# ---- calc_seq_ctrl_flat ----
--- src/rtl/calc_seq_ctrl_if.sv ---
// Command/response handshake bundle for calc_seq_ctrl.
// The cmd_chain signal exists only when CALC_SEQ_CHAIN_EN is defined.
interface calc_seq_ctrl_if;
    logic       cmd_valid;
    logic       cmd_ready;
    logic [1:0] cmd_op;
    logic [3:0] cmd_a;
    logic [3:0] cmd_b;
    logic       cmd_cin;
`ifdef CALC_SEQ_CHAIN_EN
    logic       cmd_chain;
`endif
    logic       rsp_valid;
    logic       rsp_ready;
    logic [1:0] rsp_op;
    logic [7:0] rsp_result;
    logic       rsp_flag;
    logic       rsp_err;

    modport slave (
`ifdef CALC_SEQ_CHAIN_EN
        input  cmd_chain,
`endif
        input  cmd_valid, cmd_op, cmd_a, cmd_b, cmd_cin, rsp_ready,
        output cmd_ready, rsp_valid, rsp_op, rsp_result, rsp_flag, rsp_err
    );

    modport master (
`ifdef CALC_SEQ_CHAIN_EN
        output cmd_chain,
`endif
        output cmd_valid, cmd_op, cmd_a, cmd_b, cmd_cin, rsp_ready,
        input  cmd_ready, rsp_valid, rsp_op, rsp_result, rsp_flag, rsp_err
    );
endinterface

--- src/rtl/calc_seq_ctrl.sv ---
// Sequencing controller for the 4-bit add/sub/mul calculator datapath.
// Optional operand chaining from the last good result: CALC_SEQ_CHAIN_EN.
//   state | meaning
//   IDLE  | calculator parked (mode 11), ready for a command
//   DRIVE | operands held on calculator for the settle window
//   RESP  | registered response presented, waiting for rsp_ready
module calc_seq_ctrl #(
    parameter int unsigned SETTLE_CYCLES = 1,
    parameter int unsigned CNT_W         = 8
) (
    input  logic             clk,
    input  logic             rst_n,
    calc_seq_ctrl_if.slave   bus,
    output logic             busy,
    output logic [CNT_W-1:0] op_count,
    output logic [1:0]       calc_mode,
    output logic [3:0]       calc_a,
    output logic [3:0]       calc_b,
    output logic             calc_c,
    input  logic             calc_addon,
    input  logic             calc_subon,
    input  logic             calc_mulon,
    input  logic [3:0]       calc_sum,
    input  logic [3:0]       calc_diff,
    input  logic             calc_carry,
    input  logic             calc_sgn,
    input  logic [7:0]       calc_pro
);
    typedef enum logic [1:0] {IDLE, DRIVE, RESP} state_t;

    state_t           state, state_nx;
    logic [1:0]       op_q;
    logic [3:0]       a_q, b_q, cnt_q, a_sel;
    logic             cin_q;
    logic [1:0]       rsp_op_q;
    logic [7:0]       rsp_result_q, cap_result;
    logic             rsp_flag_q, rsp_err_q, cap_flag, cap_err;
    logic [CNT_W-1:0] op_count_q;
    logic             accept, capture, rsp_done, cmd_ready_c, rsp_valid_c;

`ifdef CALC_SEQ_CHAIN_EN
    logic [3:0] last_res_q;
    assign a_sel = bus.cmd_chain ? last_res_q : bus.cmd_a;
`else
    assign a_sel = bus.cmd_a;
`endif

    always_ff @(posedge clk or negedge rst_n) begin
        if (!rst_n) state <= IDLE;
        else        state <= state_nx;
    end

    always_comb begin
        state_nx    = state;
        accept      = 1'b0;
        capture     = 1'b0;
        rsp_done    = 1'b0;
        cmd_ready_c = 1'b0;
        rsp_valid_c = 1'b0;
        calc_mode   = 2'b11;
        calc_a      = 4'd0;
        calc_b      = 4'd0;
        calc_c      = 1'b0;
        case (state)
            IDLE: begin
                cmd_ready_c = 1'b1;
                if (bus.cmd_valid) begin
                    accept   = 1'b1;
                    state_nx = (bus.cmd_op == 2'b11) ? RESP : DRIVE;
                end
            end
            DRIVE: begin
                calc_mode = op_q;
                calc_a    = a_q;
                calc_b    = b_q;
                calc_c    = (op_q == 2'b00) & cin_q;
                if (cnt_q == 4'd1) begin
                    capture  = 1'b1;
                    state_nx = RESP;
                end
            end
            RESP: begin
                rsp_valid_c = 1'b1;
                if (bus.rsp_ready) begin
                    rsp_done = 1'b1;
                    state_nx = IDLE;
                end
            end
            default: state_nx = IDLE;
        endcase
    end

    // A unit-enable mismatch still captures the result, only err is raised.
    always_comb begin
        cap_result = 8'd0;
        cap_flag   = 1'b0;
        cap_err    = 1'b1;
        case (op_q)
            2'b00: begin
                cap_result = {4'b0, calc_sum};
                cap_flag   = calc_carry;
                cap_err    = !calc_addon | calc_subon | calc_mulon;
            end
            2'b01: begin
                cap_result = {4'b0, calc_diff};
                cap_flag   = calc_sgn;
                cap_err    = !calc_subon | calc_addon | calc_mulon;
            end
            2'b10: begin
                cap_result = calc_pro;
                cap_err    = !calc_mulon | calc_addon | calc_subon;
            end
            default: ;
        endcase
    end

    always_ff @(posedge clk or negedge rst_n) begin
        if (!rst_n) begin
            op_q         <= 2'b00;
            a_q          <= 4'd0;
            b_q          <= 4'd0;
            cin_q        <= 1'b0;
            cnt_q        <= 4'd0;
            rsp_op_q     <= 2'b00;
            rsp_result_q <= 8'd0;
            rsp_flag_q   <= 1'b0;
            rsp_err_q    <= 1'b0;
            op_count_q   <= '0;
        end else begin
            if (accept) begin
                op_q  <= bus.cmd_op;
                a_q   <= a_sel;
                b_q   <= bus.cmd_b;
                cin_q <= bus.cmd_cin;
                cnt_q <= 4'(SETTLE_CYCLES);
                if (bus.cmd_op == 2'b11) begin
                    rsp_op_q     <= 2'b11;
                    rsp_result_q <= 8'd0;
                    rsp_flag_q   <= 1'b0;
                    rsp_err_q    <= 1'b1;
                end
            end else if (state == DRIVE) begin
                cnt_q <= cnt_q - 4'd1;
            end
            if (capture) begin
                rsp_op_q     <= op_q;
                rsp_result_q <= cap_result;
                rsp_flag_q   <= cap_flag;
                rsp_err_q    <= cap_err;
            end
            if (rsp_done && !rsp_err_q)
                op_count_q <= op_count_q + {{(CNT_W-1){1'b0}}, 1'b1};
        end
    end

`ifdef CALC_SEQ_CHAIN_EN
    always_ff @(posedge clk or negedge rst_n) begin
        if (!rst_n)                      last_res_q <= 4'd0;
        else if (rsp_done && !rsp_err_q) last_res_q <= rsp_result_q[3:0];
    end
`endif

    assign bus.cmd_ready  = cmd_ready_c;
    assign bus.rsp_valid  = rsp_valid_c;
    assign bus.rsp_op     = rsp_op_q;
    assign bus.rsp_result = rsp_result_q;
    assign bus.rsp_flag   = rsp_flag_q;
    assign bus.rsp_err    = rsp_err_q;
    assign busy           = (state != IDLE);
    assign op_count       = op_count_q;
endmodule

--- src/flat_wrapper.sv ---
// flat-port wrapper written by rule: the top's interface ports become plain ports
module calc_seq_ctrl_flat 
#(
    parameter int unsigned SETTLE_CYCLES = 1,
    parameter int unsigned CNT_W         = 8
)
  (clk, rst_n, busy, op_count, calc_mode, calc_a, calc_b, calc_c, calc_addon, calc_subon, calc_mulon, calc_sum, calc_diff, calc_carry, calc_sgn, calc_pro, bus_cmd_valid, bus_cmd_op, bus_cmd_a, bus_cmd_b, bus_cmd_cin, bus_rsp_ready, bus_cmd_ready, bus_rsp_valid, bus_rsp_op, bus_rsp_result, bus_rsp_flag, bus_rsp_err);
  calc_seq_ctrl_if bus_i ();
  input  logic clk;
  input  logic rst_n;
  output logic busy;
  output logic [CNT_W-1:0] op_count;
  output logic [1:0] calc_mode;
  output logic [3:0] calc_a;
  output logic [3:0] calc_b;
  output logic calc_c;
  input  logic calc_addon;
  input  logic calc_subon;
  input  logic calc_mulon;
  input  logic [3:0] calc_sum;
  input  logic [3:0] calc_diff;
  input  logic calc_carry;
  input  logic calc_sgn;
  input  logic [7:0] calc_pro;
  input wire logic [$bits(bus_i.cmd_valid)-1:0] bus_cmd_valid;
  input wire logic [$bits(bus_i.cmd_op)-1:0] bus_cmd_op;
  input wire logic [$bits(bus_i.cmd_a)-1:0] bus_cmd_a;
  input wire logic [$bits(bus_i.cmd_b)-1:0] bus_cmd_b;
  input wire logic [$bits(bus_i.cmd_cin)-1:0] bus_cmd_cin;
  input wire logic [$bits(bus_i.rsp_ready)-1:0] bus_rsp_ready;
  output wire logic [$bits(bus_i.cmd_ready)-1:0] bus_cmd_ready;
  output wire logic [$bits(bus_i.rsp_valid)-1:0] bus_rsp_valid;
  output wire logic [$bits(bus_i.rsp_op)-1:0] bus_rsp_op;
  output wire logic [$bits(bus_i.rsp_result)-1:0] bus_rsp_result;
  output wire logic [$bits(bus_i.rsp_flag)-1:0] bus_rsp_flag;
  output wire logic [$bits(bus_i.rsp_err)-1:0] bus_rsp_err;
  assign bus_i.cmd_valid = bus_cmd_valid;
  assign bus_i.cmd_op = bus_cmd_op;
  assign bus_i.cmd_a = bus_cmd_a;
  assign bus_i.cmd_b = bus_cmd_b;
  assign bus_i.cmd_cin = bus_cmd_cin;
  assign bus_i.rsp_ready = bus_rsp_ready;
  assign bus_cmd_ready = bus_i.cmd_ready;
  assign bus_rsp_valid = bus_i.rsp_valid;
  assign bus_rsp_op = bus_i.rsp_op;
  assign bus_rsp_result = bus_i.rsp_result;
  assign bus_rsp_flag = bus_i.rsp_flag;
  assign bus_rsp_err = bus_i.rsp_err;
  calc_seq_ctrl #(.SETTLE_CYCLES(SETTLE_CYCLES), .CNT_W(CNT_W)) u_core (.clk(clk), .rst_n(rst_n), .bus(bus_i), .busy(busy), .op_count(op_count), .calc_mode(calc_mode), .calc_a(calc_a), .calc_b(calc_b), .calc_c(calc_c), .calc_addon(calc_addon), .calc_subon(calc_subon), .calc_mulon(calc_mulon), .calc_sum(calc_sum), .calc_diff(calc_diff), .calc_carry(calc_carry), .calc_sgn(calc_sgn), .calc_pro(calc_pro));
endmodule
--- config.mk ---
export PLATFORM = sky130hd
export DESIGN_NAME = calc_seq_ctrl_flat
export DESIGN_NICKNAME = d
export VERILOG_FILES = /design/src/rtl/calc_seq_ctrl_if.sv /design/src/rtl/calc_seq_ctrl.sv /design/src/flat_wrapper.sv
export SDC_FILE = /design/constraint.sdc
export NUM_CORES = 1
export LEC_CHECK = 0
export CAP_MARGIN = 15
export CORE_MARGIN = 2
export CORE_UTILIZATION = 39
export DETAILED_ROUTE_END_ITERATION = 10
export PLACE_DENSITY_LB_ADDON = 0.25
export SYNTH_ARGS = -nofsm -noshare
export SYNTH_HDL_FRONTEND = slang
export SYNTH_SLANG_ARGS = --single-unit
--- constraint.sdc ---
create_clock -name clk -period 2.7 [get_ports clk]
set_input_delay 0.27 -clock clk [delete_from_list [all_inputs] [get_ports clk]]
set_output_delay 0.27 -clock clk [all_outputs]
set_load 0.02 [all_outputs]
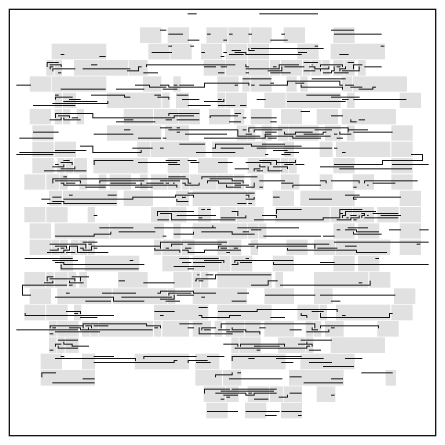
*Signal wires on met1, calc_seq_ctrl_flat*
(6 px per um)
wire length on this layer: 1940 um
nets with wire on the layer: 239
main direction: horizontal
met1 usage: 23.5%
final WL: 4.24 mm
Vias: 1466

==> qor.txt <==
Int Pwr = 1.53 mW
Worst Skew = 0.00798 ns
Period Utilization, post-route = 83.4%
Num CTS Buffers = 5
Final Hold Viols = 0
row count = 24
grt peak-use layer = met2
Worst EP arrival = 1.98 ns
Startpoint Class = flip-flop
status = complete, no violations
Crit Path Class = flip-flop to primary output
worst r2r dst = u_core.bus.rsp_err$_DFFE_PN0P_
post-CTS sizing = 0
Top cells excl fill/tap = 68 x clkdlybuf4s50_1, 42 x nand2_1, 37 x dfrtp_1
clock root buffer master = clkbuf_8
antenna violations before repair = 0
switching share of total power = 39.3%
comb. cell area = 777 sq um
CTS tree = built
GR Util met3 = 5.13%
flop count = 37
clock buf count = 7
first-pass GRT wire length = 7.08 mm
Non-clock inverters = 4
DP HPWL = 3.07 mm
Mean Syn Cell Area = 10.1 sq um
Clock Tree Buf Depth = 2
Vias/cell = 4.90
IO buf count = 69
flops & latches, synth = 37
Max-area cell share = 53.2%
ClkCell Share = 3.91%
CP endpoint kind = primary output
Seq area share = 35.7%
top cells, area = dfrtp_1 53%, nand2_1 9.1%, and2_1 3.6%, mux2i_1 2.9%, xnor2_1 2.5%
routed len/inst = 14.2 um
Comb/total area = 30.0%
Synth Instances = 173
antenna cells = 0
# DRC = 0
worst setup path endpoint = calc_c
TritonRoute pass-1 iters = 4
die width = 70.8 um
fin. max-slew vios = 0
largest net degree at the start of global routing = 38
Well Taps = 52
cell area after layout = 2590 sq um
Crit. Startpoint = u_core.state[1]$_DFFE_PN0P_
Mux area share = 4.81%
Max Used Layer = met4
GP Congestion = 0.773
Post-Synth Simple-Gate Area = 23.5%
setup bufs post-CTS = 0
Top cell excl fill/tap = clkdlybuf4s50_1
Post-synth EDFFs = 0
floorplan core density = 40.3%
Logic power comb = 1.15 mW
compound-cell area share of the yosys netlist = 9.12%
global-route usage over all layers = 17.9%
Final setup viols = 0
total of max-cap violations = 0
Post-DRT Antenna Nets = 0
-- synth_stat cells (2+ instances only) --
library cell	count
nor2b_1	2
nor2_1	11
a32o_1	4
nand2b_1	4
nor3b_2	2
clkbuf_1	4
o21ai_0	2
a21oi_1	6
o22a_1	2
xnor2_1	5
o22ai_1	2
mux2_1	3
xor2_1	5
ha_1	3
and2_1	10
o21ai_1	4
nand2_1	42
mux2i_1	5
dfrtp_1	37
nand4_1	2
inv_1	4
-- critical path, stage by stage (launching register included) --
cell             delay (ns)
dfrtp_1                0.43
and2b_1                0.29
nand2b_1               0.09
nor3b_1                0.22
clkdlybuf4s50_1        0.66

# ---- puf_eval_sequencer ----
`config.mk`:
```
export PLATFORM = sky130hd
export DESIGN_NAME = puf_eval_sequencer
export DESIGN_NICKNAME = d
export VERILOG_FILES = /design/src/rtl/puf_eval_sequencer.sv
export SDC_FILE = /design/constraint.sdc
export NUM_CORES = 1
export LEC_CHECK = 0
export ABC_AREA = 1
export CORE_AREA = 2 2 108 110
export DETAILED_ROUTE_END_ITERATION = 16
export DIE_AREA = 0 0 110 112
export PLACE_DENSITY = 0.77
export SYNTH_ARGS = -nofsm -noshare
export SYNTH_HDL_FRONTEND = slang
export SYNTH_SLANG_ARGS = --single-unit
```
`constraint.sdc`:
```
create_clock -name clock -period 3.5 [get_ports clock]
set_input_delay 0.7 -clock clock [delete_from_list [all_inputs] [get_ports clock]]
set_output_delay 0.7 -clock clock [all_outputs]
set_load 0.05 [all_outputs]
```
`src/rtl/puf_eval_sequencer.sv`:
```
// Response sequencer for one PUF parallel subblock: clears the RO banks, drives
// challenge/enables, collects one arbiter bit per evaluation and packs a response.
module puf_eval_sequencer #(
  parameter int unsigned RESP_W  = 16,
  parameter int unsigned CLR_CYC = 4,
  parameter int unsigned TIMEOUT = 24'hFFFFFF,
  parameter logic [7:0]  CH_STEP = 8'd1
) (
  input  logic                         clock,
  input  logic                         reset,
  input  logic                         start,
  input  logic [7:0]                   base_challenge,
  input  logic [$clog2(RESP_W+1)-1:0]  num_bits,
  output logic                         busy,
  output logic                         resp_valid,
  input  logic                         resp_ready,
  output logic [RESP_W-1:0]            response,
  output logic                         resp_error,
  output logic [7:0]                   puf_challenge,
  output logic [31:0]                  puf_enable,
  output logic                         puf_reset,
  input  logic                         puf_out,
  input  logic                         puf_done
);

  localparam int NW = $clog2(RESP_W + 1);
  localparam int IW = $clog2(RESP_W);
  localparam int CW = $clog2(CLR_CYC);
  localparam int TW = $clog2(TIMEOUT + 1);

  typedef enum logic [1:0] {IDLE, CLEAR, EVAL, RESP} state_t;

  state_t          state_q, state_d;
  logic            out_s1, out_s, done_s1, done_s;
  logic [NW-1:0]   n_q;
  logic [NW-1:0]   n_eff;
  logic [IW-1:0]   bit_idx;
  logic [CW-1:0]   clr_cnt;
  logic [TW-1:0]   tmo_cnt;
  logic            armed;
  logic            accept, expire, last_bit, clr_done;
  logic [31:0]     enable_d;
  logic            puf_reset_d;

  // Bit 0 gates the counters and arbiter, so it is on for every evaluation.
  function automatic logic [31:0] enable_map(input logic [7:0] ch);
    logic [31:0] en;
    en = 32'h1;
    en = en | (32'h1 << ch[3:0]) | (32'h1 << (5'd16 + {1'b0, ch[7:4]}));
    return en;
  endfunction

  assign n_eff    = (num_bits > NW'(RESP_W)) ? NW'(RESP_W) : num_bits;
  assign clr_done = (clr_cnt == CW'(CLR_CYC - 1));
  assign expire   = (tmo_cnt == TW'(TIMEOUT - 1));
  assign accept   = (state_q == EVAL) && armed && done_s;
  assign last_bit = (NW'(bit_idx) == (n_q - NW'(1)));

  // Arbiter outputs are asynchronous to clock.
  always_ff @(posedge clock or negedge reset) begin
    if (!reset) begin
      out_s1  <= 1'b0;
      out_s   <= 1'b0;
      done_s1 <= 1'b0;
      done_s  <= 1'b0;
    end else begin
      out_s1  <= puf_out;
      out_s   <= out_s1;
      done_s1 <= puf_done;
      done_s  <= done_s1;
    end
  end

  always_ff @(posedge clock or negedge reset) begin
    if (!reset) state_q <= IDLE;
    else        state_q <= state_d;
  end

  always_comb begin
    state_d = state_q;
    case (state_q)
      IDLE:  if (start) state_d = (n_eff == '0) ? RESP : CLEAR;
      CLEAR: if (clr_done) state_d = EVAL;
      EVAL: begin
        if (accept)      state_d = last_bit ? RESP : CLEAR;
        else if (expire) state_d = RESP;
      end
      RESP:  if (resp_ready) state_d = IDLE;
      default: state_d = IDLE;
    endcase
  end

  always_comb begin
    busy        = (state_q != IDLE);
    resp_valid  = (state_q == RESP);
    enable_d    = (state_d == EVAL) ? enable_map(puf_challenge) : 32'h0;
    puf_reset_d = (state_d != EVAL);
  end

  // Subblock drive is registered so it lines up exactly with the EVAL state.
  always_ff @(posedge clock or negedge reset) begin
    if (!reset) begin
      puf_enable <= 32'h0;
      puf_reset  <= 1'b1;
    end else begin
      puf_enable <= enable_d;
      puf_reset  <= puf_reset_d;
    end
  end

  always_ff @(posedge clock or negedge reset) begin
    if (!reset) begin
      puf_challenge <= 8'h00;
      n_q           <= '0;
      bit_idx       <= '0;
      response      <= '0;
      resp_error    <= 1'b0;
      clr_cnt       <= '0;
      tmo_cnt       <= '0;
      armed         <= 1'b0;
    end else begin
      case (state_q)
        IDLE: begin
          if (start) begin
            puf_challenge <= base_challenge;
            n_q           <= n_eff;
            bit_idx       <= '0;
            response      <= '0;
            resp_error    <= 1'b0;
          end
        end
        CLEAR: begin
          clr_cnt <= clr_done ? '0 : clr_cnt + CW'(1);
          tmo_cnt <= '0;
          armed   <= 1'b0;
        end
        EVAL: begin
          tmo_cnt <= tmo_cnt + TW'(1);
          // A done still high from the previous bit is ignored until it drops.
          if (!armed && !done_s) armed <= 1'b1;
          if (accept) begin
            response[bit_idx] <= out_s;
            if (!last_bit) begin
              bit_idx       <= bit_idx + IW'(1);
              puf_challenge <= puf_challenge + CH_STEP;
            end
          end else if (expire) begin
            resp_error        <= 1'b1;
            response[bit_idx] <= 1'b0;
          end
        end
        default: ;
      endcase
    end
  end

endmodule

```
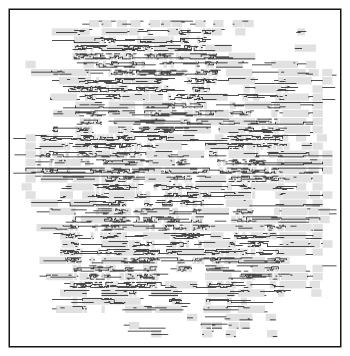
*Signal wires on met1, puf_eval_sequencer*
(3 px per um)
wire length on this layer: 5020 um
nets with wire on the layer: 667
main direction: horizontal
Vias: 4506
met1 usage: 26.5%
final WL: 11.3 mm

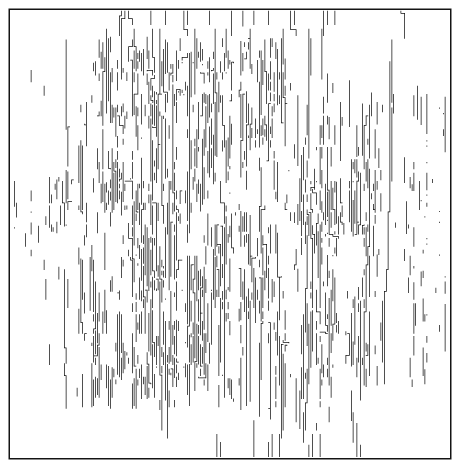
*The metal 2 layer, puf_eval_sequencer*
(4 px per um)
nets with wire on the layer: 613
share of all routed wire: 49%
main direction: vertical
longest straight run: 44.9 um
met2 Usage GRT: 33.0%

==> qor.txt <==
status = complete, no violations
Met1 Wirelength = 5.02 mm
Crit Path Class = flip-flop to flip-flop
asr flop ratio synth = 100%
top cell types by occurrence after synthesis = 215 x nand2_1, 99 x dfrtp_1, 64 x nor2_1
Worst EP arrival = 2.97 ns
IO buf count = 78
global-route usage over all layers = 19.7%
Top cells excl fill/tap = 215 x nand2_1, 99 x dfrtp_1, 77 x clkdlybuf4s50_1
clock sink total = 100
Post-synth EDFFs = 0
post-synth top area cell = dfrtp_1
flops & latches, synth = 100
Comb/total area = 36.9%
worst slew pin tran = 0.553 ns
FF-to-FF Start = state_q[0]$_DFF_PN0_
Seq area share = 39.4%
Yosys Chip Area = 5170 sq um
Final setup viols = 0
buffer share of cell area = 12.9%
Crit. Startpoint = state_q[0]$_DFF_PN0_
Worst Reg-to-Reg Cells = 9
Well Taps = 143
Inst Count DP = 868
setup bufs post-CTS = 0
fin worst setup slack = 0.777 ns
Met3 Routed Length = 601 um
CP Depth = 9
Req. time, crit path = 3.75 ns
Period Utilization, post-route = 77.8%
fmax = 0.367 GHz
most frequent CP cell = nand3_1
Synth Instances = 661
net count after synthesis = 699
Clock Power Share = 19.5%
core area = 11200 sq um
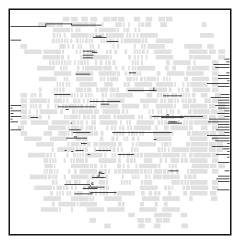
*M3 wires, puf_eval_sequencer*
(2 px per um)
main direction: horizontal
share of all routed wire: 5.3%
wire length on this layer: 602 um
GR Util met3: 2.69%

registers in the layout, indices dropped and copies added, names as in the netlist:
name / count
armed: 1
bit_idx: 4
clr_cnt: 2
done_s: 1
done_s1: 1
n_q: 5
out_s: 1
out_s1: 1
puf_challenge: 8
puf_enable: 32
puf_reset: 1
resp_error: 1
response: 16
state_q: 2
tmo_cnt: 24
cells by family after synthesis:
kind of cell | Yosys count | synth area share (%)
buffers and inverters | 76 | 6.17
flip-flops | 100 | 48.4
XOR/XNOR | 4 | 0.678
AND-OR/OR-AND | 83 | 8.88
adder cells (fa/ha/maj) | 19 | 4.60
AND/OR/NAND/NOR | 379 | 31.2

# ---- nor_netlist_sequencer_flat ----
### Signal wires on met1, nor_netlist_sequencer_flat

(2 px per um)
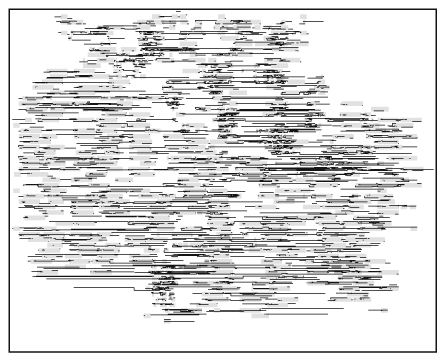
### The metal 2 layer, nor_netlist_sequencer_flat

(2 px per um)
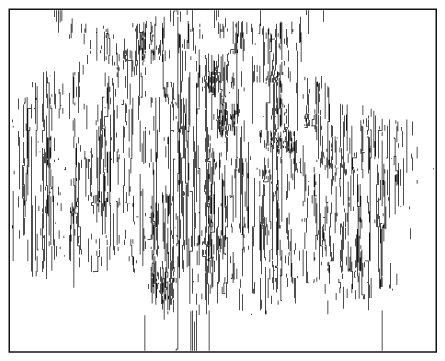
### M3 wires, nor_netlist_sequencer_flat

(1 px per um)
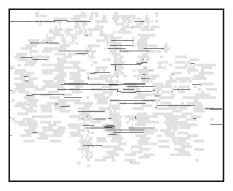
<file path="config.mk">
export PLATFORM = sky130hd
export DESIGN_NAME = nor_netlist_sequencer_flat
export DESIGN_NICKNAME = d
export VERILOG_FILES = /design/src/rtl/nor_netlist_sequencer_pkg.sv /design/src/rtl/nor_netlist_sequencer_if.sv /design/src/rtl/nor_netlist_sequencer_cell_file.sv /design/src/rtl/nor_netlist_sequencer.sv /design/src/flat_wrapper.sv
export SDC_FILE = /design/constraint.sdc
export NUM_CORES = 1
export LEC_CHECK = 0
export ABC_CLOCK_PERIOD_IN_PS = 4100
export CAP_MARGIN = 25
export CORE_ASPECT_RATIO = 0.8
export CORE_UTILIZATION = 30
export CTS_CLUSTER_SIZE = 12
export DETAILED_ROUTE_END_ITERATION = 7
export GPL_ROUTABILITY_DRIVEN = 1
export MAX_ROUTING_LAYER = met4
export PLACE_DENSITY = 0.48
export SYNTH_ARGS = -nofsm -noshare
export SYNTH_HDL_FRONTEND = slang
export SYNTH_SLANG_ARGS = --single-unit
</file>
<file path="constraint.sdc">
create_clock -name clk -period 4.1 [get_ports clk]
set_input_delay 0.82 -clock clk [delete_from_list [all_inputs] [get_ports clk]]
set_output_delay 0.82 -clock clk [all_outputs]
set_load 0.01 [all_outputs]
</file>
<file path="src/rtl/nor_netlist_sequencer_pkg.sv">
// ----------------------------------------------------------------------------
// nor_seq_pkg : shared types and constants for the NOR netlist sequencer
// Rev 1.0
// ----------------------------------------------------------------------------
`default_nettype none

package nor_seq_pkg;

  typedef enum logic [1:0] {
    IDLE = 2'd0,
    LOAD = 2'd1,
    EXEC = 2'd2,
    DONE = 2'd3
  } state_t;

  localparam int DEF_N_IN    = 4;
  localparam int DEF_N_OUT   = 3;
  localparam int DEF_N_CELL  = 16;
  localparam int DEF_N_INSTR = 16;

  localparam int OUT_BASE = DEF_N_CELL - DEF_N_OUT;
  localparam int IN_LAST  = DEF_N_IN - 1;

  // Instruction word is {is_inv, src_a, src_b, dst}, each index AW bits wide.
  localparam int DST_LSB = 0;

  function automatic int src_b_lsb(input int aw);
    return aw;
  endfunction

  function automatic int src_a_lsb(input int aw);
    return 2 * aw;
  endfunction

  function automatic int inv_bit(input int aw);
    return 3 * aw;
  endfunction

  function automatic int out_base(input int n_cell, input int n_out);
    return n_cell - n_out;
  endfunction

  function automatic int in_last(input int n_in);
    return n_in - 1;
  endfunction

endpackage

`default_nettype wire

</file>
<file path="src/rtl/nor_netlist_sequencer_if.sv">
// ----------------------------------------------------------------------------
// nor_seq_if : host-side program/run interface of the NOR netlist sequencer
// Rev 1.0
// ----------------------------------------------------------------------------
`default_nettype none

interface nor_seq_if #(
  parameter int N_IN    = 4,
  parameter int N_OUT   = 3,
  parameter int PW      = 4,
  parameter int INSTR_W = 13
);
  logic               cfg_we;
  logic [PW-1:0]      cfg_addr;
  logic [INSTR_W-1:0] cfg_data;
  logic [PW:0]        prog_len;
  logic               start;
  logic [N_IN-1:0]    in_vec;
  logic               busy;
  logic               done;
  logic [N_OUT-1:0]   out_vec;
  logic               err;

  modport master (
    output cfg_we, cfg_addr, cfg_data, prog_len, start, in_vec,
    input  busy, done, out_vec, err
  );

  modport slave (
    input  cfg_we, cfg_addr, cfg_data, prog_len, start, in_vec,
    output busy, done, out_vec, err
  );
endinterface

`default_nettype wire

</file>
<file path="src/rtl/nor_netlist_sequencer_cell_file.sv">
// ----------------------------------------------------------------------------
// nor_cell_file : bit-cell register file, bulk load, 1 write / 2 read ports
// Rev 1.0
// ----------------------------------------------------------------------------
`default_nettype none

module nor_cell_file #(
  parameter int N_CELL = 16,
  parameter int AW     = $clog2(N_CELL)
) (
  input  logic              clk,
  input  logic              rst_n,
  input  logic              load_en_i,
  input  logic [N_CELL-1:0] load_data_i,
  input  logic              we_i,
  input  logic [AW-1:0]     waddr_i,
  input  logic              wdata_i,
  input  logic [AW-1:0]     raddr_a_i,
  input  logic [AW-1:0]     raddr_b_i,
  output logic              rdata_a_o,
  output logic              rdata_b_o,
  output logic [N_CELL-1:0] cells_o
);

  logic [N_CELL-1:0] cells_q;

  // Out-of-range indices only exist for non-power-of-2 N_CELL: drop/read zero.
  always_ff @(posedge clk or negedge rst_n) begin
    if (!rst_n) begin
      cells_q <= '0;
    end else if (load_en_i) begin
      cells_q <= load_data_i;
    end else if (we_i && (int'(waddr_i) < N_CELL)) begin
      cells_q[waddr_i] <= wdata_i;
    end
  end

  assign rdata_a_o = (int'(raddr_a_i) < N_CELL) ? cells_q[raddr_a_i] : 1'b0;
  assign rdata_b_o = (int'(raddr_b_i) < N_CELL) ? cells_q[raddr_b_i] : 1'b0;
  assign cells_o   = cells_q;

endmodule

`default_nettype wire

</file>
<file path="src/rtl/nor_netlist_sequencer.sv">
// ----------------------------------------------------------------------------
// nor_netlist_sequencer : runs a nor2/inv1 gate program on one NOR evaluator
// Rev 1.0
// ----------------------------------------------------------------------------
`default_nettype none

module nor_netlist_sequencer
  import nor_seq_pkg::*;
#(
  parameter int N_IN    = DEF_N_IN,
  parameter int N_OUT   = DEF_N_OUT,
  parameter int N_CELL  = DEF_N_CELL,
  parameter int N_INSTR = DEF_N_INSTR,
  parameter int AW      = $clog2(N_CELL),
  parameter int PW      = $clog2(N_INSTR),
  parameter int INSTR_W = 1 + 3 * AW
) (
  input  logic     clk,
  input  logic     rst_n,
  nor_seq_if.slave bus
);

  localparam int          C_OUT_BASE  = out_base(N_CELL, N_OUT);
  localparam int          C_IN_LAST   = in_last(N_IN);
  localparam int          C_INV_BIT   = inv_bit(AW);
  localparam int          C_SRC_A_LSB = src_a_lsb(AW);
  localparam int          C_SRC_B_LSB = src_b_lsb(AW);
  localparam logic [PW:0] C_MAX_LEN   = (PW+1)'(N_INSTR);

  state_t           state_q, state_d;
  logic [PW:0]      len_q, len_d;
  logic [PW-1:0]    pc_q, pc_d;
  logic [N_IN-1:0]  in_q, in_d;
  logic [N_OUT-1:0] out_q, out_d;
  logic             err_q, err_d;

  logic [INSTR_W-1:0] mem [N_INSTR];

  logic               w_busy;
  logic [INSTR_W-1:0] w_instr;
  logic               w_is_inv;
  logic [AW-1:0]      w_src_a, w_src_b, w_dst;
  logic               w_rd_a, w_rd_b, w_result;
  logic               w_dst_is_input;
  logic               w_cell_we;
  logic               w_load_en;
  logic [N_CELL-1:0]  w_load_data;
  logic [N_CELL-1:0]  w_cells;
  logic [N_CELL-1:0]  w_cells_nxt;

  assign w_busy = (state_q == LOAD) || (state_q == EXEC);

  always_ff @(posedge clk) begin
    if (bus.cfg_we && !w_busy && (int'(bus.cfg_addr) < N_INSTR)) begin
      mem[bus.cfg_addr] <= bus.cfg_data;
    end
  end

  assign w_instr  = mem[pc_q];
  assign w_is_inv = w_instr[C_INV_BIT];
  assign w_src_a  = w_instr[C_SRC_A_LSB +: AW];
  assign w_src_b  = w_instr[C_SRC_B_LSB +: AW];
  assign w_dst    = w_instr[DST_LSB +: AW];

  assign w_result       = w_is_inv ? ~w_rd_a : ~(w_rd_a | w_rd_b);
  assign w_dst_is_input = (int'(w_dst) <= C_IN_LAST);
  assign w_cell_we      = (state_q == EXEC) && !w_dst_is_input;
  assign w_load_en      = (state_q == LOAD);

  for (genvar gi = 0; gi < N_CELL; gi++) begin : g_load
    if (gi < N_IN) begin : g_in
      assign w_load_data[gi] = in_q[gi];
    end else begin : g_zero
      assign w_load_data[gi] = 1'b0;
    end
  end

  nor_cell_file #(
    .N_CELL (N_CELL),
    .AW     (AW)
  ) u_cells (
    .clk         (clk),
    .rst_n       (rst_n),
    .load_en_i   (w_load_en),
    .load_data_i (w_load_data),
    .we_i        (w_cell_we),
    .waddr_i     (w_dst),
    .wdata_i     (w_result),
    .raddr_a_i   (w_src_a),
    .raddr_b_i   (w_src_b),
    .rdata_a_o   (w_rd_a),
    .rdata_b_o   (w_rd_b),
    .cells_o     (w_cells)
  );

  // Cell contents as they will be after this edge, so out_vec is already
  // valid in the cycle done is raised (includes the last gate's write).
  always_comb begin
    w_cells_nxt = w_cells;
    if (w_load_en) begin
      w_cells_nxt = w_load_data;
    end else if (w_cell_we && (int'(w_dst) < N_CELL)) begin
      w_cells_nxt[w_dst] = w_result;
    end
  end

  always_ff @(posedge clk or negedge rst_n) begin
    if (!rst_n) begin
      state_q <= IDLE;
      len_q   <= '0;
      pc_q    <= '0;
      in_q    <= '0;
      out_q   <= '0;
      err_q   <= 1'b0;
    end else begin
      state_q <= state_d;
      len_q   <= len_d;
      pc_q    <= pc_d;
      in_q    <= in_d;
      out_q   <= out_d;
      err_q   <= err_d;
    end
  end

  always_comb begin
    state_d = state_q;
    len_d   = len_q;
    pc_d    = pc_q;
    in_d    = in_q;
    out_d   = out_q;
    err_d   = err_q;
    case (state_q)
      IDLE: begin
        if (bus.start) begin
          state_d = LOAD;
          len_d   = (bus.prog_len > C_MAX_LEN) ? C_MAX_LEN : bus.prog_len;
          in_d    = bus.in_vec;
          err_d   = 1'b0;
        end
      end
      LOAD: begin
        pc_d = '0;
        if (len_q != '0) begin
          state_d = EXEC;
        end else begin
          state_d = DONE;
          out_d   = w_cells_nxt[C_OUT_BASE +: N_OUT];
        end
      end
      EXEC: begin
        if (w_dst_is_input) begin
          err_d = 1'b1;
        end
        pc_d = pc_q + 1'b1;
        if ({1'b0, pc_q} == (len_q - 1'b1)) begin
          state_d = DONE;
          out_d   = w_cells_nxt[C_OUT_BASE +: N_OUT];
        end
      end
      DONE: begin
        state_d = IDLE;
      end
      default: begin
        state_d = IDLE;
      end
    endcase
  end

  assign bus.busy    = w_busy;
  assign bus.done    = (state_q == DONE);
  assign bus.out_vec = out_q;
  assign bus.err     = err_q;

endmodule

`default_nettype wire

</file>
<file path="src/flat_wrapper.sv">
// flat-port wrapper written by rule: the top's interface ports become plain ports
module nor_netlist_sequencer_flat import nor_seq_pkg::*;
#(
  parameter int N_IN    = DEF_N_IN,
  parameter int N_OUT   = DEF_N_OUT,
  parameter int N_CELL  = DEF_N_CELL,
  parameter int N_INSTR = DEF_N_INSTR,
  parameter int AW      = $clog2(N_CELL),
  parameter int PW      = $clog2(N_INSTR),
  parameter int INSTR_W = 1 + 3 * AW
)
  (clk, rst_n, bus_cfg_we, bus_cfg_addr, bus_cfg_data, bus_prog_len, bus_start, bus_in_vec, bus_busy, bus_done, bus_out_vec, bus_err);
  nor_seq_if #(.N_IN(N_IN), .N_OUT(N_OUT), .PW(PW), .INSTR_W(INSTR_W)) bus_i ();
  input  logic clk;
  input  logic rst_n;
  input wire logic [$bits(bus_i.cfg_we)-1:0] bus_cfg_we;
  input wire logic [$bits(bus_i.cfg_addr)-1:0] bus_cfg_addr;
  input wire logic [$bits(bus_i.cfg_data)-1:0] bus_cfg_data;
  input wire logic [$bits(bus_i.prog_len)-1:0] bus_prog_len;
  input wire logic [$bits(bus_i.start)-1:0] bus_start;
  input wire logic [$bits(bus_i.in_vec)-1:0] bus_in_vec;
  output wire logic [$bits(bus_i.busy)-1:0] bus_busy;
  output wire logic [$bits(bus_i.done)-1:0] bus_done;
  output wire logic [$bits(bus_i.out_vec)-1:0] bus_out_vec;
  output wire logic [$bits(bus_i.err)-1:0] bus_err;
  assign bus_i.cfg_we = bus_cfg_we;
  assign bus_i.cfg_addr = bus_cfg_addr;
  assign bus_i.cfg_data = bus_cfg_data;
  assign bus_i.prog_len = bus_prog_len;
  assign bus_i.start = bus_start;
  assign bus_i.in_vec = bus_in_vec;
  assign bus_busy = bus_i.busy;
  assign bus_done = bus_i.done;
  assign bus_out_vec = bus_i.out_vec;
  assign bus_err = bus_i.err;
  nor_netlist_sequencer #(.N_IN(N_IN), .N_OUT(N_OUT), .N_CELL(N_CELL), .N_INSTR(N_INSTR), .AW(AW), .PW(PW), .INSTR_W(INSTR_W)) u_core (.clk(clk), .rst_n(rst_n), .bus(bus_i));
endmodule
</file>
==> qor.txt <==
status = complete, no violations
FF+latch area = 7130 sq um
Top cells excl fill/tap = 208 x edfxtp_1, 40 x mux4_2, 37 x nand2_1
Crit. Startpoint = u_core.pc_q[0]$_DFFE_PN0P_
chip area = 36300 sq um
DP HPWL = 17.1 mm
worst r2r dst = u_core.bus.out_vec[2]$_DFFE_PN0P_
CP endpoint kind = flip-flop
Yosys Chip Area = 10700 sq um
Crit Path Class = flip-flop to flip-flop
Final Hold Viols = 0
Period Utilization, post-route = 87.6%
CTS tree = built
sw power = 0.963 mW
RSZ-0062 raised after global routing = no
fin. max-slew vios = 0
antenna cells = 0
P_leak = 4.14 nW
worst slew pin tran = 0.822 ns
MI comb cells = 336
Notes on 'Signal wires on met1' of nor_netlist_sequencer_flat above:
longest straight run: 71.8 um
main direction: horizontal
share of all routed wire: 46%
nets with wire on the layer: 684
wire length on this layer: 12000 um

Notes on 'The metal 2 layer' of nor_netlist_sequencer_flat above:
share of all routed wire: 47%
main direction: vertical
longest straight run: 78.2 um
wire length on this layer: 12200 um
final WL: 26.0 mm
met2 Usage GRT: 24.1%
Vias: 5882

Notes on 'M3 wires' of nor_netlist_sequencer_flat above:
wire length on this layer: 1180 um
longest straight run: 84.0 um
nets with wire on the layer: 51
main direction: horizontal
share of all routed wire: 4.5%

sequential cells by signal, summed over array words and instances, names as in the netlist:
signal / flops
u_core.bus.err: 1
u_core.bus.out_vec: 3
u_core.in_q: 4
u_core.len_q: 5
u_core.mem: 208
u_core.pc_q: 4
u_core.state_q: 2
u_core.u_cells.cells_o: 16
critical path, cell delays in order (launching register included):
cell       delay (ns)
dfrtp_4          0.75
buf_4            0.41
mux4_2           0.57
mux4_2           0.58
a41oi_1          0.22
nand4_1          0.16
o2111ai_4        0.56
o31ai_1          0.19

# ---- csa_accum_stage ----
### Signal wires on met1, csa_accum_stage

(4 px per um)
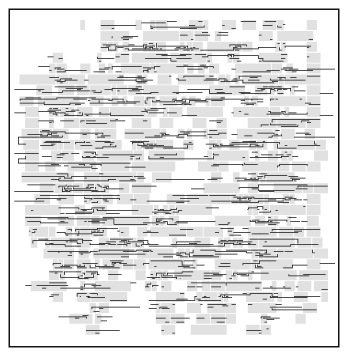
**config.mk**
```make
export PLATFORM = sky130hd
export DESIGN_NAME = csa_accum_stage
export DESIGN_NICKNAME = d
export VERILOG_FILES = /design/src/rtl/csa_accum_stage.sv
export SDC_FILE = /design/constraint.sdc
export NUM_CORES = 1
export LEC_CHECK = 0
export CAP_MARGIN = 0
export CORE_AREA = 2 2 80 82
export DETAILED_ROUTE_END_ITERATION = 10
export DIE_AREA = 0 0 82 84
export PLACE_DENSITY_LB_ADDON = 0.25
export SETUP_SLACK_MARGIN = 0.15
export SLEW_MARGIN = 20
export SYNTH_ARGS = -nofsm -noshare
export SYNTH_HDL_FRONTEND = slang
export SYNTH_SLANG_ARGS = --single-unit
```
**constraint.sdc**
```tcl
create_clock -name clk -period 1.43 [get_ports clk]
set_input_delay 0.286 -clock clk [delete_from_list [all_inputs] [get_ports clk]]
set_output_delay 0.286 -clock clk [all_outputs]
set_load 0.01 [all_outputs]
```
**src/rtl/csa_accum_stage.sv**
```systemverilog
// Carry-save accumulation stage: folds a stream of N-bit operands into a W-bit
// redundant sum/carry pair with a 3:2 compressor, one operand per cycle.
module csa_accum_stage #(
   parameter int unsigned N = 16,
   parameter int unsigned W = 20
) (
   input  logic         clk,
   input  logic         rst_n,
   input  logic         flush,
   input  logic         in_valid,
   output logic         in_ready,
   input  logic [N-1:0] in_data,
   input  logic         in_last,
   output logic         out_valid,
   input  logic         out_ready,
   output logic [W-1:0] out_s,
   output logic [W-1:0] out_c,
   output logic [7:0]   out_count,
   output logic         busy
);

   localparam int unsigned CNT_W = 8;

   localparam logic [1:0] IDLE = 2'b00;
   localparam logic [1:0] ACC  = 2'b01;
   localparam logic [1:0] OUT  = 2'b10;

   logic [1:0]       state, state_nxt;
   logic [W-1:0]     s_q, c_q, s_nxt, c_nxt;
   logic [W-1:0]     x, maj;
   logic [CNT_W-1:0] cnt_q, cnt_nxt;
   logic             accept;

   assign in_ready = (state != OUT) && !flush;
   assign accept   = in_valid && in_ready;

   // 3:2 compressor over the running sum, running carry and new operand
   assign x   = W'(in_data);
   assign maj = (s_q & c_q) | (s_q & x) | (c_q & x);

   always_ff @(posedge clk or negedge rst_n) begin
      if (!rst_n) begin
         state <= IDLE;
         s_q   <= '0;
         c_q   <= '0;
         cnt_q <= '0;
      end else begin
         state <= state_nxt;
         s_q   <= s_nxt;
         c_q   <= c_nxt;
         cnt_q <= cnt_nxt;
      end
   end

   // Next state and datapath; flush overrides both accept and output handshake
   always_comb begin
      state_nxt = state;
      s_nxt     = s_q;
      c_nxt     = c_q;
      cnt_nxt   = cnt_q;
      if (flush) begin
         state_nxt = IDLE;
         s_nxt     = '0;
         c_nxt     = '0;
         cnt_nxt   = '0;
      end else begin
         case (state)
            IDLE, ACC: begin
               if (accept) begin
                  s_nxt     = s_q ^ c_q ^ x;
                  c_nxt     = maj << 1;
                  cnt_nxt   = (cnt_q == {CNT_W{1'b1}}) ? cnt_q : cnt_q + CNT_W'(1);
                  state_nxt = in_last ? OUT : ACC;
               end
            end
            OUT: begin
               if (out_ready) begin
                  state_nxt = IDLE;
                  s_nxt     = '0;
                  c_nxt     = '0;
                  cnt_nxt   = '0;
               end
            end
            default: state_nxt = IDLE;
         endcase
      end
   end

   assign out_valid = (state == OUT);
   assign busy      = (state != IDLE);
   assign out_s     = s_q;
   assign out_c     = c_q;
   assign out_count = cnt_q;

endmodule

```
==> qor.txt <==
Worst Skew = 0.00526 ns
share of cells above drive strength 1 = 29.4%
Num CTS Buffers = 5
post-layout util = 66.2%
non-filler instance count after layout = 472
status = complete, but fails checks
Final setup viols = 50
Max-area cell share = 49.0%
ClkCell Share = 3.41%
CTS tree = built
IO buf count = 71
Post-Synth Simple-Gate Area = 19.8%
fin worst setup slack = -0.128 ns
number of flip-flops under the largest register name = 20
failing checks = negative setup slack
Post-DRT Antenna Nets = 0
Notes on 'Signal wires on met1' of csa_accum_stage above:
share of all routed wire: 42%
nets with wire on the layer: 383
wire length on this layer: 2640 um
main direction: horizontal
longest straight run: 28.1 um
met1 usage: 24.9%
final WL: 6.26 mm
Vias: 2302

## tightest hold or removal path, stage by stage
cell,delay (ns)
dlymetal6s2s_1,0.15
nor2_4,0.07
buf_6,0.13
nand2_1,0.05
a31oi_1,0.07
## metal layers
layer / wire, um / vias to the layer above / part of all wire (%)
met5: 0 / - / 0
met4: 65 / 0 / 1.0
met3: 267 / 6 / 4.3
met2: 3290 / 65 / 52
met1: 2640 / 1113 / 42
li1: - / 1118 / -
## where the power goes
group          leakage (nW)  switching, mW  internal [mW]
clock network        0.0687          0.482          0.704
logic                  1.24          0.559          0.646
registers             0.662         0.0869           1.53
total                  1.97           1.13           2.88

# ---- adc_spi_responder ----
### M3 wires, adc_spi_responder

(3 px per um)
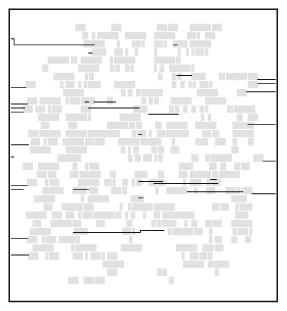
**config.mk**
```make
export PLATFORM = sky130hd
export DESIGN_NAME = adc_spi_responder
export DESIGN_NICKNAME = d
export VERILOG_FILES = /design/src/rtl/adc_spi_responder.sv
export SDC_FILE = /design/constraint.sdc
export NUM_CORES = 1
export LEC_CHECK = 0
export CELL_PAD_IN_SITES_DETAIL_PLACEMENT = 0
export CELL_PAD_IN_SITES_GLOBAL_PLACEMENT = 2
export CORE_ASPECT_RATIO = 1.1
export CORE_MARGIN = 4
export CORE_UTILIZATION = 37
export DETAILED_ROUTE_END_ITERATION = 8
export MAX_ROUTING_LAYER = met4
export PLACE_DENSITY = 0.81
export SLEW_MARGIN = 0
export SYNTH_ARGS = -nofsm -noshare
export SYNTH_HDL_FRONTEND = slang
export SYNTH_SLANG_ARGS = --single-unit
export TNS_END_PERCENT = 5
```
**constraint.sdc**
```tcl
create_clock -name clk -period 4.6 [get_ports clk]
set_clock_uncertainty 0.2 [all_clocks]
set_input_delay 0.69 -clock clk [delete_from_list [all_inputs] [get_ports clk]]
set_output_delay 0.69 -clock clk [all_outputs]
set_load 0.05 [all_outputs]
```
**src/rtl/adc_spi_responder.sv**
```systemverilog
// adc_spi_responder: SPI-style ADC responder. A convst rise snapshots the
// hold register and runs a fixed-length conversion. The result is then shifted
// out LSB first on sck rises, while a configuration word is captured from sdi.
module adc_spi_responder #(
  parameter int unsigned DATA_W      = 12,
  parameter int unsigned MODE_W      = 6,
  parameter int unsigned CONV_CYCLES = 80
) (
  input  logic              clk,
  input  logic              reset,
  input  logic              convst,
  input  logic              sck,
  input  logic              sdi,
  output logic              sdo,
  input  logic [DATA_W-1:0] sample_data,
  input  logic              sample_valid,
  output logic              busy,
  output logic [MODE_W-1:0] mode_out,
  output logic              mode_valid,
  output logic              frame_done,
  output logic              frame_error
);

  localparam int unsigned BCNT_W = $clog2(DATA_W + 1);
  localparam int unsigned CCNT_W = $clog2(CONV_CYCLES + 1);

  typedef enum logic [1:0] {
    ST_IDLE    = 2'd0,
    ST_CONVERT = 2'd1,
    ST_SHIFT   = 2'd2
  } state_t;

  // Synchronizer chains: stage 1, stage 2, and a third copy for edge detection
  logic r_convst_s1, r_convst_s2, r_convst_s3;
  logic r_sck_s1, r_sck_s2, r_sck_s3;
  logic r_sdi_s1, r_sdi_s2;

  // Start-up qualification of convst after reset release
  logic [1:0] r_settle;
  logic       r_armed;

  logic [DATA_W-1:0] r_hold;
  logic [DATA_W-1:0] r_shift;
  logic [MODE_W-1:0] r_mode_sr;
  logic [BCNT_W-1:0] r_bit_cnt;
  logic [CCNT_W-1:0] r_conv_cnt;
  state_t            r_state;

  logic              w_convst_rise;
  logic              w_sck_rise;
  logic [DATA_W-1:0] w_hold_next;
  logic [DATA_W-1:0] w_shifted;
  logic              w_shift_bit;
  logic [MODE_W-1:0] w_mode_next;
  logic              w_bit_avail;
  logic              w_last_bit;

  // Double-flop synchronizers plus delayed copies for edge detection
  always_ff @(posedge clk) begin
    if (reset) begin
      r_convst_s1 <= 1'b0;
      r_convst_s2 <= 1'b0;
      r_convst_s3 <= 1'b0;
      r_sck_s1    <= 1'b0;
      r_sck_s2    <= 1'b0;
      r_sck_s3    <= 1'b0;
      r_sdi_s1    <= 1'b0;
      r_sdi_s2    <= 1'b0;
    end else begin
      r_convst_s1 <= convst;
      r_convst_s2 <= r_convst_s1;
      r_convst_s3 <= r_convst_s2;
      r_sck_s1    <= sck;
      r_sck_s2    <= r_sck_s1;
      r_sck_s3    <= r_sck_s2;
      r_sdi_s1    <= sdi;
      r_sdi_s2    <= r_sdi_s1;
    end
  end

  // convst edges count only after it has been seen low once the chain has
  // refilled, so a level held high across reset release is not a start
  always_ff @(posedge clk) begin
    if (reset) begin
      r_settle <= 2'd0;
      r_armed  <= 1'b0;
    end else begin
      if (r_settle != 2'd2) begin
        r_settle <= r_settle + 2'd1;
      end
      if ((r_settle == 2'd2) && !r_convst_s2) begin
        r_armed <= 1'b1;
      end
    end
  end

  assign w_convst_rise = r_armed & r_convst_s2 & ~r_convst_s3;
  assign w_sck_rise    = r_sck_s2 & ~r_sck_s3;

  // A sample arriving in the same cycle as a start is the one captured
  assign w_hold_next = sample_valid ? sample_data : r_hold;

  assign w_shifted   = r_shift >> r_bit_cnt;
  assign w_shift_bit = w_shifted[0];
  assign w_bit_avail = (r_bit_cnt < BCNT_W'(DATA_W));
  assign w_last_bit  = (r_bit_cnt == BCNT_W'(DATA_W - 1));

  // Configuration bits enter at the MSB so the first bit lands at bit 0
  assign w_mode_next = (r_bit_cnt < BCNT_W'(MODE_W)) ?
                       {r_sdi_s2, r_mode_sr[MODE_W-1:1]} : r_mode_sr;

  // Hold register follows sample_valid regardless of state
  always_ff @(posedge clk) begin
    if (reset) begin
      r_hold <= '0;
    end else if (sample_valid) begin
      r_hold <= sample_data;
    end
  end

  // Main control FSM with registered outputs
  always_ff @(posedge clk) begin
    if (reset) begin
      r_state     <= ST_IDLE;
      r_shift     <= '0;
      r_mode_sr   <= '0;
      r_bit_cnt   <= '0;
      r_conv_cnt  <= '0;
      sdo         <= 1'b0;
      busy        <= 1'b0;
      mode_out    <= '0;
      mode_valid  <= 1'b0;
      frame_done  <= 1'b0;
      frame_error <= 1'b0;
    end else begin
      mode_valid  <= 1'b0;
      frame_done  <= 1'b0;
      frame_error <= 1'b0;

      case (r_state)
        ST_IDLE: begin
          sdo  <= 1'b0;
          busy <= 1'b0;
          if (w_convst_rise) begin
            r_shift    <= w_hold_next;
            r_bit_cnt  <= '0;
            r_conv_cnt <= CCNT_W'(CONV_CYCLES);
            busy       <= 1'b1;
            r_state    <= ST_CONVERT;
          end
        end

        ST_CONVERT: begin
          sdo  <= 1'b0;
          busy <= 1'b1;
          if (r_conv_cnt != '0) begin
            r_conv_cnt <= r_conv_cnt - CCNT_W'(1);
          end else if (!r_convst_s2) begin
            // Conversion time elapsed and convst released
            busy    <= 1'b0;
            r_state <= ST_SHIFT;
          end
        end

        ST_SHIFT: begin
          busy <= 1'b0;
          if (w_convst_rise) begin
            // A restart wins over a coincident sck edge; a partial frame is an error
            frame_error <= (r_bit_cnt != '0);
            sdo         <= 1'b0;
            r_shift     <= w_hold_next;
            r_bit_cnt   <= '0;
            r_conv_cnt  <= CCNT_W'(CONV_CYCLES);
            busy        <= 1'b1;
            r_state     <= ST_CONVERT;
          end else if (w_sck_rise && w_bit_avail) begin
            sdo       <= w_shift_bit;
            r_mode_sr <= w_mode_next;
            r_bit_cnt <= r_bit_cnt + BCNT_W'(1);
            if (w_last_bit) begin
              frame_done <= 1'b1;
              mode_out   <= w_mode_next;
              mode_valid <= 1'b1;
              r_state    <= ST_IDLE;
            end
          end
        end

        default: begin
          r_state <= ST_IDLE;
        end
      endcase
    end
  end

endmodule

```
==> qor.txt <==
status = complete, no violations
crit-path cells = clkdlybuf4s50_1
Top class by area = registers
IO buf count = 28
Fin Setup TNS = 0 ns
Synth Instances = 280
post-layout util = 45.2%
Crit Path Class = flip-flop to primary output
net count after synthesis = 303
cell area after placement = 2960 sq um
Sequential Power Share = 49.1%
fin. max-slew vios = 0
row count = 32
hold endpoint = r_sdi_s2$_SDFF_PP0_
FF-to-FF Start = r_bit_cnt[1]$_SDFFE_PP0P_
antenna violations before repair = 0
RSZ-0062 raised after global routing = no
seq pwr = 0.597 mW
Yosys Chip Area = 2660 sq um
Worst Reg-to-Reg Cells = 5
Seq area share = 40.4%
post-route minimum period = 2.40 ns
tool warnings = 28
CP endpoint kind = primary output
Mean Syn Cell Area = 9.50 sq um
asr flop ratio synth = 0%
TritonRoute pass-1 iters = 4
GP Congestion = 0.755
Layout fillers = 688
Worst EP arrival = 1.51 ns
wire length on met2 = 2.38 mm
global-route congestion overflow total = 0
floorplan core density = 38.0%
hold path cells = 1
MI comb cells = 188
htree depth = 3
FF+latch area = 1280 sq um
Met1 Wirelength = 2.58 mm
Critical-path top delay cell = clkdlybuf4s50_1
Final setup viols = 0
overall die height = 97.0 um
flop count = 64
worst slew pin tran = 0.928 ns
final-stage net count = 323
worst setup path endpoint = sdo
top cell types by occurrence after synthesis = 64 x dfxtp_1, 35 x nor2_1, 17 x a21oi_1, 17 x mux2i_1, 17 x nand2_1
synthesis warning total = 0
CP Depth = 1
clock sink total = 64
Comb power frac = 8.4%
bufs w/o clock = 28
fin worst setup slack = 2.20 ns
Well Taps = 85
comb. cell area = 1260 sq um
top cells, area = dfxtp_1 48%, mux2i_1 6.4%, nor2_1 4.9%, o22a_1 3.9%, a21oi_1 3.2%
clock buf count = 10
Hold Startpoint = r_sdi_s1$_SDFF_PP0_
share of cells above drive strength 1 = 7.87%
vias in the first global route = 1904
Adder Share, Synth = 2.35%
R2R Setup Slk = 2.34 ns
Inst Count DP = 374
non-filler instance count after layout = 390
CP max stage delay = 0.81 ns
Crit. Startpoint = sdo$_SDFFE_PP0P_
# DRC = 0
Skew-Pair Late Insertion Delay = 0.34 ns
About 'M3 wires' of adc_spi_responder:
nets with wire on the layer: 23
longest straight run: 26.7 um
main direction: horizontal
final WL: 5.34 mm
GR Util met3: 3.83%
Vias: 1982

registers in the layout, summed over array words and instances, names as in the netlist, 2 cells and up:
name / count
r_hold: 12
r_shift: 12
r_conv_cnt: 7
mode_out: 6
r_mode_sr: 6
r_bit_cnt: 4
r_settle: 2
r_state: 2
layer usage:
layer	vias to the layer above	track usage, %
met2	37	19.7
met5	-	-
met3	13	3.83
met1	903	18.2
met4	0	6.40
li1	1029	-
stage by stage:
step	hold slack, ns	power [mW]
floorplan	0.214	0.681
global placement	0.225	0.712
detailed placement	0.224	0.713
CTS	0.241	1.24
global route	0.255	1.27
finish	0.238	1.22

# ---- ddr_frame_arbiter_flat ----
### Signal wires on met1, ddr_frame_arbiter_flat

(1 px per um)
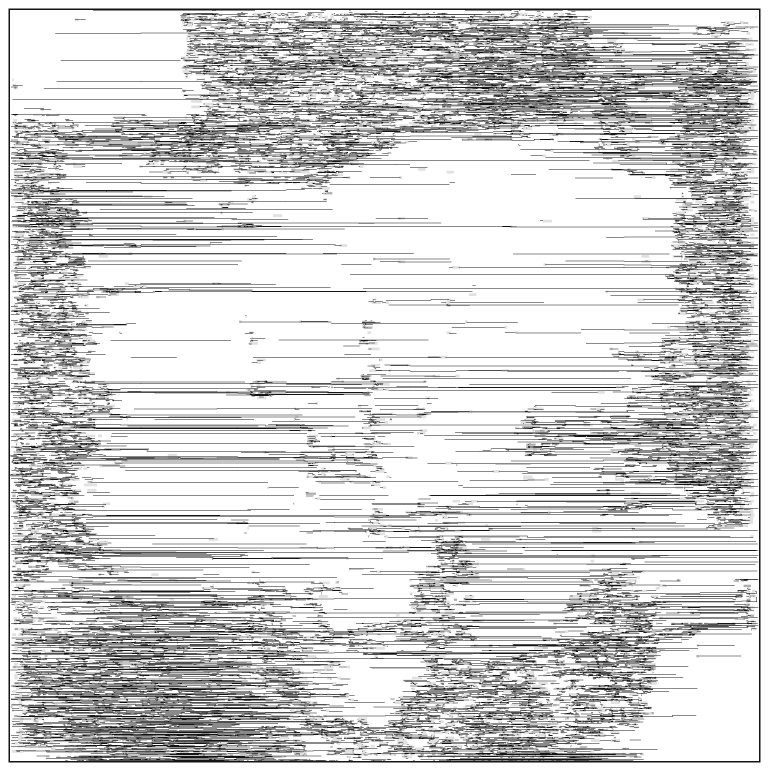
$ cat config.mk
export PLATFORM = sky130hd
export DESIGN_NAME = ddr_frame_arbiter_flat
export DESIGN_NICKNAME = d
export VERILOG_FILES = /design/src/rtl/ddr_frame_arbiter_if.sv /design/src/rtl/ddr_frame_arbiter.sv /design/src/flat_wrapper.sv
export SDC_FILE = /design/constraint.sdc
export NUM_CORES = 2
export LEC_CHECK = 0
export ABC_AREA = 1
export CAP_MARGIN = 20
export CORE_AREA = 2 2 747 749
export CTS_CLUSTER_DIAMETER = 100
export DETAILED_ROUTE_END_ITERATION = 8
export DIE_AREA = 0 0 749 751
export PLACE_DENSITY = 0.41
export SLEW_MARGIN = 20
export SYNTH_ARGS = -nofsm -noshare
export SYNTH_HDL_FRONTEND = slang
export SYNTH_SLANG_ARGS = --single-unit
$ cat constraint.sdc
create_clock -name clk -period 5.3 [get_ports clk]
set_clock_uncertainty 0.15 [all_clocks]
set_input_delay 1.59 -clock clk [delete_from_list [all_inputs] [get_ports clk]]
set_output_delay 1.59 -clock clk [all_outputs]
set_load 0.01 [all_outputs]
$ cat src/rtl/ddr_frame_arbiter_if.sv
// ddr_frame_arbiter_if
// Native user-interface bundle between the frame arbiter and the memory
// controller.
//   master modport : arbiter side (drives command, address and write data)
//   slave modport  : controller side (drives ready flags and read return)
// Signals:
//   app_addr, app_cmd, app_en       command channel (000 = write, 001 = read)
//   app_wdf_data, app_wdf_wren,
//   app_wdf_end                     write-data channel
//   app_rdy, app_wdf_rdy            controller ready flags
//   app_rd_data, app_rd_data_valid  read return
interface ddr_frame_arbiter_if #(
  parameter int ADDR_W = 28,
  parameter int DATA_W = 128
);
  logic [ADDR_W-1:0] app_addr;
  logic [2:0]        app_cmd;
  logic              app_en;
  logic [DATA_W-1:0] app_wdf_data;
  logic              app_wdf_wren;
  logic              app_wdf_end;
  logic              app_rdy;
  logic              app_wdf_rdy;
  logic [DATA_W-1:0] app_rd_data;
  logic              app_rd_data_valid;

  modport master (
    output app_addr, app_cmd, app_en, app_wdf_data, app_wdf_wren, app_wdf_end,
    input  app_rdy, app_wdf_rdy, app_rd_data, app_rd_data_valid
  );

  modport slave (
    input  app_addr, app_cmd, app_en, app_wdf_data, app_wdf_wren, app_wdf_end,
    output app_rdy, app_wdf_rdy, app_rd_data, app_rd_data_valid
  );
endinterface

$ cat src/rtl/ddr_frame_arbiter.sv
// ddr_frame_arbiter
// Shares one memory-controller port between NUM_WR round-robin write
// requesters and a frame reader that keeps a two-half ping-pong buffer
// filled. Reader work (refill, then priming) takes precedence over writes.
// Ports:
//   clk, sys_rst (async, active-low), calib_done
//   wr_req/wr_addr/wr_data/wr_ack     per-channel write requesters
//   rd_enable, refill_req/refill_half/refill_ack, primed, buf_data,
//   frame_wrap                        frame reader / ping-pong buffer
//   app                               controller interface (master side)
module ddr_frame_arbiter #(
  parameter int NUM_WR      = 2,
  parameter int ADDR_W      = 28,
  parameter int DATA_W      = 128,
  parameter int HALF_WORDS  = 5,
  parameter int FRAME_WORDS = 98304,
  parameter int ADDR_STEP   = 8
) (
  input  logic                           clk,
  input  logic                           sys_rst,
  input  logic                           calib_done,
  input  logic [NUM_WR-1:0]              wr_req,
  input  logic [NUM_WR*ADDR_W-1:0]       wr_addr,
  input  logic [NUM_WR*DATA_W-1:0]       wr_data,
  output logic [NUM_WR-1:0]              wr_ack,
  input  logic                           rd_enable,
  input  logic                           refill_req,
  input  logic                           refill_half,
  output logic                           refill_ack,
  output logic                           primed,
  output logic [2*HALF_WORDS*DATA_W-1:0] buf_data,
  output logic                           frame_wrap,
  ddr_frame_arbiter_if.master            app
);

  localparam int GW = (NUM_WR > 1) ? $clog2(NUM_WR) : 1;
  localparam int CW = $clog2(HALF_WORDS + 1);
  localparam logic [ADDR_W-1:0] LAST_ADDR = ADDR_W'((FRAME_WORDS - 1) * ADDR_STEP);

  typedef enum logic [2:0] {
    IDLE       = 3'd0,
    WRITE      = 3'd1,
    WRITE_DONE = 3'd2,
    RD_ISSUE   = 3'd3,
    RD_DRAIN   = 3'd4
  } state_t;

  state_t            state;
  logic [GW-1:0]     grant;
  logic [GW-1:0]     rr_ptr;          // channel where the next search starts
  logic [ADDR_W-1:0] rd_addr;
  logic [CW-1:0]     issue_cnt;
  logic [CW-1:0]     ret_cnt;
  logic              fill_half;
  logic              fill_refill;     // current fill serves a refill (else priming)
  logic              refill_pending;
  logic              refill_pend_half;
  logic              refill_active;
  logic              prime_stage;     // 0: priming half 0 next, 1: half 1 next

  logic [GW-1:0]     pick;
  logic [GW-1:0]     pick_next;
  logic              pick_valid;
  int                cand;
  logic [ADDR_W-1:0] next_addr;
  logic              at_last;
  logic [ADDR_W-1:0] prime_addr;
  logic              ret_take;
  logic              refill_take;
  int                buf_idx;

  assign app.app_wdf_end = 1'b1;

  // Round-robin pick: first requesting channel at or after rr_ptr.
  always_comb begin
    pick       = {GW{1'b0}};
    pick_valid = 1'b0;
    cand       = 0;
    for (int k = 0; k < NUM_WR; k++) begin
      cand = (int'(rr_ptr) + k) % NUM_WR;
      if (!pick_valid && wr_req[cand[GW-1:0]]) begin
        pick_valid = 1'b1;
        pick       = cand[GW-1:0];
      end else begin
        pick_valid = pick_valid;
      end
    end
    if (pick == GW'(NUM_WR - 1)) begin
      pick_next = {GW{1'b0}};
    end else begin
      pick_next = pick + GW'(1);
    end
  end

  // Read-address sequencing, return capture and refill-latch qualifiers.
  always_comb begin
    at_last = (rd_addr == LAST_ADDR);
    if (at_last) begin
      next_addr = {ADDR_W{1'b0}};
    end else begin
      next_addr = rd_addr + ADDR_W'(ADDR_STEP);
    end
    // The first priming fill restarts the frame; the second continues it.
    if (prime_stage) begin
      prime_addr = rd_addr;
    end else begin
      prime_addr = {ADDR_W{1'b0}};
    end
    // Returns are counted only inside a fill, and extras are dropped.
    ret_take = ((state == RD_ISSUE) || (state == RD_DRAIN)) &&
               app.app_rd_data_valid && (ret_cnt < CW'(HALF_WORDS));
    buf_idx  = (fill_half ? HALF_WORDS : 0) + int'(ret_cnt);
    // The ack cycle is excluded so a level request still high while the
    // consumer sees refill_ack cannot start a second refill.
    refill_take = refill_req && primed && !refill_pending && !refill_active && !refill_ack;
  end

  // Ping-pong buffer storage, written as read data returns.
  always_ff @(posedge clk or negedge sys_rst) begin
    if (!sys_rst) begin
      buf_data <= {(2*HALF_WORDS*DATA_W){1'b0}};
    end else if (ret_take) begin
      buf_data[buf_idx*DATA_W +: DATA_W] <= app.app_rd_data;
    end else begin
      buf_data <= buf_data;
    end
  end

  // Main arbitration FSM with registered controller outputs and pulses.
  always_ff @(posedge clk or negedge sys_rst) begin
    if (!sys_rst) begin
      state            <= IDLE;
      grant            <= {GW{1'b0}};
      rr_ptr           <= {GW{1'b0}};
      rd_addr          <= {ADDR_W{1'b0}};
      issue_cnt        <= {CW{1'b0}};
      ret_cnt          <= {CW{1'b0}};
      fill_half        <= 1'b0;
      fill_refill      <= 1'b0;
      refill_pending   <= 1'b0;
      refill_pend_half <= 1'b0;
      refill_active    <= 1'b0;
      prime_stage      <= 1'b0;
      primed           <= 1'b0;
      wr_ack           <= {NUM_WR{1'b0}};
      refill_ack       <= 1'b0;
      frame_wrap       <= 1'b0;
      app.app_addr     <= {ADDR_W{1'b0}};
      app.app_cmd      <= 3'b000;
      app.app_en       <= 1'b0;
      app.app_wdf_data <= {DATA_W{1'b0}};
      app.app_wdf_wren <= 1'b0;
    end else begin
      wr_ack     <= {NUM_WR{1'b0}};
      refill_ack <= 1'b0;
      frame_wrap <= 1'b0;
      if (!rd_enable) begin
        primed <= 1'b0;
      end
      if (refill_take) begin
        refill_pending   <= 1'b1;
        refill_pend_half <= refill_half;
      end
      if (ret_take) begin
        ret_cnt <= ret_cnt + CW'(1);
      end

      case (state)
        IDLE: begin
          if (!rd_enable) begin
            prime_stage <= 1'b0;
          end
          if (!calib_done) begin
            state <= IDLE;
          end else if (refill_pending) begin
            refill_pending <= 1'b0;
            refill_active  <= 1'b1;
            fill_refill    <= 1'b1;
            fill_half      <= refill_pend_half;
            issue_cnt      <= {CW{1'b0}};
            ret_cnt        <= {CW{1'b0}};
            app.app_addr   <= rd_addr;
            app.app_cmd    <= 3'b001;
            app.app_en     <= 1'b1;
            state          <= RD_ISSUE;
          end else if (rd_enable && !primed) begin
            fill_refill  <= 1'b0;
            fill_half    <= prime_stage;
            issue_cnt    <= {CW{1'b0}};
            ret_cnt      <= {CW{1'b0}};
            rd_addr      <= prime_addr;
            app.app_addr <= prime_addr;
            app.app_cmd  <= 3'b001;
            app.app_en   <= 1'b1;
            state        <= RD_ISSUE;
          end else if (pick_valid) begin
            grant            <= pick;
            rr_ptr           <= pick_next;
            app.app_addr     <= wr_addr[int'(pick)*ADDR_W +: ADDR_W];
            app.app_wdf_data <= wr_data[int'(pick)*DATA_W +: DATA_W];
            state            <= WRITE;
          end else begin
            state <= IDLE;
          end
        end

        WRITE: begin
          if (app.app_rdy && app.app_wdf_rdy) begin
            app.app_cmd      <= 3'b000;
            app.app_en       <= 1'b1;
            app.app_wdf_wren <= 1'b1;
            state            <= WRITE_DONE;
          end
        end

        WRITE_DONE: begin
          // Command and data channels retire independently.
          if (app.app_en && app.app_rdy) begin
            app.app_en <= 1'b0;
          end
          if (app.app_wdf_wren && app.app_wdf_rdy) begin
            app.app_wdf_wren <= 1'b0;
          end
          if (!app.app_en && !app.app_wdf_wren) begin
            wr_ack[grant] <= 1'b1;
            state         <= IDLE;
          end
        end

        RD_ISSUE: begin
          if (app.app_rdy) begin
            issue_cnt    <= issue_cnt + CW'(1);
            rd_addr      <= next_addr;
            app.app_addr <= next_addr;
            frame_wrap   <= at_last;
            if (issue_cnt == CW'(HALF_WORDS - 1)) begin
              app.app_en <= 1'b0;
              state      <= RD_DRAIN;
            end
          end
        end

        RD_DRAIN: begin
          if (ret_cnt == CW'(HALF_WORDS)) begin
            state <= IDLE;
            if (fill_refill) begin
              refill_ack    <= 1'b1;
              refill_active <= 1'b0;
            end else if (!fill_half) begin
              // Half 0 primed: the next IDLE pass fills half 1.
              prime_stage <= rd_enable;
            end else begin
              primed      <= rd_enable;
              prime_stage <= 1'b0;
            end
          end
        end

        default: begin
          state <= IDLE;
        end
      endcase
    end
  end

endmodule

$ cat src/flat_wrapper.sv
// flat-port wrapper written by rule: the top's interface ports become plain ports
module ddr_frame_arbiter_flat 
#(
  parameter int NUM_WR      = 2,
  parameter int ADDR_W      = 28,
  parameter int DATA_W      = 128,
  parameter int HALF_WORDS  = 5,
  parameter int FRAME_WORDS = 98304,
  parameter int ADDR_STEP   = 8
)
  (clk, sys_rst, calib_done, wr_req, wr_addr, wr_data, wr_ack, rd_enable, refill_req, refill_half, refill_ack, primed, buf_data, frame_wrap, app_app_addr, app_app_cmd, app_app_en, app_app_wdf_data, app_app_wdf_wren, app_app_wdf_end, app_app_rdy, app_app_wdf_rdy, app_app_rd_data, app_app_rd_data_valid);
  ddr_frame_arbiter_if #(.ADDR_W(ADDR_W), .DATA_W(DATA_W)) app_i ();
  input  logic clk;
  input  logic sys_rst;
  input  logic calib_done;
  input  logic [NUM_WR-1:0] wr_req;
  input  logic [NUM_WR*ADDR_W-1:0] wr_addr;
  input  logic [NUM_WR*DATA_W-1:0] wr_data;
  output logic [NUM_WR-1:0] wr_ack;
  input  logic rd_enable;
  input  logic refill_req;
  input  logic refill_half;
  output logic refill_ack;
  output logic primed;
  output logic [2*HALF_WORDS*DATA_W-1:0] buf_data;
  output logic frame_wrap;
  output wire logic [$bits(app_i.app_addr)-1:0] app_app_addr;
  output wire logic [$bits(app_i.app_cmd)-1:0] app_app_cmd;
  output wire logic [$bits(app_i.app_en)-1:0] app_app_en;
  output wire logic [$bits(app_i.app_wdf_data)-1:0] app_app_wdf_data;
  output wire logic [$bits(app_i.app_wdf_wren)-1:0] app_app_wdf_wren;
  output wire logic [$bits(app_i.app_wdf_end)-1:0] app_app_wdf_end;
  input wire logic [$bits(app_i.app_rdy)-1:0] app_app_rdy;
  input wire logic [$bits(app_i.app_wdf_rdy)-1:0] app_app_wdf_rdy;
  input wire logic [$bits(app_i.app_rd_data)-1:0] app_app_rd_data;
  input wire logic [$bits(app_i.app_rd_data_valid)-1:0] app_app_rd_data_valid;
  assign app_app_addr = app_i.app_addr;
  assign app_app_cmd = app_i.app_cmd;
  assign app_app_en = app_i.app_en;
  assign app_app_wdf_data = app_i.app_wdf_data;
  assign app_app_wdf_wren = app_i.app_wdf_wren;
  assign app_app_wdf_end = app_i.app_wdf_end;
  assign app_i.app_rdy = app_app_rdy;
  assign app_i.app_wdf_rdy = app_app_wdf_rdy;
  assign app_i.app_rd_data = app_app_rd_data;
  assign app_i.app_rd_data_valid = app_app_rd_data_valid;
  ddr_frame_arbiter #(.NUM_WR(NUM_WR), .ADDR_W(ADDR_W), .DATA_W(DATA_W), .HALF_WORDS(HALF_WORDS), .FRAME_WORDS(FRAME_WORDS), .ADDR_STEP(ADDR_STEP)) u_core (.clk(clk), .sys_rst(sys_rst), .calib_done(calib_done), .wr_req(wr_req), .wr_addr(wr_addr), .wr_data(wr_data), .wr_ack(wr_ack), .rd_enable(rd_enable), .refill_req(refill_req), .refill_half(refill_half), .refill_ack(refill_ack), .primed(primed), .buf_data(buf_data), .frame_wrap(frame_wrap), .app(app_i));
endmodule
==> qor.txt <==
status = complete, no violations
Met3 Routed Length = 50.5 mm
Comb/total area = 24.2%
Mux area share = 0%
Critical-path top delay cell = ha_4
# DRC = 0
top cell types by occurrence after synthesis = 3145 x nand2_1, 1489 x dfrtp_1, 950 x nand3_1
IO buf count = 1894
routed len/inst = 30.6 um
Crit. Startpoint = u_core.ret_cnt[0]$_DFF_PN0_
floorplan core density = 11.8%
buffer share of cell area = 21.4%
CP max stage delay = 0.62 ns
Slew HR = 13.9%
hold path cells = 1
Top cell excl fill/tap = nand2_1
Period Utilization, post-route = 81.1%
Worst EP arrival = 4.89 ns
met1 usage = 23.9%
Layout fillers = 62600
I/O pin total = 1898
Worst Reg-to-Reg Cells = 13
CP Depth = 13
worst setup path endpoint = u_core.buf_data[860]$_DFFE_PN0P_
P_leak = 44.9 nW
Main logic family = simple AND/OR/NAND/NOR gates
cell area after placement = 93800 sq um
comb. cell area = 24400 sq um
top cells, area = dfrtp_1 57%, nand2_1 18%, nand3_1 7.2%, nor2_1 3.1%, buf_2 2.1%
global-route usage over all layers = 18.2%
Setup WS pre-CTS = 0.806 ns
Top class by area = registers
Final setup viols = 0
tool warnings = 69
row count = 274
Clock Tree Buf Depth = 4
post-layout util = 18.2%
worst-path fanout max = 53
Crit path buffers/inverters = 4
worst slew pin tran = 1.29 ns
fmax = 0.233 GHz
CTS tree = built
htree depth = 4
Final Power = 66.1 mW
core area = 555000 sq um
post-CTS sizing = 0
cell area after layout = 101000 sq um
asr flop ratio synth = 100%
Power Density = 655 nW/um^2
Vias/cell = 3.83
Skew-Pair Late Insertion Delay = 0.92 ns
DP HPWL = 418 mm
setup bufs post-CTS = 0
top-count cell post-synth = nand2_1
hold endpoint = u_core.wr_ack[0]$_DFF_PN0_
share of cells above drive strength 1 = 6.23%
compound-cell area share of the yosys netlist = 4.89%
CTS Hold Buffers Added = 0
Starting DRT DRC Count = 5884
CTS clk-pin slew, worst paths = 0.06 ns
Met1 Wirelength = 232 mm
number of flip-flops under the largest register name = 1280
antenna violations before repair = 110
fin worst setup slack = 1.00 ns
non-filler instance count after layout = 17400
Notes on 'Signal wires on met1' of ddr_frame_arbiter_flat above:
longest straight run: 356 um
main direction: horizontal
final WL: 532 mm
Vias: 66500

==> cells by family (layout without fill, tap and decap cells) <==
kind of cell,after synthesis,in the layout
compound gates,632,632
buf+inv,977,2860
other cells,2,58
flops,1489,1489
simple gates,5009,5009
xor+xnor,9,9
fa+ha+maj,10,10
==> where the power goes <==
group	leakage, nW	total [mW]	internal (mW)	switching (mW)
combinational	21.2	35.3	9.01	26.2
clock	3.44	14.8	8.60	6.20
sequential	20.3	16.0	14.0	2.07
total	44.9	66.1	31.6	34.5

# ---- uart_frame_tx ----
### Signal wires on met1, uart_frame_tx

(4 px per um)
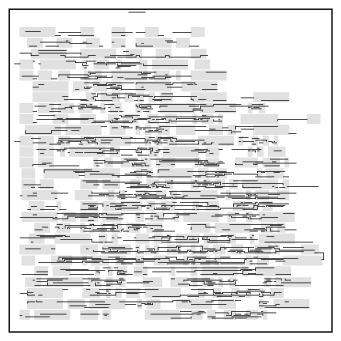
### The metal 2 layer, uart_frame_tx

(6 px per um)
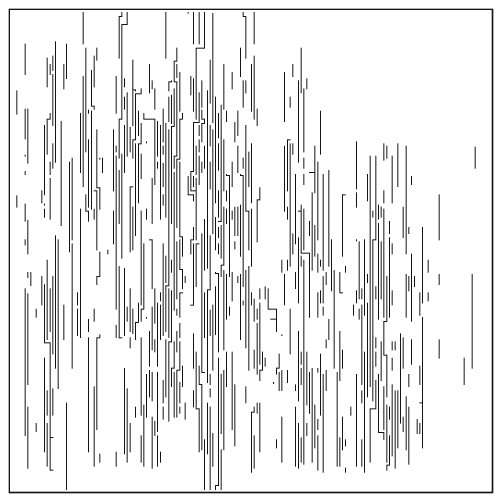
File: config.mk
export PLATFORM = sky130hd
export DESIGN_NAME = uart_frame_tx
export DESIGN_NICKNAME = d
export VERILOG_FILES = /design/src/rtl/uart_frame_pkg.sv /design/src/rtl/uart_frame_tx_byte.sv /design/src/rtl/uart_frame_tx.sv
export SDC_FILE = /design/constraint.sdc
export NUM_CORES = 1
export LEC_CHECK = 0
export ABC_CLOCK_PERIOD_IN_PS = 4000
export CAP_MARGIN = 30
export CELL_PAD_IN_SITES_DETAIL_PLACEMENT = 1
export CELL_PAD_IN_SITES_GLOBAL_PLACEMENT = 1
export CORE_MARGIN = 2
export CORE_UTILIZATION = 49
export CTS_CLUSTER_SIZE = 40
export DETAILED_ROUTE_END_ITERATION = 16
export HOLD_SLACK_MARGIN = 0.15
export MAX_ROUTING_LAYER = met4
export PLACE_DENSITY = 0.9
export SLEW_MARGIN = 30
export SYNTH_ARGS = -nofsm -noshare
export SYNTH_HDL_FRONTEND = slang
export SYNTH_SLANG_ARGS = --single-unit
File: constraint.sdc
create_clock -name clk -period 4 [get_ports clk]
set_input_delay 0.4 -clock clk [delete_from_list [all_inputs] [get_ports clk]]
set_output_delay 0.4 -clock clk [all_outputs]
set_load 0.005 [all_outputs]
File: src/rtl/uart_frame_pkg.sv
// uart_frame_pkg -- shared definitions for the UART frame transmitter.
//   Frame marker bytes, address/data field widths, the frame FSM state
//   type and the helper that packs address/data fields into payload bytes.
package uart_frame_pkg;

   localparam logic [7:0] START_BYTE        = 8'hF5;
   localparam logic [7:0] STOP_BYTE         = 8'hFA;
   localparam logic [7:0] READ_OUT_MEM_BYTE = 8'hF6;

   localparam int ADDR_W    = 10;
   localparam int DATA_W    = 12;
   localparam int ADDR_HI_W = 5;
   localparam int ADDR_LO_W = 5;
   localparam int DATA_HI_W = 6;
   localparam int DATA_LO_W = 6;

   localparam int NUM_PAYLOAD   = 4;   // payload bytes between START and STOP
   localparam int BITS_PER_CHAR = 10;  // 8N1: start + 8 data + stop

   typedef enum logic [1:0] {
      IDLE,
      SEND_START,
      SEND_PAYLOAD,
      SEND_STOP
   } frame_state_t;

   // Payload bytes carry at most 6 significant bits, so they can never
   // collide with the 0xF5 / 0xF6 / 0xFA marker bytes.
   function automatic logic [7:0] payload_byte(input logic [ADDR_W-1:0] addr,
                                               input logic [DATA_W-1:0] data,
                                               input logic [1:0]        idx);
      logic [7:0] b;
      case (idx)
         2'd0:    b = {3'b000, addr[ADDR_W-1 -: ADDR_HI_W]};
         2'd1:    b = {3'b000, addr[ADDR_LO_W-1:0]};
         2'd2:    b = {2'b00,  data[DATA_W-1 -: DATA_HI_W]};
         default: b = {2'b00,  data[DATA_LO_W-1:0]};
      endcase
      return b;
   endfunction

endpackage

File: src/rtl/uart_frame_tx_byte.sv
// uart_tx_byte -- 8N1 byte serialiser with a baud counter.
//   clk, rst_n : clock / async active-low reset
//   byte_in    : byte to send, sampled when send is taken
//   send       : start a byte; taken when idle or in the last cycle of
//                the current stop bit (done), which chains bytes gap-free
//   ready      : serialiser idle
//   done       : last cycle of the current byte's stop bit
//   tx         : registered serial output, idle high
module uart_tx_byte #(
   parameter int CLKS_PER_BIT = 4
) (
   input  logic       clk,
   input  logic       rst_n,
   input  logic [7:0] byte_in,
   input  logic       send,
   output logic       ready,
   output logic       done,
   output logic       tx
);

   localparam int CW = $clog2(CLKS_PER_BIT + 1);

   logic [CW-1:0] baud_cnt;
   logic [3:0]    bit_idx;   // 0 = start, 1..8 = data, 9 = stop
   logic [7:0]    shreg;
   logic          active;
   logic          bit_end;
   logic          load;

   assign bit_end = active && (baud_cnt == CW'(CLKS_PER_BIT - 1));
   assign done    = bit_end && (bit_idx == 4'd9);
   assign ready   = !active;
   assign load    = send && (!active || done);

   always_ff @(posedge clk or negedge rst_n) begin
      if (!rst_n) begin
         active   <= 1'b0;
         tx       <= 1'b1;
         baud_cnt <= '0;
         bit_idx  <= '0;
         shreg    <= '0;
      end else if (load) begin
         active   <= 1'b1;
         tx       <= 1'b0;
         baud_cnt <= '0;
         bit_idx  <= '0;
         shreg    <= byte_in;
      end else if (active) begin
         if (bit_end) begin
            baud_cnt <= '0;
            if (bit_idx == 4'd9) begin
               active  <= 1'b0;
               tx      <= 1'b1;
               bit_idx <= '0;
            end else begin
               bit_idx <= bit_idx + 4'd1;
               if (bit_idx == 4'd8) begin
                  tx <= 1'b1;
               end else begin
                  tx    <= shreg[0];
                  shreg <= {1'b0, shreg[7:1]};
               end
            end
         end else begin
            baud_cnt <= baud_cnt + CW'(1);
         end
      end
   end

endmodule

File: src/rtl/uart_frame_tx.sv
// uart_frame_tx -- sends a memory address/data pair as a six-byte UART frame:
//   F5, addr[9:5], addr[4:0], data[11:6], data[5:0], FA (8N1, back-to-back).
//   clk, rst_n         : clock / async active-low reset
//   in_valid, in_ready : request handshake; in_addr / in_data captured on accept
//   tx                 : serial line, idle high
//   busy               : frame in progress
//   frame_done         : one-cycle pulse in the first idle cycle after a frame
module uart_frame_tx
   import uart_frame_pkg::*;
#(
   parameter int CLK_FREQ = 25000000,
   parameter int BAUD     = 115200
) (
   input  logic              clk,
   input  logic              rst_n,
   input  logic              in_valid,
   output logic              in_ready,
   input  logic [ADDR_W-1:0] in_addr,
   input  logic [DATA_W-1:0] in_data,
   output logic              tx,
   output logic              busy,
   output logic              frame_done
);

   localparam int CLKS_PER_BIT = CLK_FREQ / BAUD;

   generate
      if (CLKS_PER_BIT < 2) begin : g_cpb_check
         $error("uart_frame_tx: CLK_FREQ/BAUD must be at least 2");
      end
   endgenerate

   frame_state_t      state, state_nxt;
   logic [1:0]        idx, idx_nxt;
   logic [ADDR_W-1:0] addr_q;
   logic [DATA_W-1:0] data_q;
   logic              frame_done_q;
   logic              accept;
   logic              send;
   logic [7:0]        byte_sel;
   logic              byte_ready;
   logic              byte_done;

   assign in_ready   = (state == IDLE) && byte_ready;
   assign accept     = in_valid && in_ready;
   assign busy       = (state != IDLE);
   assign frame_done = frame_done_q;

   always_ff @(posedge clk or negedge rst_n) begin
      if (!rst_n) begin
         state        <= IDLE;
         idx          <= '0;
         addr_q       <= '0;
         data_q       <= '0;
         frame_done_q <= 1'b0;
      end else begin
         state        <= state_nxt;
         idx          <= idx_nxt;
         frame_done_q <= (state == SEND_STOP) && byte_done;
         if (accept) begin
            addr_q <= in_addr;
            data_q <= in_data;
         end
      end
   end

   // The next byte is launched in the same cycle the previous one reports
   // done, so the serialiser never idles inside a frame.
   always_comb begin
      state_nxt = state;
      idx_nxt   = idx;
      send      = 1'b0;
      byte_sel  = START_BYTE;
      case (state)
         IDLE: begin
            if (accept) begin
               send      = 1'b1;
               byte_sel  = START_BYTE;
               idx_nxt   = 2'd0;
               state_nxt = SEND_START;
            end
         end
         SEND_START: begin
            if (byte_done) begin
               send      = 1'b1;
               byte_sel  = payload_byte(addr_q, data_q, 2'd0);
               idx_nxt   = 2'd0;
               state_nxt = SEND_PAYLOAD;
            end
         end
         SEND_PAYLOAD: begin
            if (byte_done) begin
               send = 1'b1;
               if (idx == 2'(NUM_PAYLOAD - 1)) begin
                  byte_sel  = STOP_BYTE;
                  state_nxt = SEND_STOP;
               end else begin
                  byte_sel = payload_byte(addr_q, data_q, idx + 2'd1);
                  idx_nxt  = idx + 2'd1;
               end
            end
         end
         SEND_STOP: begin
            if (byte_done) state_nxt = IDLE;
         end
         default: state_nxt = IDLE;
      endcase
   end

   uart_tx_byte #(.CLKS_PER_BIT(CLKS_PER_BIT)) u_byte (
      .clk     (clk),
      .rst_n   (rst_n),
      .byte_in (byte_sel),
      .send    (send),
      .ready   (byte_ready),
      .done    (byte_done),
      .tx      (tx)
   );

endmodule

==> qor.txt <==
Mux area share = 12.4%
htree depth = 2
Max-area cell share = 42.1%
hold path cells = 2
IO buf count = 28
TritonRoute pass-1 iters = 4
fmax = 0.428 GHz
die width = 80.3 um
vias in the first global route = 2324
worst setup path endpoint = u_byte.baud_cnt[7]$_DFFE_PN0P_
status = complete, no violations
Area Overhead vs Synth = 12.9%
largest net degree at the start of global routing = 50
antenna cells = 0
top cells, area = dfrtp_1 42%, mux2_2 8.7%, ha_1 7.0%, mux2i_1 3.2%, nand2_1 2.4%
fin. max-slew vios = 0
setup bufs post-CTS = 0
Max Used Layer = met4
Post-synth seq share = 43.0%
post-synth top area cell = dfrtp_1
non-filler instance count after layout = 355
Synth cell types = 64
Fin Setup TNS = 0 ns
Synth Instances = 261
yosys cell count = 261
CTS Hold Buffers Added = 1
top-count cell post-synth = dfrtp_1
DP HPWL = 5.10 mm
Clock Tree Buf Depth = 2
met1 usage = 29.3%
## Picture notes: 'Signal wires on met1' of uart_frame_tx
share of all routed wire: 45%
nets with wire on the layer: 286
wire length on this layer: 3010 um

## Picture notes: 'The metal 2 layer' of uart_frame_tx
longest straight run: 38.4 um
nets with wire on the layer: 283

-- registers in the layout, summed over array words and instances (netlist names) --
name	flops
addr_q	10
data_q	12
frame_done	1
idx	2
state	2
u_byte.active	1
u_byte.baud_cnt	8
u_byte.bit_idx	4
u_byte.shreg	8
u_byte.tx	1
-- layout make-up --
cell class | count | area share (%)
Clock buffer | 6 | 2.26
Clock inverter | 2 | 0.311
Inverter | 14 | 1.63
Multi-Input combinational cell | 183 | 45.9
Sequential cell | 49 | 38.1
Tap cell | 72 | 2.80
Timing Repair Buffer | 29 | 8.94

# ---- fetch_cache ----
### Signal wires on met1, fetch_cache

(2 px per um)
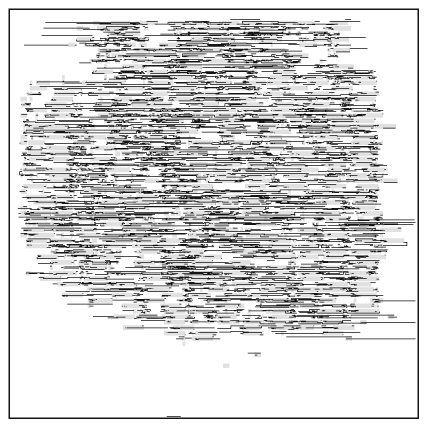
**src/rtl/fetch_cache_pkg.sv**
```systemverilog
// Shared types and helpers for the direct-mapped instruction fetch cache.
package fetch_cache_pkg;

  typedef enum logic [1:0] {
    StIdle     = 2'd0,
    StMissReq  = 2'd1,
    StFillWait = 2'd2,
    StRespond  = 2'd3
  } state_e;

  function automatic int unsigned tag_bits(int unsigned addr_bits, int unsigned num_lines);
    return addr_bits - $clog2(num_lines);
  endfunction

endpackage

```
**src/rtl/fetch_cache_array.sv**
```systemverilog
// Valid/tag/data storage: combinational lookup, synchronous fill, flush clears valid bits.
module fetch_cache_array import fetch_cache_pkg::*; #(
  parameter int unsigned ADDR_BITS = 8,
  parameter int unsigned DATA_BITS = 16,
  parameter int unsigned NUM_LINES = 16
) (
  input  logic                 clk,
  input  logic                 reset,
  input  logic [ADDR_BITS-1:0] lookup_address,
  output logic                 hit,
  output logic [DATA_BITS-1:0] lookup_data,
  input  logic                 fill,
  input  logic [ADDR_BITS-1:0] fill_address,
  input  logic [DATA_BITS-1:0] fill_data,
  input  logic                 flush
);

  localparam int unsigned IdxBits = $clog2(NUM_LINES);
  localparam int unsigned TagBits = tag_bits(ADDR_BITS, NUM_LINES);

  logic [NUM_LINES-1:0] valid;
  logic [TagBits-1:0]   tag_mem  [NUM_LINES];
  logic [DATA_BITS-1:0] data_mem [NUM_LINES];

  logic [IdxBits-1:0] lookup_idx;
  logic [IdxBits-1:0] fill_idx;

  assign lookup_idx  = lookup_address[IdxBits-1:0];
  assign fill_idx    = fill_address[IdxBits-1:0];
  assign hit         = valid[lookup_idx] &&
                       (tag_mem[lookup_idx] == lookup_address[ADDR_BITS-1:IdxBits]);
  assign lookup_data = data_mem[lookup_idx];

  // Flush takes priority so a line filled on the flush edge ends up invalid.
  always_ff @(posedge clk or negedge reset) begin
    if (!reset) begin
      valid <= '0;
    end else if (flush) begin
      valid <= '0;
    end else if (fill) begin
      valid[fill_idx] <= 1'b1;
    end
  end

  always_ff @(posedge clk) begin
    if (fill) begin
      tag_mem[fill_idx]  <= fill_address[ADDR_BITS-1:IdxBits];
      data_mem[fill_idx] <= fill_data;
    end
  end

endmodule

```
**src/rtl/fetch_cache.sv**
```systemverilog
// Direct-mapped read-only fetch cache; four-phase handshakes on both sides.
// Define FETCH_CACHE_STATS_EN to add saturating hit_count/miss_count outputs.
module fetch_cache import fetch_cache_pkg::*; #(
  parameter int unsigned ADDR_BITS = 8,
  parameter int unsigned DATA_BITS = 16,
  parameter int unsigned NUM_LINES = 16
) (
  input  logic                 clk,
  input  logic                 reset,
  input  logic                 read_valid,
  input  logic [ADDR_BITS-1:0] read_address,
  output logic                 read_ready,
  output logic [DATA_BITS-1:0] read_data,
  output logic                 mem_read_valid,
  output logic [ADDR_BITS-1:0] mem_read_address,
  input  logic                 mem_read_ready,
  input  logic [DATA_BITS-1:0] mem_read_data,
  input  logic                 flush
`ifdef FETCH_CACHE_STATS_EN
  ,
  output logic [15:0]          hit_count,
  output logic [15:0]          miss_count
`endif
);

  state_e               state;
  logic                 hit;
  logic [DATA_BITS-1:0] hit_data;
  logic                 fill;

  assign fill = (state == StMissReq) && mem_read_ready;

  fetch_cache_array #(
    .ADDR_BITS (ADDR_BITS),
    .DATA_BITS (DATA_BITS),
    .NUM_LINES (NUM_LINES)
  ) u_array (
    .clk            (clk),
    .reset          (reset),
    .lookup_address (read_address),
    .hit            (hit),
    .lookup_data    (hit_data),
    .fill           (fill),
    .fill_address   (mem_read_address),
    .fill_data      (mem_read_data),
    .flush          (flush)
  );

  always_ff @(posedge clk or negedge reset) begin
    if (!reset) begin
      state            <= StIdle;
      read_ready       <= 1'b0;
      read_data        <= '0;
      mem_read_valid   <= 1'b0;
      mem_read_address <= '0;
    end else begin
      unique case (state)
        StIdle: begin
          if (read_valid) begin
            if (hit) begin
              read_ready <= 1'b1;
              read_data  <= hit_data;
              state      <= StRespond;
            end else begin
              mem_read_valid   <= 1'b1;
              mem_read_address <= read_address;
              state            <= StMissReq;
            end
          end
        end
        StMissReq: begin
          if (mem_read_ready) begin
            mem_read_valid <= 1'b0;
            read_data      <= mem_read_data;
            state          <= StFillWait;
          end
        end
        // Hold off until the controller releases its strobe.
        StFillWait: begin
          if (!mem_read_ready) begin
            read_ready <= 1'b1;
            state      <= StRespond;
          end
        end
        StRespond: begin
          if (!read_valid) begin
            read_ready <= 1'b0;
            state      <= StIdle;
          end
        end
        default: state <= StIdle;
      endcase
    end
  end

`ifdef FETCH_CACHE_STATS_EN
  always_ff @(posedge clk or negedge reset) begin
    if (!reset) begin
      hit_count  <= '0;
      miss_count <= '0;
    end else if (state == StIdle && read_valid) begin
      if (hit) begin
        if (hit_count != 16'hFFFF) hit_count <= hit_count + 16'd1;
      end else begin
        if (miss_count != 16'hFFFF) miss_count <= miss_count + 16'd1;
      end
    end
  end
`endif

endmodule

```
**config.mk**
```make
export PLATFORM = sky130hd
export DESIGN_NAME = fetch_cache
export DESIGN_NICKNAME = d
export VERILOG_FILES = /design/src/rtl/fetch_cache_pkg.sv /design/src/rtl/fetch_cache_array.sv /design/src/rtl/fetch_cache.sv
export SDC_FILE = /design/constraint.sdc
export NUM_CORES = 1
export LEC_CHECK = 0
export ABC_AREA = 1
export CAP_MARGIN = 20
export CORE_MARGIN = 5
export CORE_UTILIZATION = 40
export CTS_BUF_LIST = sky130_fd_sc_hd__clkbuf_2
export CTS_CLUSTER_DIAMETER = 40
export DETAILED_ROUTE_END_ITERATION = 8
export DONT_BUFFER_PORTS = 1
export SKIP_CTS_REPAIR_TIMING = 1
export SLEW_MARGIN = 20
export SYNTH_ARGS = -nofsm -noshare
export SYNTH_HDL_FRONTEND = slang
export SYNTH_HIERARCHICAL = 1
export SYNTH_SLANG_ARGS = --single-unit
```
**constraint.sdc**
```tcl
create_clock -name clk -period 2.5 [get_ports clk]
set_clock_uncertainty 0.05 [all_clocks]
set_input_delay 0.625 -clock clk [delete_from_list [all_inputs] [get_ports clk]]
set_output_delay 0.625 -clock clk [all_outputs]
set_load 0.005 [all_outputs]
```
==> qor.txt <==
htree depth = 3
Skew-Pair Late Insertion Delay = 0.93 ns
Num CTS Buffers = 91
Crit path buffers/inverters = 5
Crit Path Class = flip-flop to flip-flop
core area = 37300 sq um
fin worst setup slack = 0.206 ns
Top cells excl fill/tap = 320 x edfxtp_1, 211 x nand2_1, 183 x nor2_1
buffer share of cell area = 4.76%
Vias/cell = 5.37
met2 Usage GRT = 29.5%
Req. time, crit path = 2.98 ns
Largest delay share family, worst path = buffers and inverters
bufs w/o clock = 86
Final Power = 13.5 mW
CP endpoint kind = flip-flop
flop count = 364
total of max-cap violations = 0
Starting DRT DRC Count = 913
CTS clk-pin slew, worst paths = 0.11 ns
row count = 71
final-stage net count = 1396
Cell Area, Synth = 15000 sq um
Min-Delay Path Class = input port to flip-flop
Clock Power Share = 28.1%
Clock Tree Buf Depth = 3
Main logic family = simple AND/OR/NAND/NOR gates
ClkCell Share = 4.70%
XORs/XNORs by Area = 0%
routed len/inst = 20.6 um
Vias = 10200
non-filler instance count after layout = 1904
Crit. Startpoint = state[1]$_DFFE_PN0P_
Layout fillers = 3477
met1 usage = 24.9%
status = complete, no violations
cell area after placement = 15700 sq um
die width = 204 um
Final setup viols = 0
Met1 Wirelength = 17.4 mm
flops & latches, synth = 364
IO buf count = 0
Mux area share = 0%
fin. max-slew vios = 0
final WL = 39.2 mm
post-route minimum period = 2.29 ns
Non-clock inverters = 74
I/O pin total = 55
Regs by FF count = u_array/data_mem: 256 flops, u_array/tag_mem: 64 flops
largest reg by FF count = u_array/data_mem
Logic power comb = 2.14 mW
cell area after layout = 16800 sq um
CP max stage delay = 0.42 ns
clock root buffer master = clkbuf_2
About 'Signal wires on met1' of fetch_cache:
nets with wire on the layer: 1322
share of all routed wire: 44%
longest straight run: 63.9 um

cells in the mapped netlist (all sizes together):
master | n | share of area, %
o22ai | 16 | 0.67
clkinv | 1 | 0.025
clkbuf | 27 | 0.68
inv | 73 | 1.9
ha | 5 | 0.42
o211ai | 22 | 1.1
o221ai | 48 | 2.8
edfxtp | 320 | 64
o21ba | 2 | 0.13
nor2 | 199 | 5.0
o21ai | 152 | 5.2
nand3 | 84 | 2.8
a21oi | 1 | 0.033
buf | 49 | 2.4
dfrtp | 44 | 7.3
nand2 | 212 | 5.4
o21a | 1 | 0.050
nor3 | 3 | 0.10

# ---- gpmc_wb_bridge ----
`src/rtl/gpmc_wb_bridge_pkg.sv`:
```
// gpmc_wb_bridge_pkg: bridge state encoding and GPMC/Wishbone width constants shared by all slaves
package gpmc_wb_bridge_pkg;
   localparam logic [1:0] ST_IDLE   = 2'd0;
   localparam logic [1:0] ST_WR_CYC = 2'd1;
   localparam logic [1:0] ST_RD_CYC = 2'd2;
   localparam logic [1:0] ST_HOLD   = 2'd3;
   localparam int GPMC_AW = 5;
   localparam int GPMC_DW = 16;
   localparam logic [GPMC_DW-1:0] ERR_DATA_DEF = 16'hDEAD;
endpackage

```
`src/rtl/gpmc_wb_bridge_sync_2ff.sv`:
```
// sync_2ff: two-flop synchroniser for asynchronous control strobes
module sync_2ff #(
   parameter int WIDTH = 1,
   parameter logic [WIDTH-1:0] RST_VAL = '0
) (
   input  logic             clk,
   input  logic             reset,
   input  logic [WIDTH-1:0] i_d,
   output logic [WIDTH-1:0] o_q
);
   logic [WIDTH-1:0] r_meta;
   always_ff @(posedge clk)
      if (!reset) begin
         r_meta <= RST_VAL;
         o_q    <= RST_VAL;
      end else begin
         r_meta <= i_d;
         o_q    <= r_meta;
      end
endmodule

```
`src/rtl/gpmc_wb_bridge.sv`:
```
// gpmc_wb_bridge: turns asynchronous GPMC muxed accesses into single Wishbone cycles
module gpmc_wb_bridge
   import gpmc_wb_bridge_pkg::*;
#(
   parameter int ADDR_WIDTH = GPMC_AW,
   parameter int DATA_WIDTH = GPMC_DW,
   parameter int TIMEOUT    = 255,
   parameter logic [DATA_WIDTH-1:0] ERR_DATA = ERR_DATA_DEF
) (
   input  logic                  clk,
   input  logic                  reset,
   input  logic                  gpmc_csn,
   input  logic                  gpmc_advn,
   input  logic                  gpmc_wen,
   input  logic                  gpmc_oen,
   input  logic [DATA_WIDTH-1:0] gpmc_ad_in,
   output logic [DATA_WIDTH-1:0] gpmc_ad_out,
   output logic                  gpmc_ad_oe,
   output logic [ADDR_WIDTH-1:0] wbm_address,
   output logic [DATA_WIDTH-1:0] wbm_writedata,
   input  logic [DATA_WIDTH-1:0] wbm_readdata,
   output logic                  wbm_write,
   output logic                  wbm_cycle,
   input  logic                  wbm_ack,
   output logic                  timeout_err
);
   localparam int TW = $clog2(TIMEOUT + 1);
   logic [3:0]            w_s;
   logic                  w_csn, w_advn, w_wen, w_oen, w_wen_fall, w_oen_fall, w_busy, w_tmo;
   logic                  r_wen_prev, r_oen_prev, r_rd, r_terr;
   logic [1:0]            r_state;
   logic [ADDR_WIDTH-1:0] r_addr;
   logic [DATA_WIDTH-1:0] r_wdata, r_rdata;
   logic [TW-1:0]         r_timer;
   sync_2ff #(.WIDTH(4), .RST_VAL(4'hF)) u_sync (
      .clk   (clk),
      .reset (reset),
      .i_d   ({gpmc_csn, gpmc_advn, gpmc_wen, gpmc_oen}),
      .o_q   (w_s)
   );
   assign {w_csn, w_advn, w_wen, w_oen} = w_s;
   assign w_wen_fall = r_wen_prev & ~w_wen & ~w_csn;
   assign w_oen_fall = r_oen_prev & ~w_oen & ~w_csn;
   assign w_busy     = (r_state == ST_WR_CYC) || (r_state == ST_RD_CYC);
   assign w_tmo      = r_timer == TW'(TIMEOUT - 1);
   // cycle drops as soon as reset is asserted, without waiting for the edge
   assign wbm_cycle     = reset & w_busy;
   assign wbm_write     = r_state == ST_WR_CYC;
   assign wbm_address   = r_addr;
   assign wbm_writedata = r_wdata;
   assign gpmc_ad_out   = r_rdata;
   assign gpmc_ad_oe    = (r_state == ST_HOLD) & r_rd & ~w_oen & ~w_csn;
   assign timeout_err   = r_terr;
   always_ff @(posedge clk)
      if (!reset) begin
         r_wen_prev <= 1'b1;
         r_oen_prev <= 1'b1;
         r_state    <= ST_IDLE;
         r_rd       <= 1'b0;
         r_terr     <= 1'b0;
         r_addr     <= '0;
         r_wdata    <= '0;
         r_rdata    <= '0;
         r_timer    <= '0;
      end else begin
         r_wen_prev <= w_wen;
         r_oen_prev <= w_oen;
         // address is frozen while a Wishbone cycle is in flight
         if (!w_busy && !w_advn && !w_csn) r_addr <= gpmc_ad_in[ADDR_WIDTH-1:0];
         r_timer <= !w_busy ? '0 : (r_timer != TW'(TIMEOUT)) ? r_timer + 1'b1 : r_timer;
         case (r_state)
            ST_IDLE:
               if (w_wen_fall) begin
                  r_wdata <= gpmc_ad_in;
                  r_rd    <= 1'b0;
                  r_state <= ST_WR_CYC;
               end else if (w_oen_fall) begin
                  r_rd    <= 1'b1;
                  r_state <= ST_RD_CYC;
               end
            ST_WR_CYC, ST_RD_CYC:
               if (wbm_ack) begin
                  if (r_rd) r_rdata <= wbm_readdata;
                  r_state <= ST_HOLD;
               end else if (w_tmo) begin
                  if (r_rd) r_rdata <= ERR_DATA;
                  r_terr  <= 1'b1;
                  r_state <= ST_HOLD;
               end
            default:
               if ((w_wen && w_oen) || w_csn) r_state <= ST_IDLE;
         endcase
      end
endmodule

```
`config.mk`:
```
export PLATFORM = sky130hd
export DESIGN_NAME = gpmc_wb_bridge
export DESIGN_NICKNAME = d
export VERILOG_FILES = /design/src/rtl/gpmc_wb_bridge_pkg.sv /design/src/rtl/gpmc_wb_bridge_sync_2ff.sv /design/src/rtl/gpmc_wb_bridge.sv
export SDC_FILE = /design/constraint.sdc
export NUM_CORES = 1
export LEC_CHECK = 0
export ABC_CLOCK_PERIOD_IN_PS = 2000
export CORE_UTILIZATION = 40
export CTS_BUF_LIST = sky130_fd_sc_hd__clkbuf_16
export DETAILED_ROUTE_END_ITERATION = 10
export PLACE_DENSITY = 0.7
export REMOVE_ABC_BUFFERS = 1
export SYNTH_ARGS = -nofsm -noshare
export SYNTH_HDL_FRONTEND = slang
export SYNTH_SLANG_ARGS = --single-unit
```
`constraint.sdc`:
```
create_clock -name clk -period 2 [get_ports clk]
set_input_delay 0.6 -clock clk [delete_from_list [all_inputs] [get_ports clk]]
set_output_delay 0.6 -clock clk [all_outputs]
set_load 0.02 [all_outputs]
```
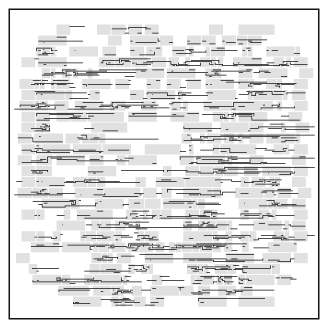
*Signal wires on met1, gpmc_wb_bridge*
(4 px per um)
longest straight run: 29.4 um
share of all routed wire: 46%
wire length on this layer: 2230 um
nets with wire on the layer: 305
Vias: 1887
final WL: 4.83 mm
met1 usage: 21.5%

[Yosys cell counts, types with 2 or more instances]
cell type,number
inv_1,6
buf_6,2
xnor2_1,2
dfxtp_1,59
o221a_2,11
a31oi_1,3
nand2_1,48
mux2i_1,8
nor2_1,6
nor3_1,4
o22ai_1,5
a21boi_1,10
nand4_1,2
a21oi_1,3
a21boi_0,6
nand3_1,4
nor2b_1,5
a211oi_1,2
o21ai_0,2
clkbuf_1,8
ha_1,5
nand2b_1,13
==> qor.txt <==
Area Overhead vs Synth = 50.6%
Non-clock inverters = 6
met2 Usage GRT = 26.8%
Setup WS pre-CTS = -0.0872 ns
CTS tree = built
asr flop ratio synth = 0%
I/O pin total = 80
XORs/XNORs by Area = 1.17%
tool warnings = 28
Req. time, crit path = 1.40 ns
Mean Syn Cell Area = 9.78 sq um
Startpoint Class = flip-flop
Clock Tree Buf Depth = 2
ClkCell Share = 7.65%
GP Congestion = 0.766
clock buf count = 9
Layout fillers = 467
Largest delay share family, worst path = buffers and inverters
GR Util met3 = 6.19%
comb. cell area = 986 sq um
worst-path fanout max = 2
Worst Skew = 0.00613 ns
fmax = 0.529 GHz
final-stage net count = 362
Critical-path top delay cell = dfxtp_1
Top power group = clock
Fin Setup TNS = 0 ns
switching share of total power = 22.9%
Sequential Power Share = 43.2%
die width = 77.0 um
Period Utilization, post-route = 94.6%
grt peak-use layer = met2
sw power = 0.650 mW
post-route minimum period = 1.89 ns
Post-synth seq share = 52.5%
Mux area share = 3.56%
R2R Setup Slk = 0.29 ns
antenna violations before repair = 0
Final Hold Viols = 0
post-synth top area cell = dfxtp_1
largest net degree at the start of global routing = 59
status = complete, no violations
worst slew pin tran = 0.605 ns
FF+latch area = 1180 sq um
yosys cell count = 230
floorplan core density = 42.7%
Crit path buffers/inverters = 3
Power Density = 838 nW/um^2
Max Used Layer = met4
CP max stage delay = 0.32 ns
Vias/cell = 4.81
seq pwr = 1.23 mW
buffer share of cell area = 25.1%
Dominant flop cell = dfxtp_1
total of max-cap violations = 0
compound-cell area share of the yosys netlist = 16.7%
first-pass GRT wire length = 8.09 mm
Met3 Routed Length = 377 um
flop count = 59
non-filler instance count after layout = 392
crit-path cells = inv_1 > buf_4 > ha_1 > dlygate4sd2_1

# ---- fifo_serial_tx_flat ----
### Pin map, fifo_serial_tx_flat

(8 px per um) Pins as bars across the die edge, other pins in grey.
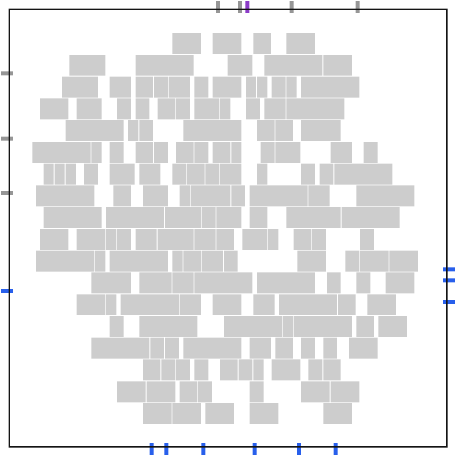
### The metal 2 layer, fifo_serial_tx_flat

(8 px per um)
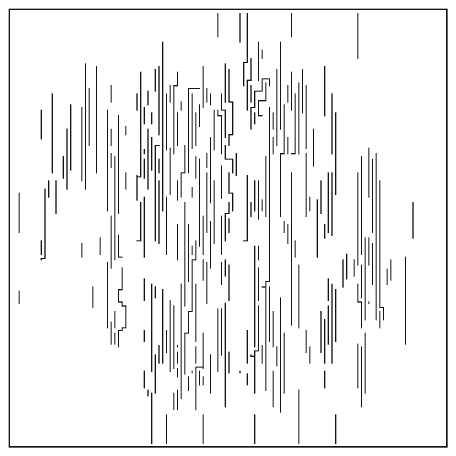
`src/rtl/fifo_serial_tx_pkg.sv`:
```
// Shared types and default parameters for the FIFO-to-serial drain stage.
package fifo_serial_tx_pkg;

   localparam int unsigned DEF_DATA_W       = 10;
   localparam int unsigned DEF_CLKS_PER_BIT = 16;

   typedef enum logic [2:0] {
      IDLE,
      POP,
      LOAD,
      START,
      DATA,
      PARITY,
      STOP
   } state_t;

endpackage

```
`src/rtl/fifo_serial_tx_if.sv`:
```
// FIFO read port plus serial line bundle; master is the drain stage, slave is the FIFO/board side.
interface fifo_serial_tx_if
   import fifo_serial_tx_pkg::*;
#(
   parameter int unsigned DATA_W = DEF_DATA_W
) ();

   logic              enable;
   logic              fifo_empty;
   logic [DATA_W-1:0] fifo_dout;
   logic              fifo_rd_en;
   logic              tx;
   logic              busy;
   logic              frame_done;

   modport master (
      input  enable, fifo_empty, fifo_dout,
      output fifo_rd_en, tx, busy, frame_done
   );

   modport slave (
      output enable, fifo_empty, fifo_dout,
      input  fifo_rd_en, tx, busy, frame_done
   );

endinterface

```
`src/rtl/serial_bit_timer.sv`:
```
// Baud counter for one serial bit period; bit_tick marks the last cycle, pre_tick the one before.
module serial_bit_timer
   import fifo_serial_tx_pkg::*;
#(
   parameter int unsigned CLKS_PER_BIT = DEF_CLKS_PER_BIT
) (
   input  logic clk,
   input  logic rst,
   input  logic clear,
   output logic bit_tick,
   output logic pre_tick
);

   localparam int unsigned CNT_W = (CLKS_PER_BIT > 1) ? $clog2(CLKS_PER_BIT) : 1;
   localparam logic [CNT_W-1:0] LAST = CNT_W'(CLKS_PER_BIT - 1);
   localparam logic [CNT_W-1:0] PRE  = CNT_W'(CLKS_PER_BIT - 2);

   logic [CNT_W-1:0] cnt;

   always_ff @(posedge clk) begin
      if (rst || clear) begin
         cnt <= '0;
      end else if (cnt == LAST) begin
         cnt <= '0;
      end else begin
         cnt <= cnt + CNT_W'(1);
      end
   end

   assign bit_tick = !clear && (cnt == LAST);
   assign pre_tick = !clear && (cnt == PRE);

endmodule

```
`src/rtl/fifo_serial_tx.sv`:
```
// Pops words from the FIFO and shifts them out as start/data(LSB first)/stop frames.
// Define FIFO_SERIAL_TX_PARITY_EN to add an even-parity bit after the data bits.
module fifo_serial_tx
   import fifo_serial_tx_pkg::*;
#(
   parameter int unsigned DATA_W       = DEF_DATA_W,
   parameter int unsigned CLKS_PER_BIT = DEF_CLKS_PER_BIT
) (
   input  logic             clk,
   input  logic             rst,
   fifo_serial_tx_if.master bus
);

   localparam int unsigned BIT_W = $clog2(DATA_W + 1);
   localparam logic [BIT_W-1:0] LAST_BIT = BIT_W'(DATA_W - 1);

   state_t            state;
   logic [DATA_W-1:0] shift_reg;
   logic [DATA_W-1:0] shift_nx;
   logic [BIT_W-1:0]  bit_cnt;
   logic              timer_clear;
   logic              bit_tick;
   logic              pre_tick;
   logic              start_ok;
`ifdef FIFO_SERIAL_TX_PARITY_EN
   logic              parity_bit;
`endif

   assign shift_nx    = shift_reg >> 1;
   assign start_ok    = bus.enable && !bus.fifo_empty;
   // Baud counter only runs while a bit is on the line.
   assign timer_clear = (state == IDLE) || (state == POP) || (state == LOAD);

   serial_bit_timer #(
      .CLKS_PER_BIT (CLKS_PER_BIT)
   ) u_timer (
      .clk      (clk),
      .rst      (rst),
      .clear    (timer_clear),
      .bit_tick (bit_tick),
      .pre_tick (pre_tick)
   );

   // Outputs are set on the transition into the state that owns them.
   always_ff @(posedge clk) begin
      if (rst) begin
         state          <= IDLE;
         shift_reg      <= '0;
         bit_cnt        <= '0;
         bus.tx         <= 1'b1;
         bus.fifo_rd_en <= 1'b0;
         bus.busy       <= 1'b0;
         bus.frame_done <= 1'b0;
`ifdef FIFO_SERIAL_TX_PARITY_EN
         parity_bit     <= 1'b0;
`endif
      end else begin
         bus.fifo_rd_en <= 1'b0;
         bus.frame_done <= 1'b0;
         case (state)
            IDLE: begin
               if (start_ok) begin
                  state          <= POP;
                  bus.fifo_rd_en <= 1'b1;
                  bus.busy       <= 1'b1;
               end
            end
            POP: begin
               state <= LOAD;
            end
            LOAD: begin
               shift_reg  <= bus.fifo_dout;
               bit_cnt    <= '0;
               bus.tx     <= 1'b0;
               state      <= START;
`ifdef FIFO_SERIAL_TX_PARITY_EN
               parity_bit <= ^bus.fifo_dout;
`endif
            end
            START: begin
               if (bit_tick) begin
                  bus.tx <= shift_reg[0];
                  state  <= DATA;
               end
            end
            DATA: begin
               if (bit_tick) begin
                  bit_cnt   <= bit_cnt + BIT_W'(1);
                  shift_reg <= shift_nx;
                  if (bit_cnt == LAST_BIT) begin
`ifdef FIFO_SERIAL_TX_PARITY_EN
                     bus.tx <= parity_bit;
                     state  <= PARITY;
`else
                     bus.tx <= 1'b1;
                     state  <= STOP;
`endif
                  end else begin
                     bus.tx <= shift_nx[0];
                  end
               end
            end
`ifdef FIFO_SERIAL_TX_PARITY_EN
            PARITY: begin
               if (bit_tick) begin
                  bus.tx <= 1'b1;
                  state  <= STOP;
               end
            end
`endif
            STOP: begin
               if (pre_tick) begin
                  bus.frame_done <= 1'b1;
               end
               if (bit_tick) begin
                  if (start_ok) begin
                     state          <= POP;
                     bus.fifo_rd_en <= 1'b1;
                  end else begin
                     state    <= IDLE;
                     bus.busy <= 1'b0;
                  end
               end
            end
            default: begin
               state    <= IDLE;
               bus.tx   <= 1'b1;
               bus.busy <= 1'b0;
            end
         endcase
      end
   end

endmodule

```
`src/flat_wrapper.sv`:
```
// flat-port wrapper written by rule: the top's interface ports become plain ports
module fifo_serial_tx_flat import fifo_serial_tx_pkg::*;
#(
   parameter int unsigned DATA_W       = DEF_DATA_W,
   parameter int unsigned CLKS_PER_BIT = DEF_CLKS_PER_BIT
)
  (clk, rst, bus_enable, bus_fifo_empty, bus_fifo_dout, bus_fifo_rd_en, bus_tx, bus_busy, bus_frame_done);
  fifo_serial_tx_if #(.DATA_W(DATA_W)) bus_i ();
  input  logic clk;
  input  logic rst;
  input wire logic [$bits(bus_i.enable)-1:0] bus_enable;
  input wire logic [$bits(bus_i.fifo_empty)-1:0] bus_fifo_empty;
  input wire logic [$bits(bus_i.fifo_dout)-1:0] bus_fifo_dout;
  output wire logic [$bits(bus_i.fifo_rd_en)-1:0] bus_fifo_rd_en;
  output wire logic [$bits(bus_i.tx)-1:0] bus_tx;
  output wire logic [$bits(bus_i.busy)-1:0] bus_busy;
  output wire logic [$bits(bus_i.frame_done)-1:0] bus_frame_done;
  assign bus_i.enable = bus_enable;
  assign bus_i.fifo_empty = bus_fifo_empty;
  assign bus_i.fifo_dout = bus_fifo_dout;
  assign bus_fifo_rd_en = bus_i.fifo_rd_en;
  assign bus_tx = bus_i.tx;
  assign bus_busy = bus_i.busy;
  assign bus_frame_done = bus_i.frame_done;
  fifo_serial_tx #(.DATA_W(DATA_W), .CLKS_PER_BIT(CLKS_PER_BIT)) u_core (.clk(clk), .rst(rst), .bus(bus_i));
endmodule
```
`config.mk`:
```
export PLATFORM = sky130hd
export DESIGN_NAME = fifo_serial_tx_flat
export DESIGN_NICKNAME = d
export VERILOG_FILES = /design/src/rtl/fifo_serial_tx_pkg.sv /design/src/rtl/fifo_serial_tx_if.sv /design/src/rtl/serial_bit_timer.sv /design/src/rtl/fifo_serial_tx.sv /design/src/flat_wrapper.sv
export SDC_FILE = /design/constraint.sdc
export NUM_CORES = 1
export LEC_CHECK = 0
export CORE_UTILIZATION = 47
export CTS_BUF_LIST = sky130_fd_sc_hd__clkbuf_8
export CTS_CLUSTER_SIZE = 30
export DETAILED_ROUTE_END_ITERATION = 8
export HOLD_SLACK_MARGIN = 0.02
export PLACE_DENSITY = 0.81
export SYNTH_ARGS = -nofsm -noshare
export SYNTH_HDL_FRONTEND = slang
export SYNTH_SLANG_ARGS = --single-unit
```
`constraint.sdc`:
```
create_clock -name clk -period 2.35 [get_ports clk]
set_input_delay 0.3525 -clock clk [delete_from_list [all_inputs] [get_ports clk]]
set_output_delay 0.3525 -clock clk [all_outputs]
set_load 0.05 [all_outputs]
```
==> qor.txt <==
met1 usage = 23.9%
tool warnings = 28
Final Power = 0.967 mW
Main logic family = simple AND/OR/NAND/NOR gates
CP max stage delay = 0.58 ns
fin. max-slew vios = 0
sw power = 0.298 mW
final WL = 2.54 mm
CTS Hold Buffers Added = 0
Vias = 1103
CTS tree = built
Max Used Layer = met4
Slew HR = 56.9%
Worst Skew = 0.00573 ns
Layout fillers = 233
global-route congestion overflow total = 0
worst slew pin tran = 0.647 ns
Skew-Pair Late Insertion Delay = 0.27 ns
WHS = 0.476 ns
post-synth top area cell = dfxtp_1
Final Hold Viols = 0
Max-area cell share = 38.6%
Top cells excl fill/tap = 25 x dfxtp_1, 17 x clkdlybuf4s50_1, 16 x a21oi_1
Synth Instances = 150
setup bufs post-CTS = 0
Clock Tree Buf Depth = 2
FF-to-FF Start = u_core.u_timer.cnt[0]$_SDFF_PP0_
number of flip-flops under the largest register name = 10
Area Overhead vs Synth = 15.9%
largest net degree at the start of global routing = 34
R2R Setup Slk = 0.37 ns
GP Congestion = 0.817
routed len/inst = 13.2 um
row count = 18
Vias/cell = 5.74
Mux area share = 8.59%
Worst Reg-to-Reg Cells = 5
global-route usage over all layers = 21.2%
floorplan core density = 50.9%
fin worst setup slack = 0.369 ns
Met1 Wirelength = 1.13 mm
Mean Syn Cell Area = 8.64 sq um
Req. time, crit path = 2.52 ns
Period Utilization, post-route = 84.3%
Dominant flop cell = dfxtp_1
Met3 Routed Length = 103 um
DP HPWL = 1.80 mm
status = complete, no violations
Adder Share, Synth = 3.86%
Int Pwr = 0.669 mW
Final setup viols = 0
Notes on 'Pin map' of fifo_serial_tx_flat above:
legend:
  bus_fifo_dout:
    colour: blue
    pins: 10
    direction: input
    edge: 6 bottom, 3 right, 1 left
  bus_enable:
    colour: purple
    pins: 1
    direction: input
    edge: top
die width: 54.5 um
IO buf count: 17

Notes on 'The metal 2 layer' of fifo_serial_tx_flat above:
wire length on this layer: 1280 um
share of all routed wire: 50%
main direction: vertical
longest straight run: 21.8 um
nets with wire on the layer: 155

[critical path: cells and delay by family, from the launching register on]
family / cells / cell delay (ns)
compound gates: 1 / 0.58
mux: 1 / 0.29
fa+ha+maj: 1 / 0.24
simple gates: 2 / 0.42
flops: 1 / 0.34
[area by class of cell]
type                    instances  area [sq um]  share of cell area [%]
multi-input cells             109           711                    47.3
flip-flops and latches         25           500                    33.3
repair buffers                 20           193                    12.8
clock buffers                   3          41.3                    2.75
well taps                      30          37.5                    2.50
inverters                       4          15.0                   0.999
clock inverters                 1          5.00                   0.333

# ---- nes_pad_poller ----
## config.mk

```make
export PLATFORM = sky130hd
export DESIGN_NAME = nes_pad_poller
export DESIGN_NICKNAME = d
export VERILOG_FILES = /design/src/rtl/nes_pad_poller.sv
export SDC_FILE = /design/constraint.sdc
export NUM_CORES = 1
export LEC_CHECK = 0
export CAP_MARGIN = 20
export CORE_MARGIN = 2
export CORE_UTILIZATION = 54
export CTS_CLUSTER_SIZE = 30
export DETAILED_ROUTE_END_ITERATION = 7
export GPL_ROUTABILITY_DRIVEN = 1
export PLACE_DENSITY = 0.89
export SLEW_MARGIN = 15
export SYNTH_ARGS = -nofsm -noshare
export SYNTH_HDL_FRONTEND = slang
export SYNTH_SLANG_ARGS = --single-unit
```

## constraint.sdc

```tcl
create_clock -name clk -period 2.8 [get_ports clk]
set_clock_uncertainty 0.1 [all_clocks]
set_input_delay 0.28 -clock clk [delete_from_list [all_inputs] [get_ports clk]]
set_output_delay 0.28 -clock clk [all_outputs]
set_load 0.01 [all_outputs]
```

## src/rtl/nes_pad_poller.sv

```systemverilog
// Serial game-pad poller for NES/SNES pads sharing one latch and clock line.
// Generates latch/clock from a clk divider and presents per-frame button words with edge masks.
module nes_pad_poller #(
  parameter int unsigned NUM_CONTROLLERS  = 4,
  parameter int unsigned BITS             = 8,
  parameter int unsigned CLK_DIV          = 50,
  parameter int unsigned AUTO_POLL_PERIOD = 0
) (
  input  logic                              clk,
  input  logic                              rst,
  input  logic                              start_fetch_i,
  output logic                              busy_o,
  output logic                              valid_o,
  output logic                              controller_clk_o,
  output logic                              controller_latch_o,
  input  logic [NUM_CONTROLLERS-1:0]        controller_serial_LIST_ni,
  output logic [BITS*NUM_CONTROLLERS-1:0]   data_LIST_o,
  output logic [BITS*NUM_CONTROLLERS-1:0]   pressed_LIST_o,
  output logic [BITS*NUM_CONTROLLERS-1:0]   released_LIST_o
);

  localparam int unsigned DW        = $clog2(CLK_DIV + 1);
  localparam int unsigned BW        = $clog2(BITS + 1);
  localparam int unsigned PW        = (AUTO_POLL_PERIOD > 1) ? $clog2(AUTO_POLL_PERIOD) : 1;
  localparam int unsigned POLL_LAST = (AUTO_POLL_PERIOD > 0) ? AUTO_POLL_PERIOD - 1 : 0;
  localparam bit          AUTO_EN   = (AUTO_POLL_PERIOD > 0);
  localparam int unsigned W         = BITS * NUM_CONTROLLERS;

  typedef enum logic [2:0] {IDLE, LATCH, LOW, HIGH, DONE} state_t;

  state_t          state, state_next;
  logic [DW-1:0]   div, div_next;
  logic [BW-1:0]   bit_cnt, bit_next;
  logic [PW-1:0]   poll, poll_next;
  logic [W-1:0]    shift;
  logic            sample;
  logic            div_last;
  logic            trigger;

  assign div_last = (div == DW'(CLK_DIV - 1));
  assign trigger  = start_fetch_i || (AUTO_EN && (poll == PW'(POLL_LAST)));

  always_comb begin
    state_next = state;
    div_next   = div;
    bit_next   = bit_cnt;
    poll_next  = poll;
    sample     = 1'b0;
    case (state)
      IDLE: begin
        if (trigger) begin
          state_next = LATCH;
          div_next   = '0;
          bit_next   = '0;
          poll_next  = '0;
        end else if (AUTO_EN) begin
          poll_next = poll + PW'(1);
        end
      end
      // Latch spans two half-periods; bit_cnt doubles as the half flag here
      // so the divider stays only wide enough for CLK_DIV.
      LATCH: begin
        if (div_last) begin
          div_next = '0;
          if (bit_cnt == '0) begin
            bit_next = BW'(1);
          end else begin
            bit_next   = '0;
            state_next = LOW;
          end
        end else begin
          div_next = div + DW'(1);
        end
      end
      LOW: begin
        if (div_last) begin
          div_next   = '0;
          sample     = 1'b1;
          state_next = HIGH;
        end else begin
          div_next = div + DW'(1);
        end
      end
      HIGH: begin
        if (div_last) begin
          div_next = '0;
          if (bit_cnt == BW'(BITS - 1)) begin
            state_next = DONE;
          end else begin
            bit_next   = bit_cnt + BW'(1);
            state_next = LOW;
          end
        end else begin
          div_next = div + DW'(1);
        end
      end
      DONE:    state_next = IDLE;
      default: state_next = IDLE;
    endcase
  end

  always_ff @(posedge clk) begin
    if (rst) begin
      state              <= IDLE;
      div                <= '0;
      bit_cnt            <= '0;
      poll               <= '0;
      shift              <= '0;
      controller_latch_o <= 1'b0;
      controller_clk_o   <= 1'b1;
      busy_o             <= 1'b0;
      valid_o            <= 1'b0;
      data_LIST_o        <= '0;
      pressed_LIST_o     <= '0;
      released_LIST_o    <= '0;
    end else begin
      state              <= state_next;
      div                <= div_next;
      bit_cnt            <= bit_next;
      poll               <= poll_next;
      // Pin outputs decode the next state so they change with it, glitch-free.
      controller_latch_o <= (state_next == LATCH);
      controller_clk_o   <= (state_next != LOW);
      busy_o             <= (state_next != IDLE);
      valid_o            <= (state_next == DONE);
      if (sample) begin
        for (int unsigned k = 0; k < NUM_CONTROLLERS; k++) begin
          shift[BITS*k +: BITS] <= BITS'({shift[BITS*k +: BITS], ~controller_serial_LIST_ni[k]});
        end
      end
      if (state_next == DONE) begin
        data_LIST_o     <= shift;
        pressed_LIST_o  <= shift & ~data_LIST_o;
        released_LIST_o <= data_LIST_o & ~shift;
      end else begin
        pressed_LIST_o  <= '0;
        released_LIST_o <= '0;
      end
    end
  end

endmodule

```

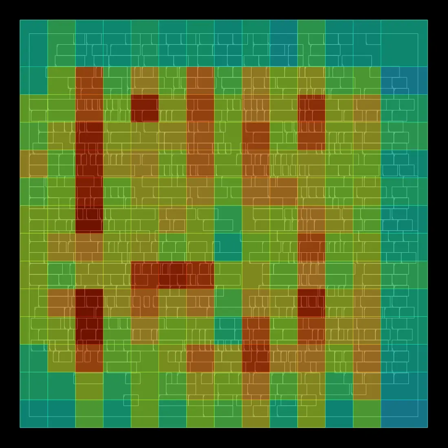
*Routing congestion, nes_pad_poller*
post-layout util: 73.2%
GR Util met3: 6.14%

==> qor.txt <==
status = complete, no violations
flops & latches, synth = 145
antenna cells = 0
Crit Path Class = flip-flop to flip-flop
IO buf count = 106
Skew-Pair Late Insertion Delay = 0.50 ns
worst slew pin tran = 0.982 ns
Dominant flop cell = dfxtp_1
Mux area share = 0%
Main logic family = simple AND/OR/NAND/NOR gates
Yosys Chip Area = 5110 sq um
net count after synthesis = 522
Fin Setup TNS = 0 ns
post-CTS sizing = 0
first-pass GRT wire length = 17.4 mm
largest net degree at the start of global routing = 72
final WL = 10.9 mm
Power Density = 641 nW/um^2
P_leak = 2.16 nW
CP Depth = 6
Met3 Routed Length = 454 um
fin worst setup slack = 0.462 ns
Crit. Startpoint = div[1]$_SDFFE_PP0P_
Setup WS pre-CTS = 0.486 ns
Top cells excl fill/tap = 145 x dfxtp_1, 124 x nand2_1, 105 x clkdlybuf4s50_1
CP endpoint kind = flip-flop
worst r2r dst = released_LIST_o[0]$_SDFF_PP0_
vias in the first global route = 3635
peak supply drop = 0.000431 V
Req. time, crit path = 3.04 ns
Slew HR = 34.5%
WHS = 0.0219 ns
yosys cell count = 511
antenna violations before repair = 0
Startpoint Class = flip-flop
[final cells by class]
type                            instances  area, sq um  area share, %
Sequential cell                       145         2900           43.1
Multi-Input combinational cell        326         1980           29.4
Timing Repair Buffer                  112         1110           16.5
Clock buffer                           20          445           6.62
Tap cell                              111          139           2.06
Clock inverter                         11          129           1.91
Inverter                                6         22.5          0.335
[power by group]
part           internal, mW  switching, mW
registers              2.07        0.00655
clock network          1.32          0.855
logic                0.0254         0.0408
[tightest hold or removal path, cell delays in order]
cell,delay (ns)
buf_2,0.09
nor2_1,0.06
o211a_1,0.13


==> gallery <==
M3 wires.
(a)
(4 px per um)
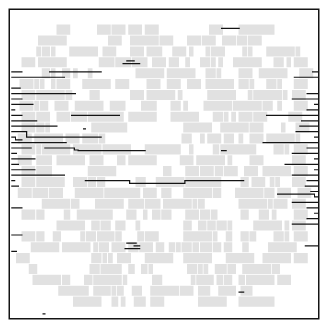
(b)
(4 px per um)
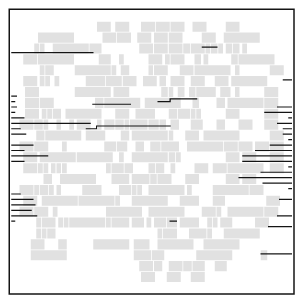
(c)
(3 px per um)
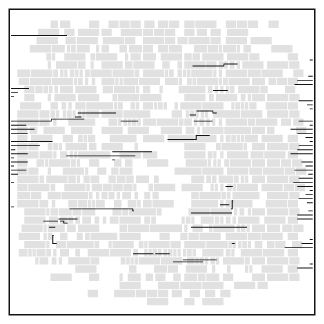
(d)
(1.5 px per um)
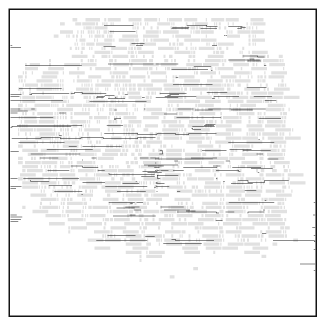
(e)
(3 px per um)
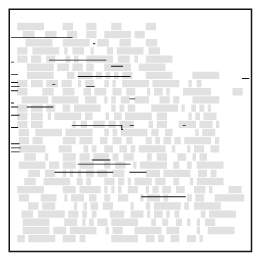
(f)
(1 px per um)
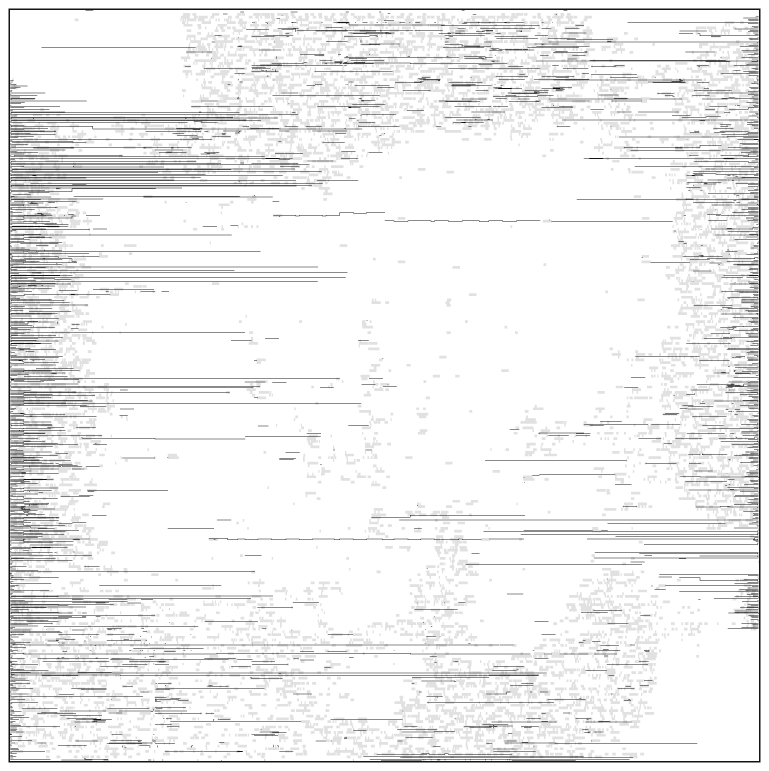
(c) is nes_pad_poller.
(a) is gpmc_wb_bridge.
(e) is uart_frame_tx.
(f) is ddr_frame_arbiter_flat.
(d) is fetch_cache.
(b) is calc_seq_ctrl_flat.
The one with the smallest die is (b).
The one with the largest die is (f).


==> screenshots <==
Pin map.
image #1
(6 px per um) Pins as bars across the die edge, other pins in grey.
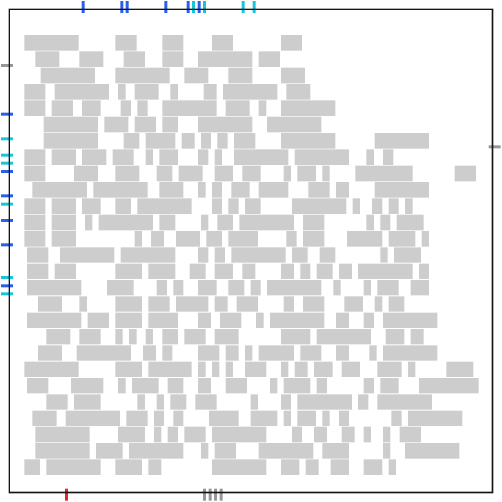
image #2
(6 px per um) Pins as bars across the die edge, other pins in grey.
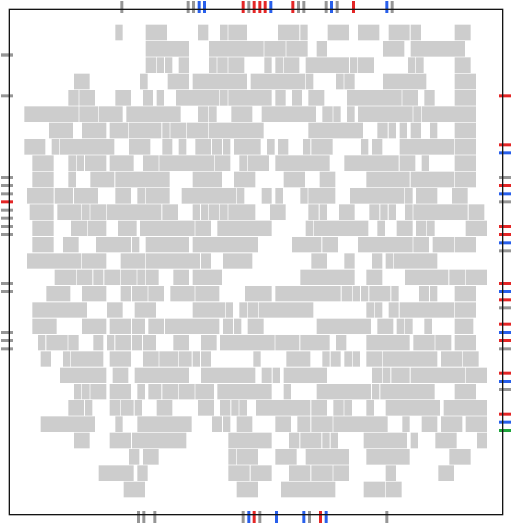
image #3
(4 px per um) Pins as bars across the die edge, other pins in grey.
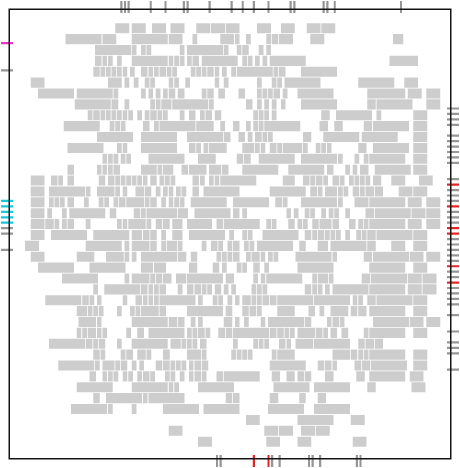
image #4
(4 px per um) Pins as bars across the die edge, other pins in grey.
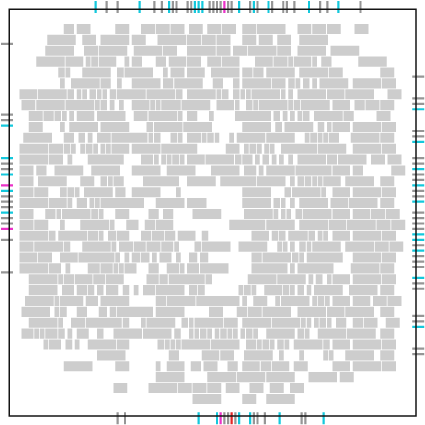
image #5
(6 px per um) Pins as bars across the die edge, other pins in grey.
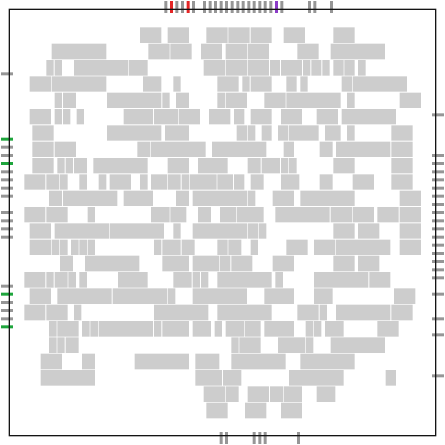
image #6
(6 px per um) Pins as bars across the die edge, other pins in grey.
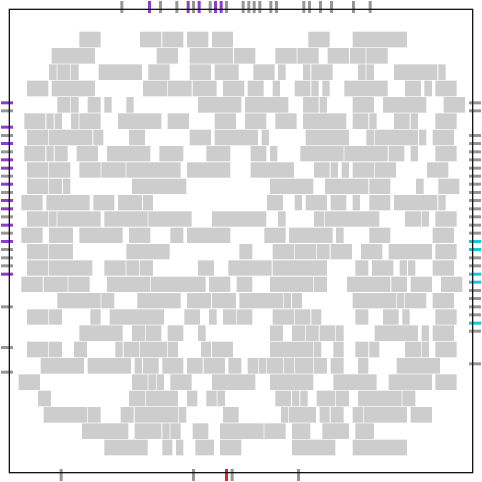
- calc_seq_ctrl_flat = image #5
- nes_pad_poller = image #4
- puf_eval_sequencer = image #3
- uart_frame_tx = image #1
- csa_accum_stage = image #2
- gpmc_wb_bridge = image #6
The one with the fewest pins is image #1.
The one with the largest die is image #3.

No activity file was given, so power comes from the tool's default toggle rates.
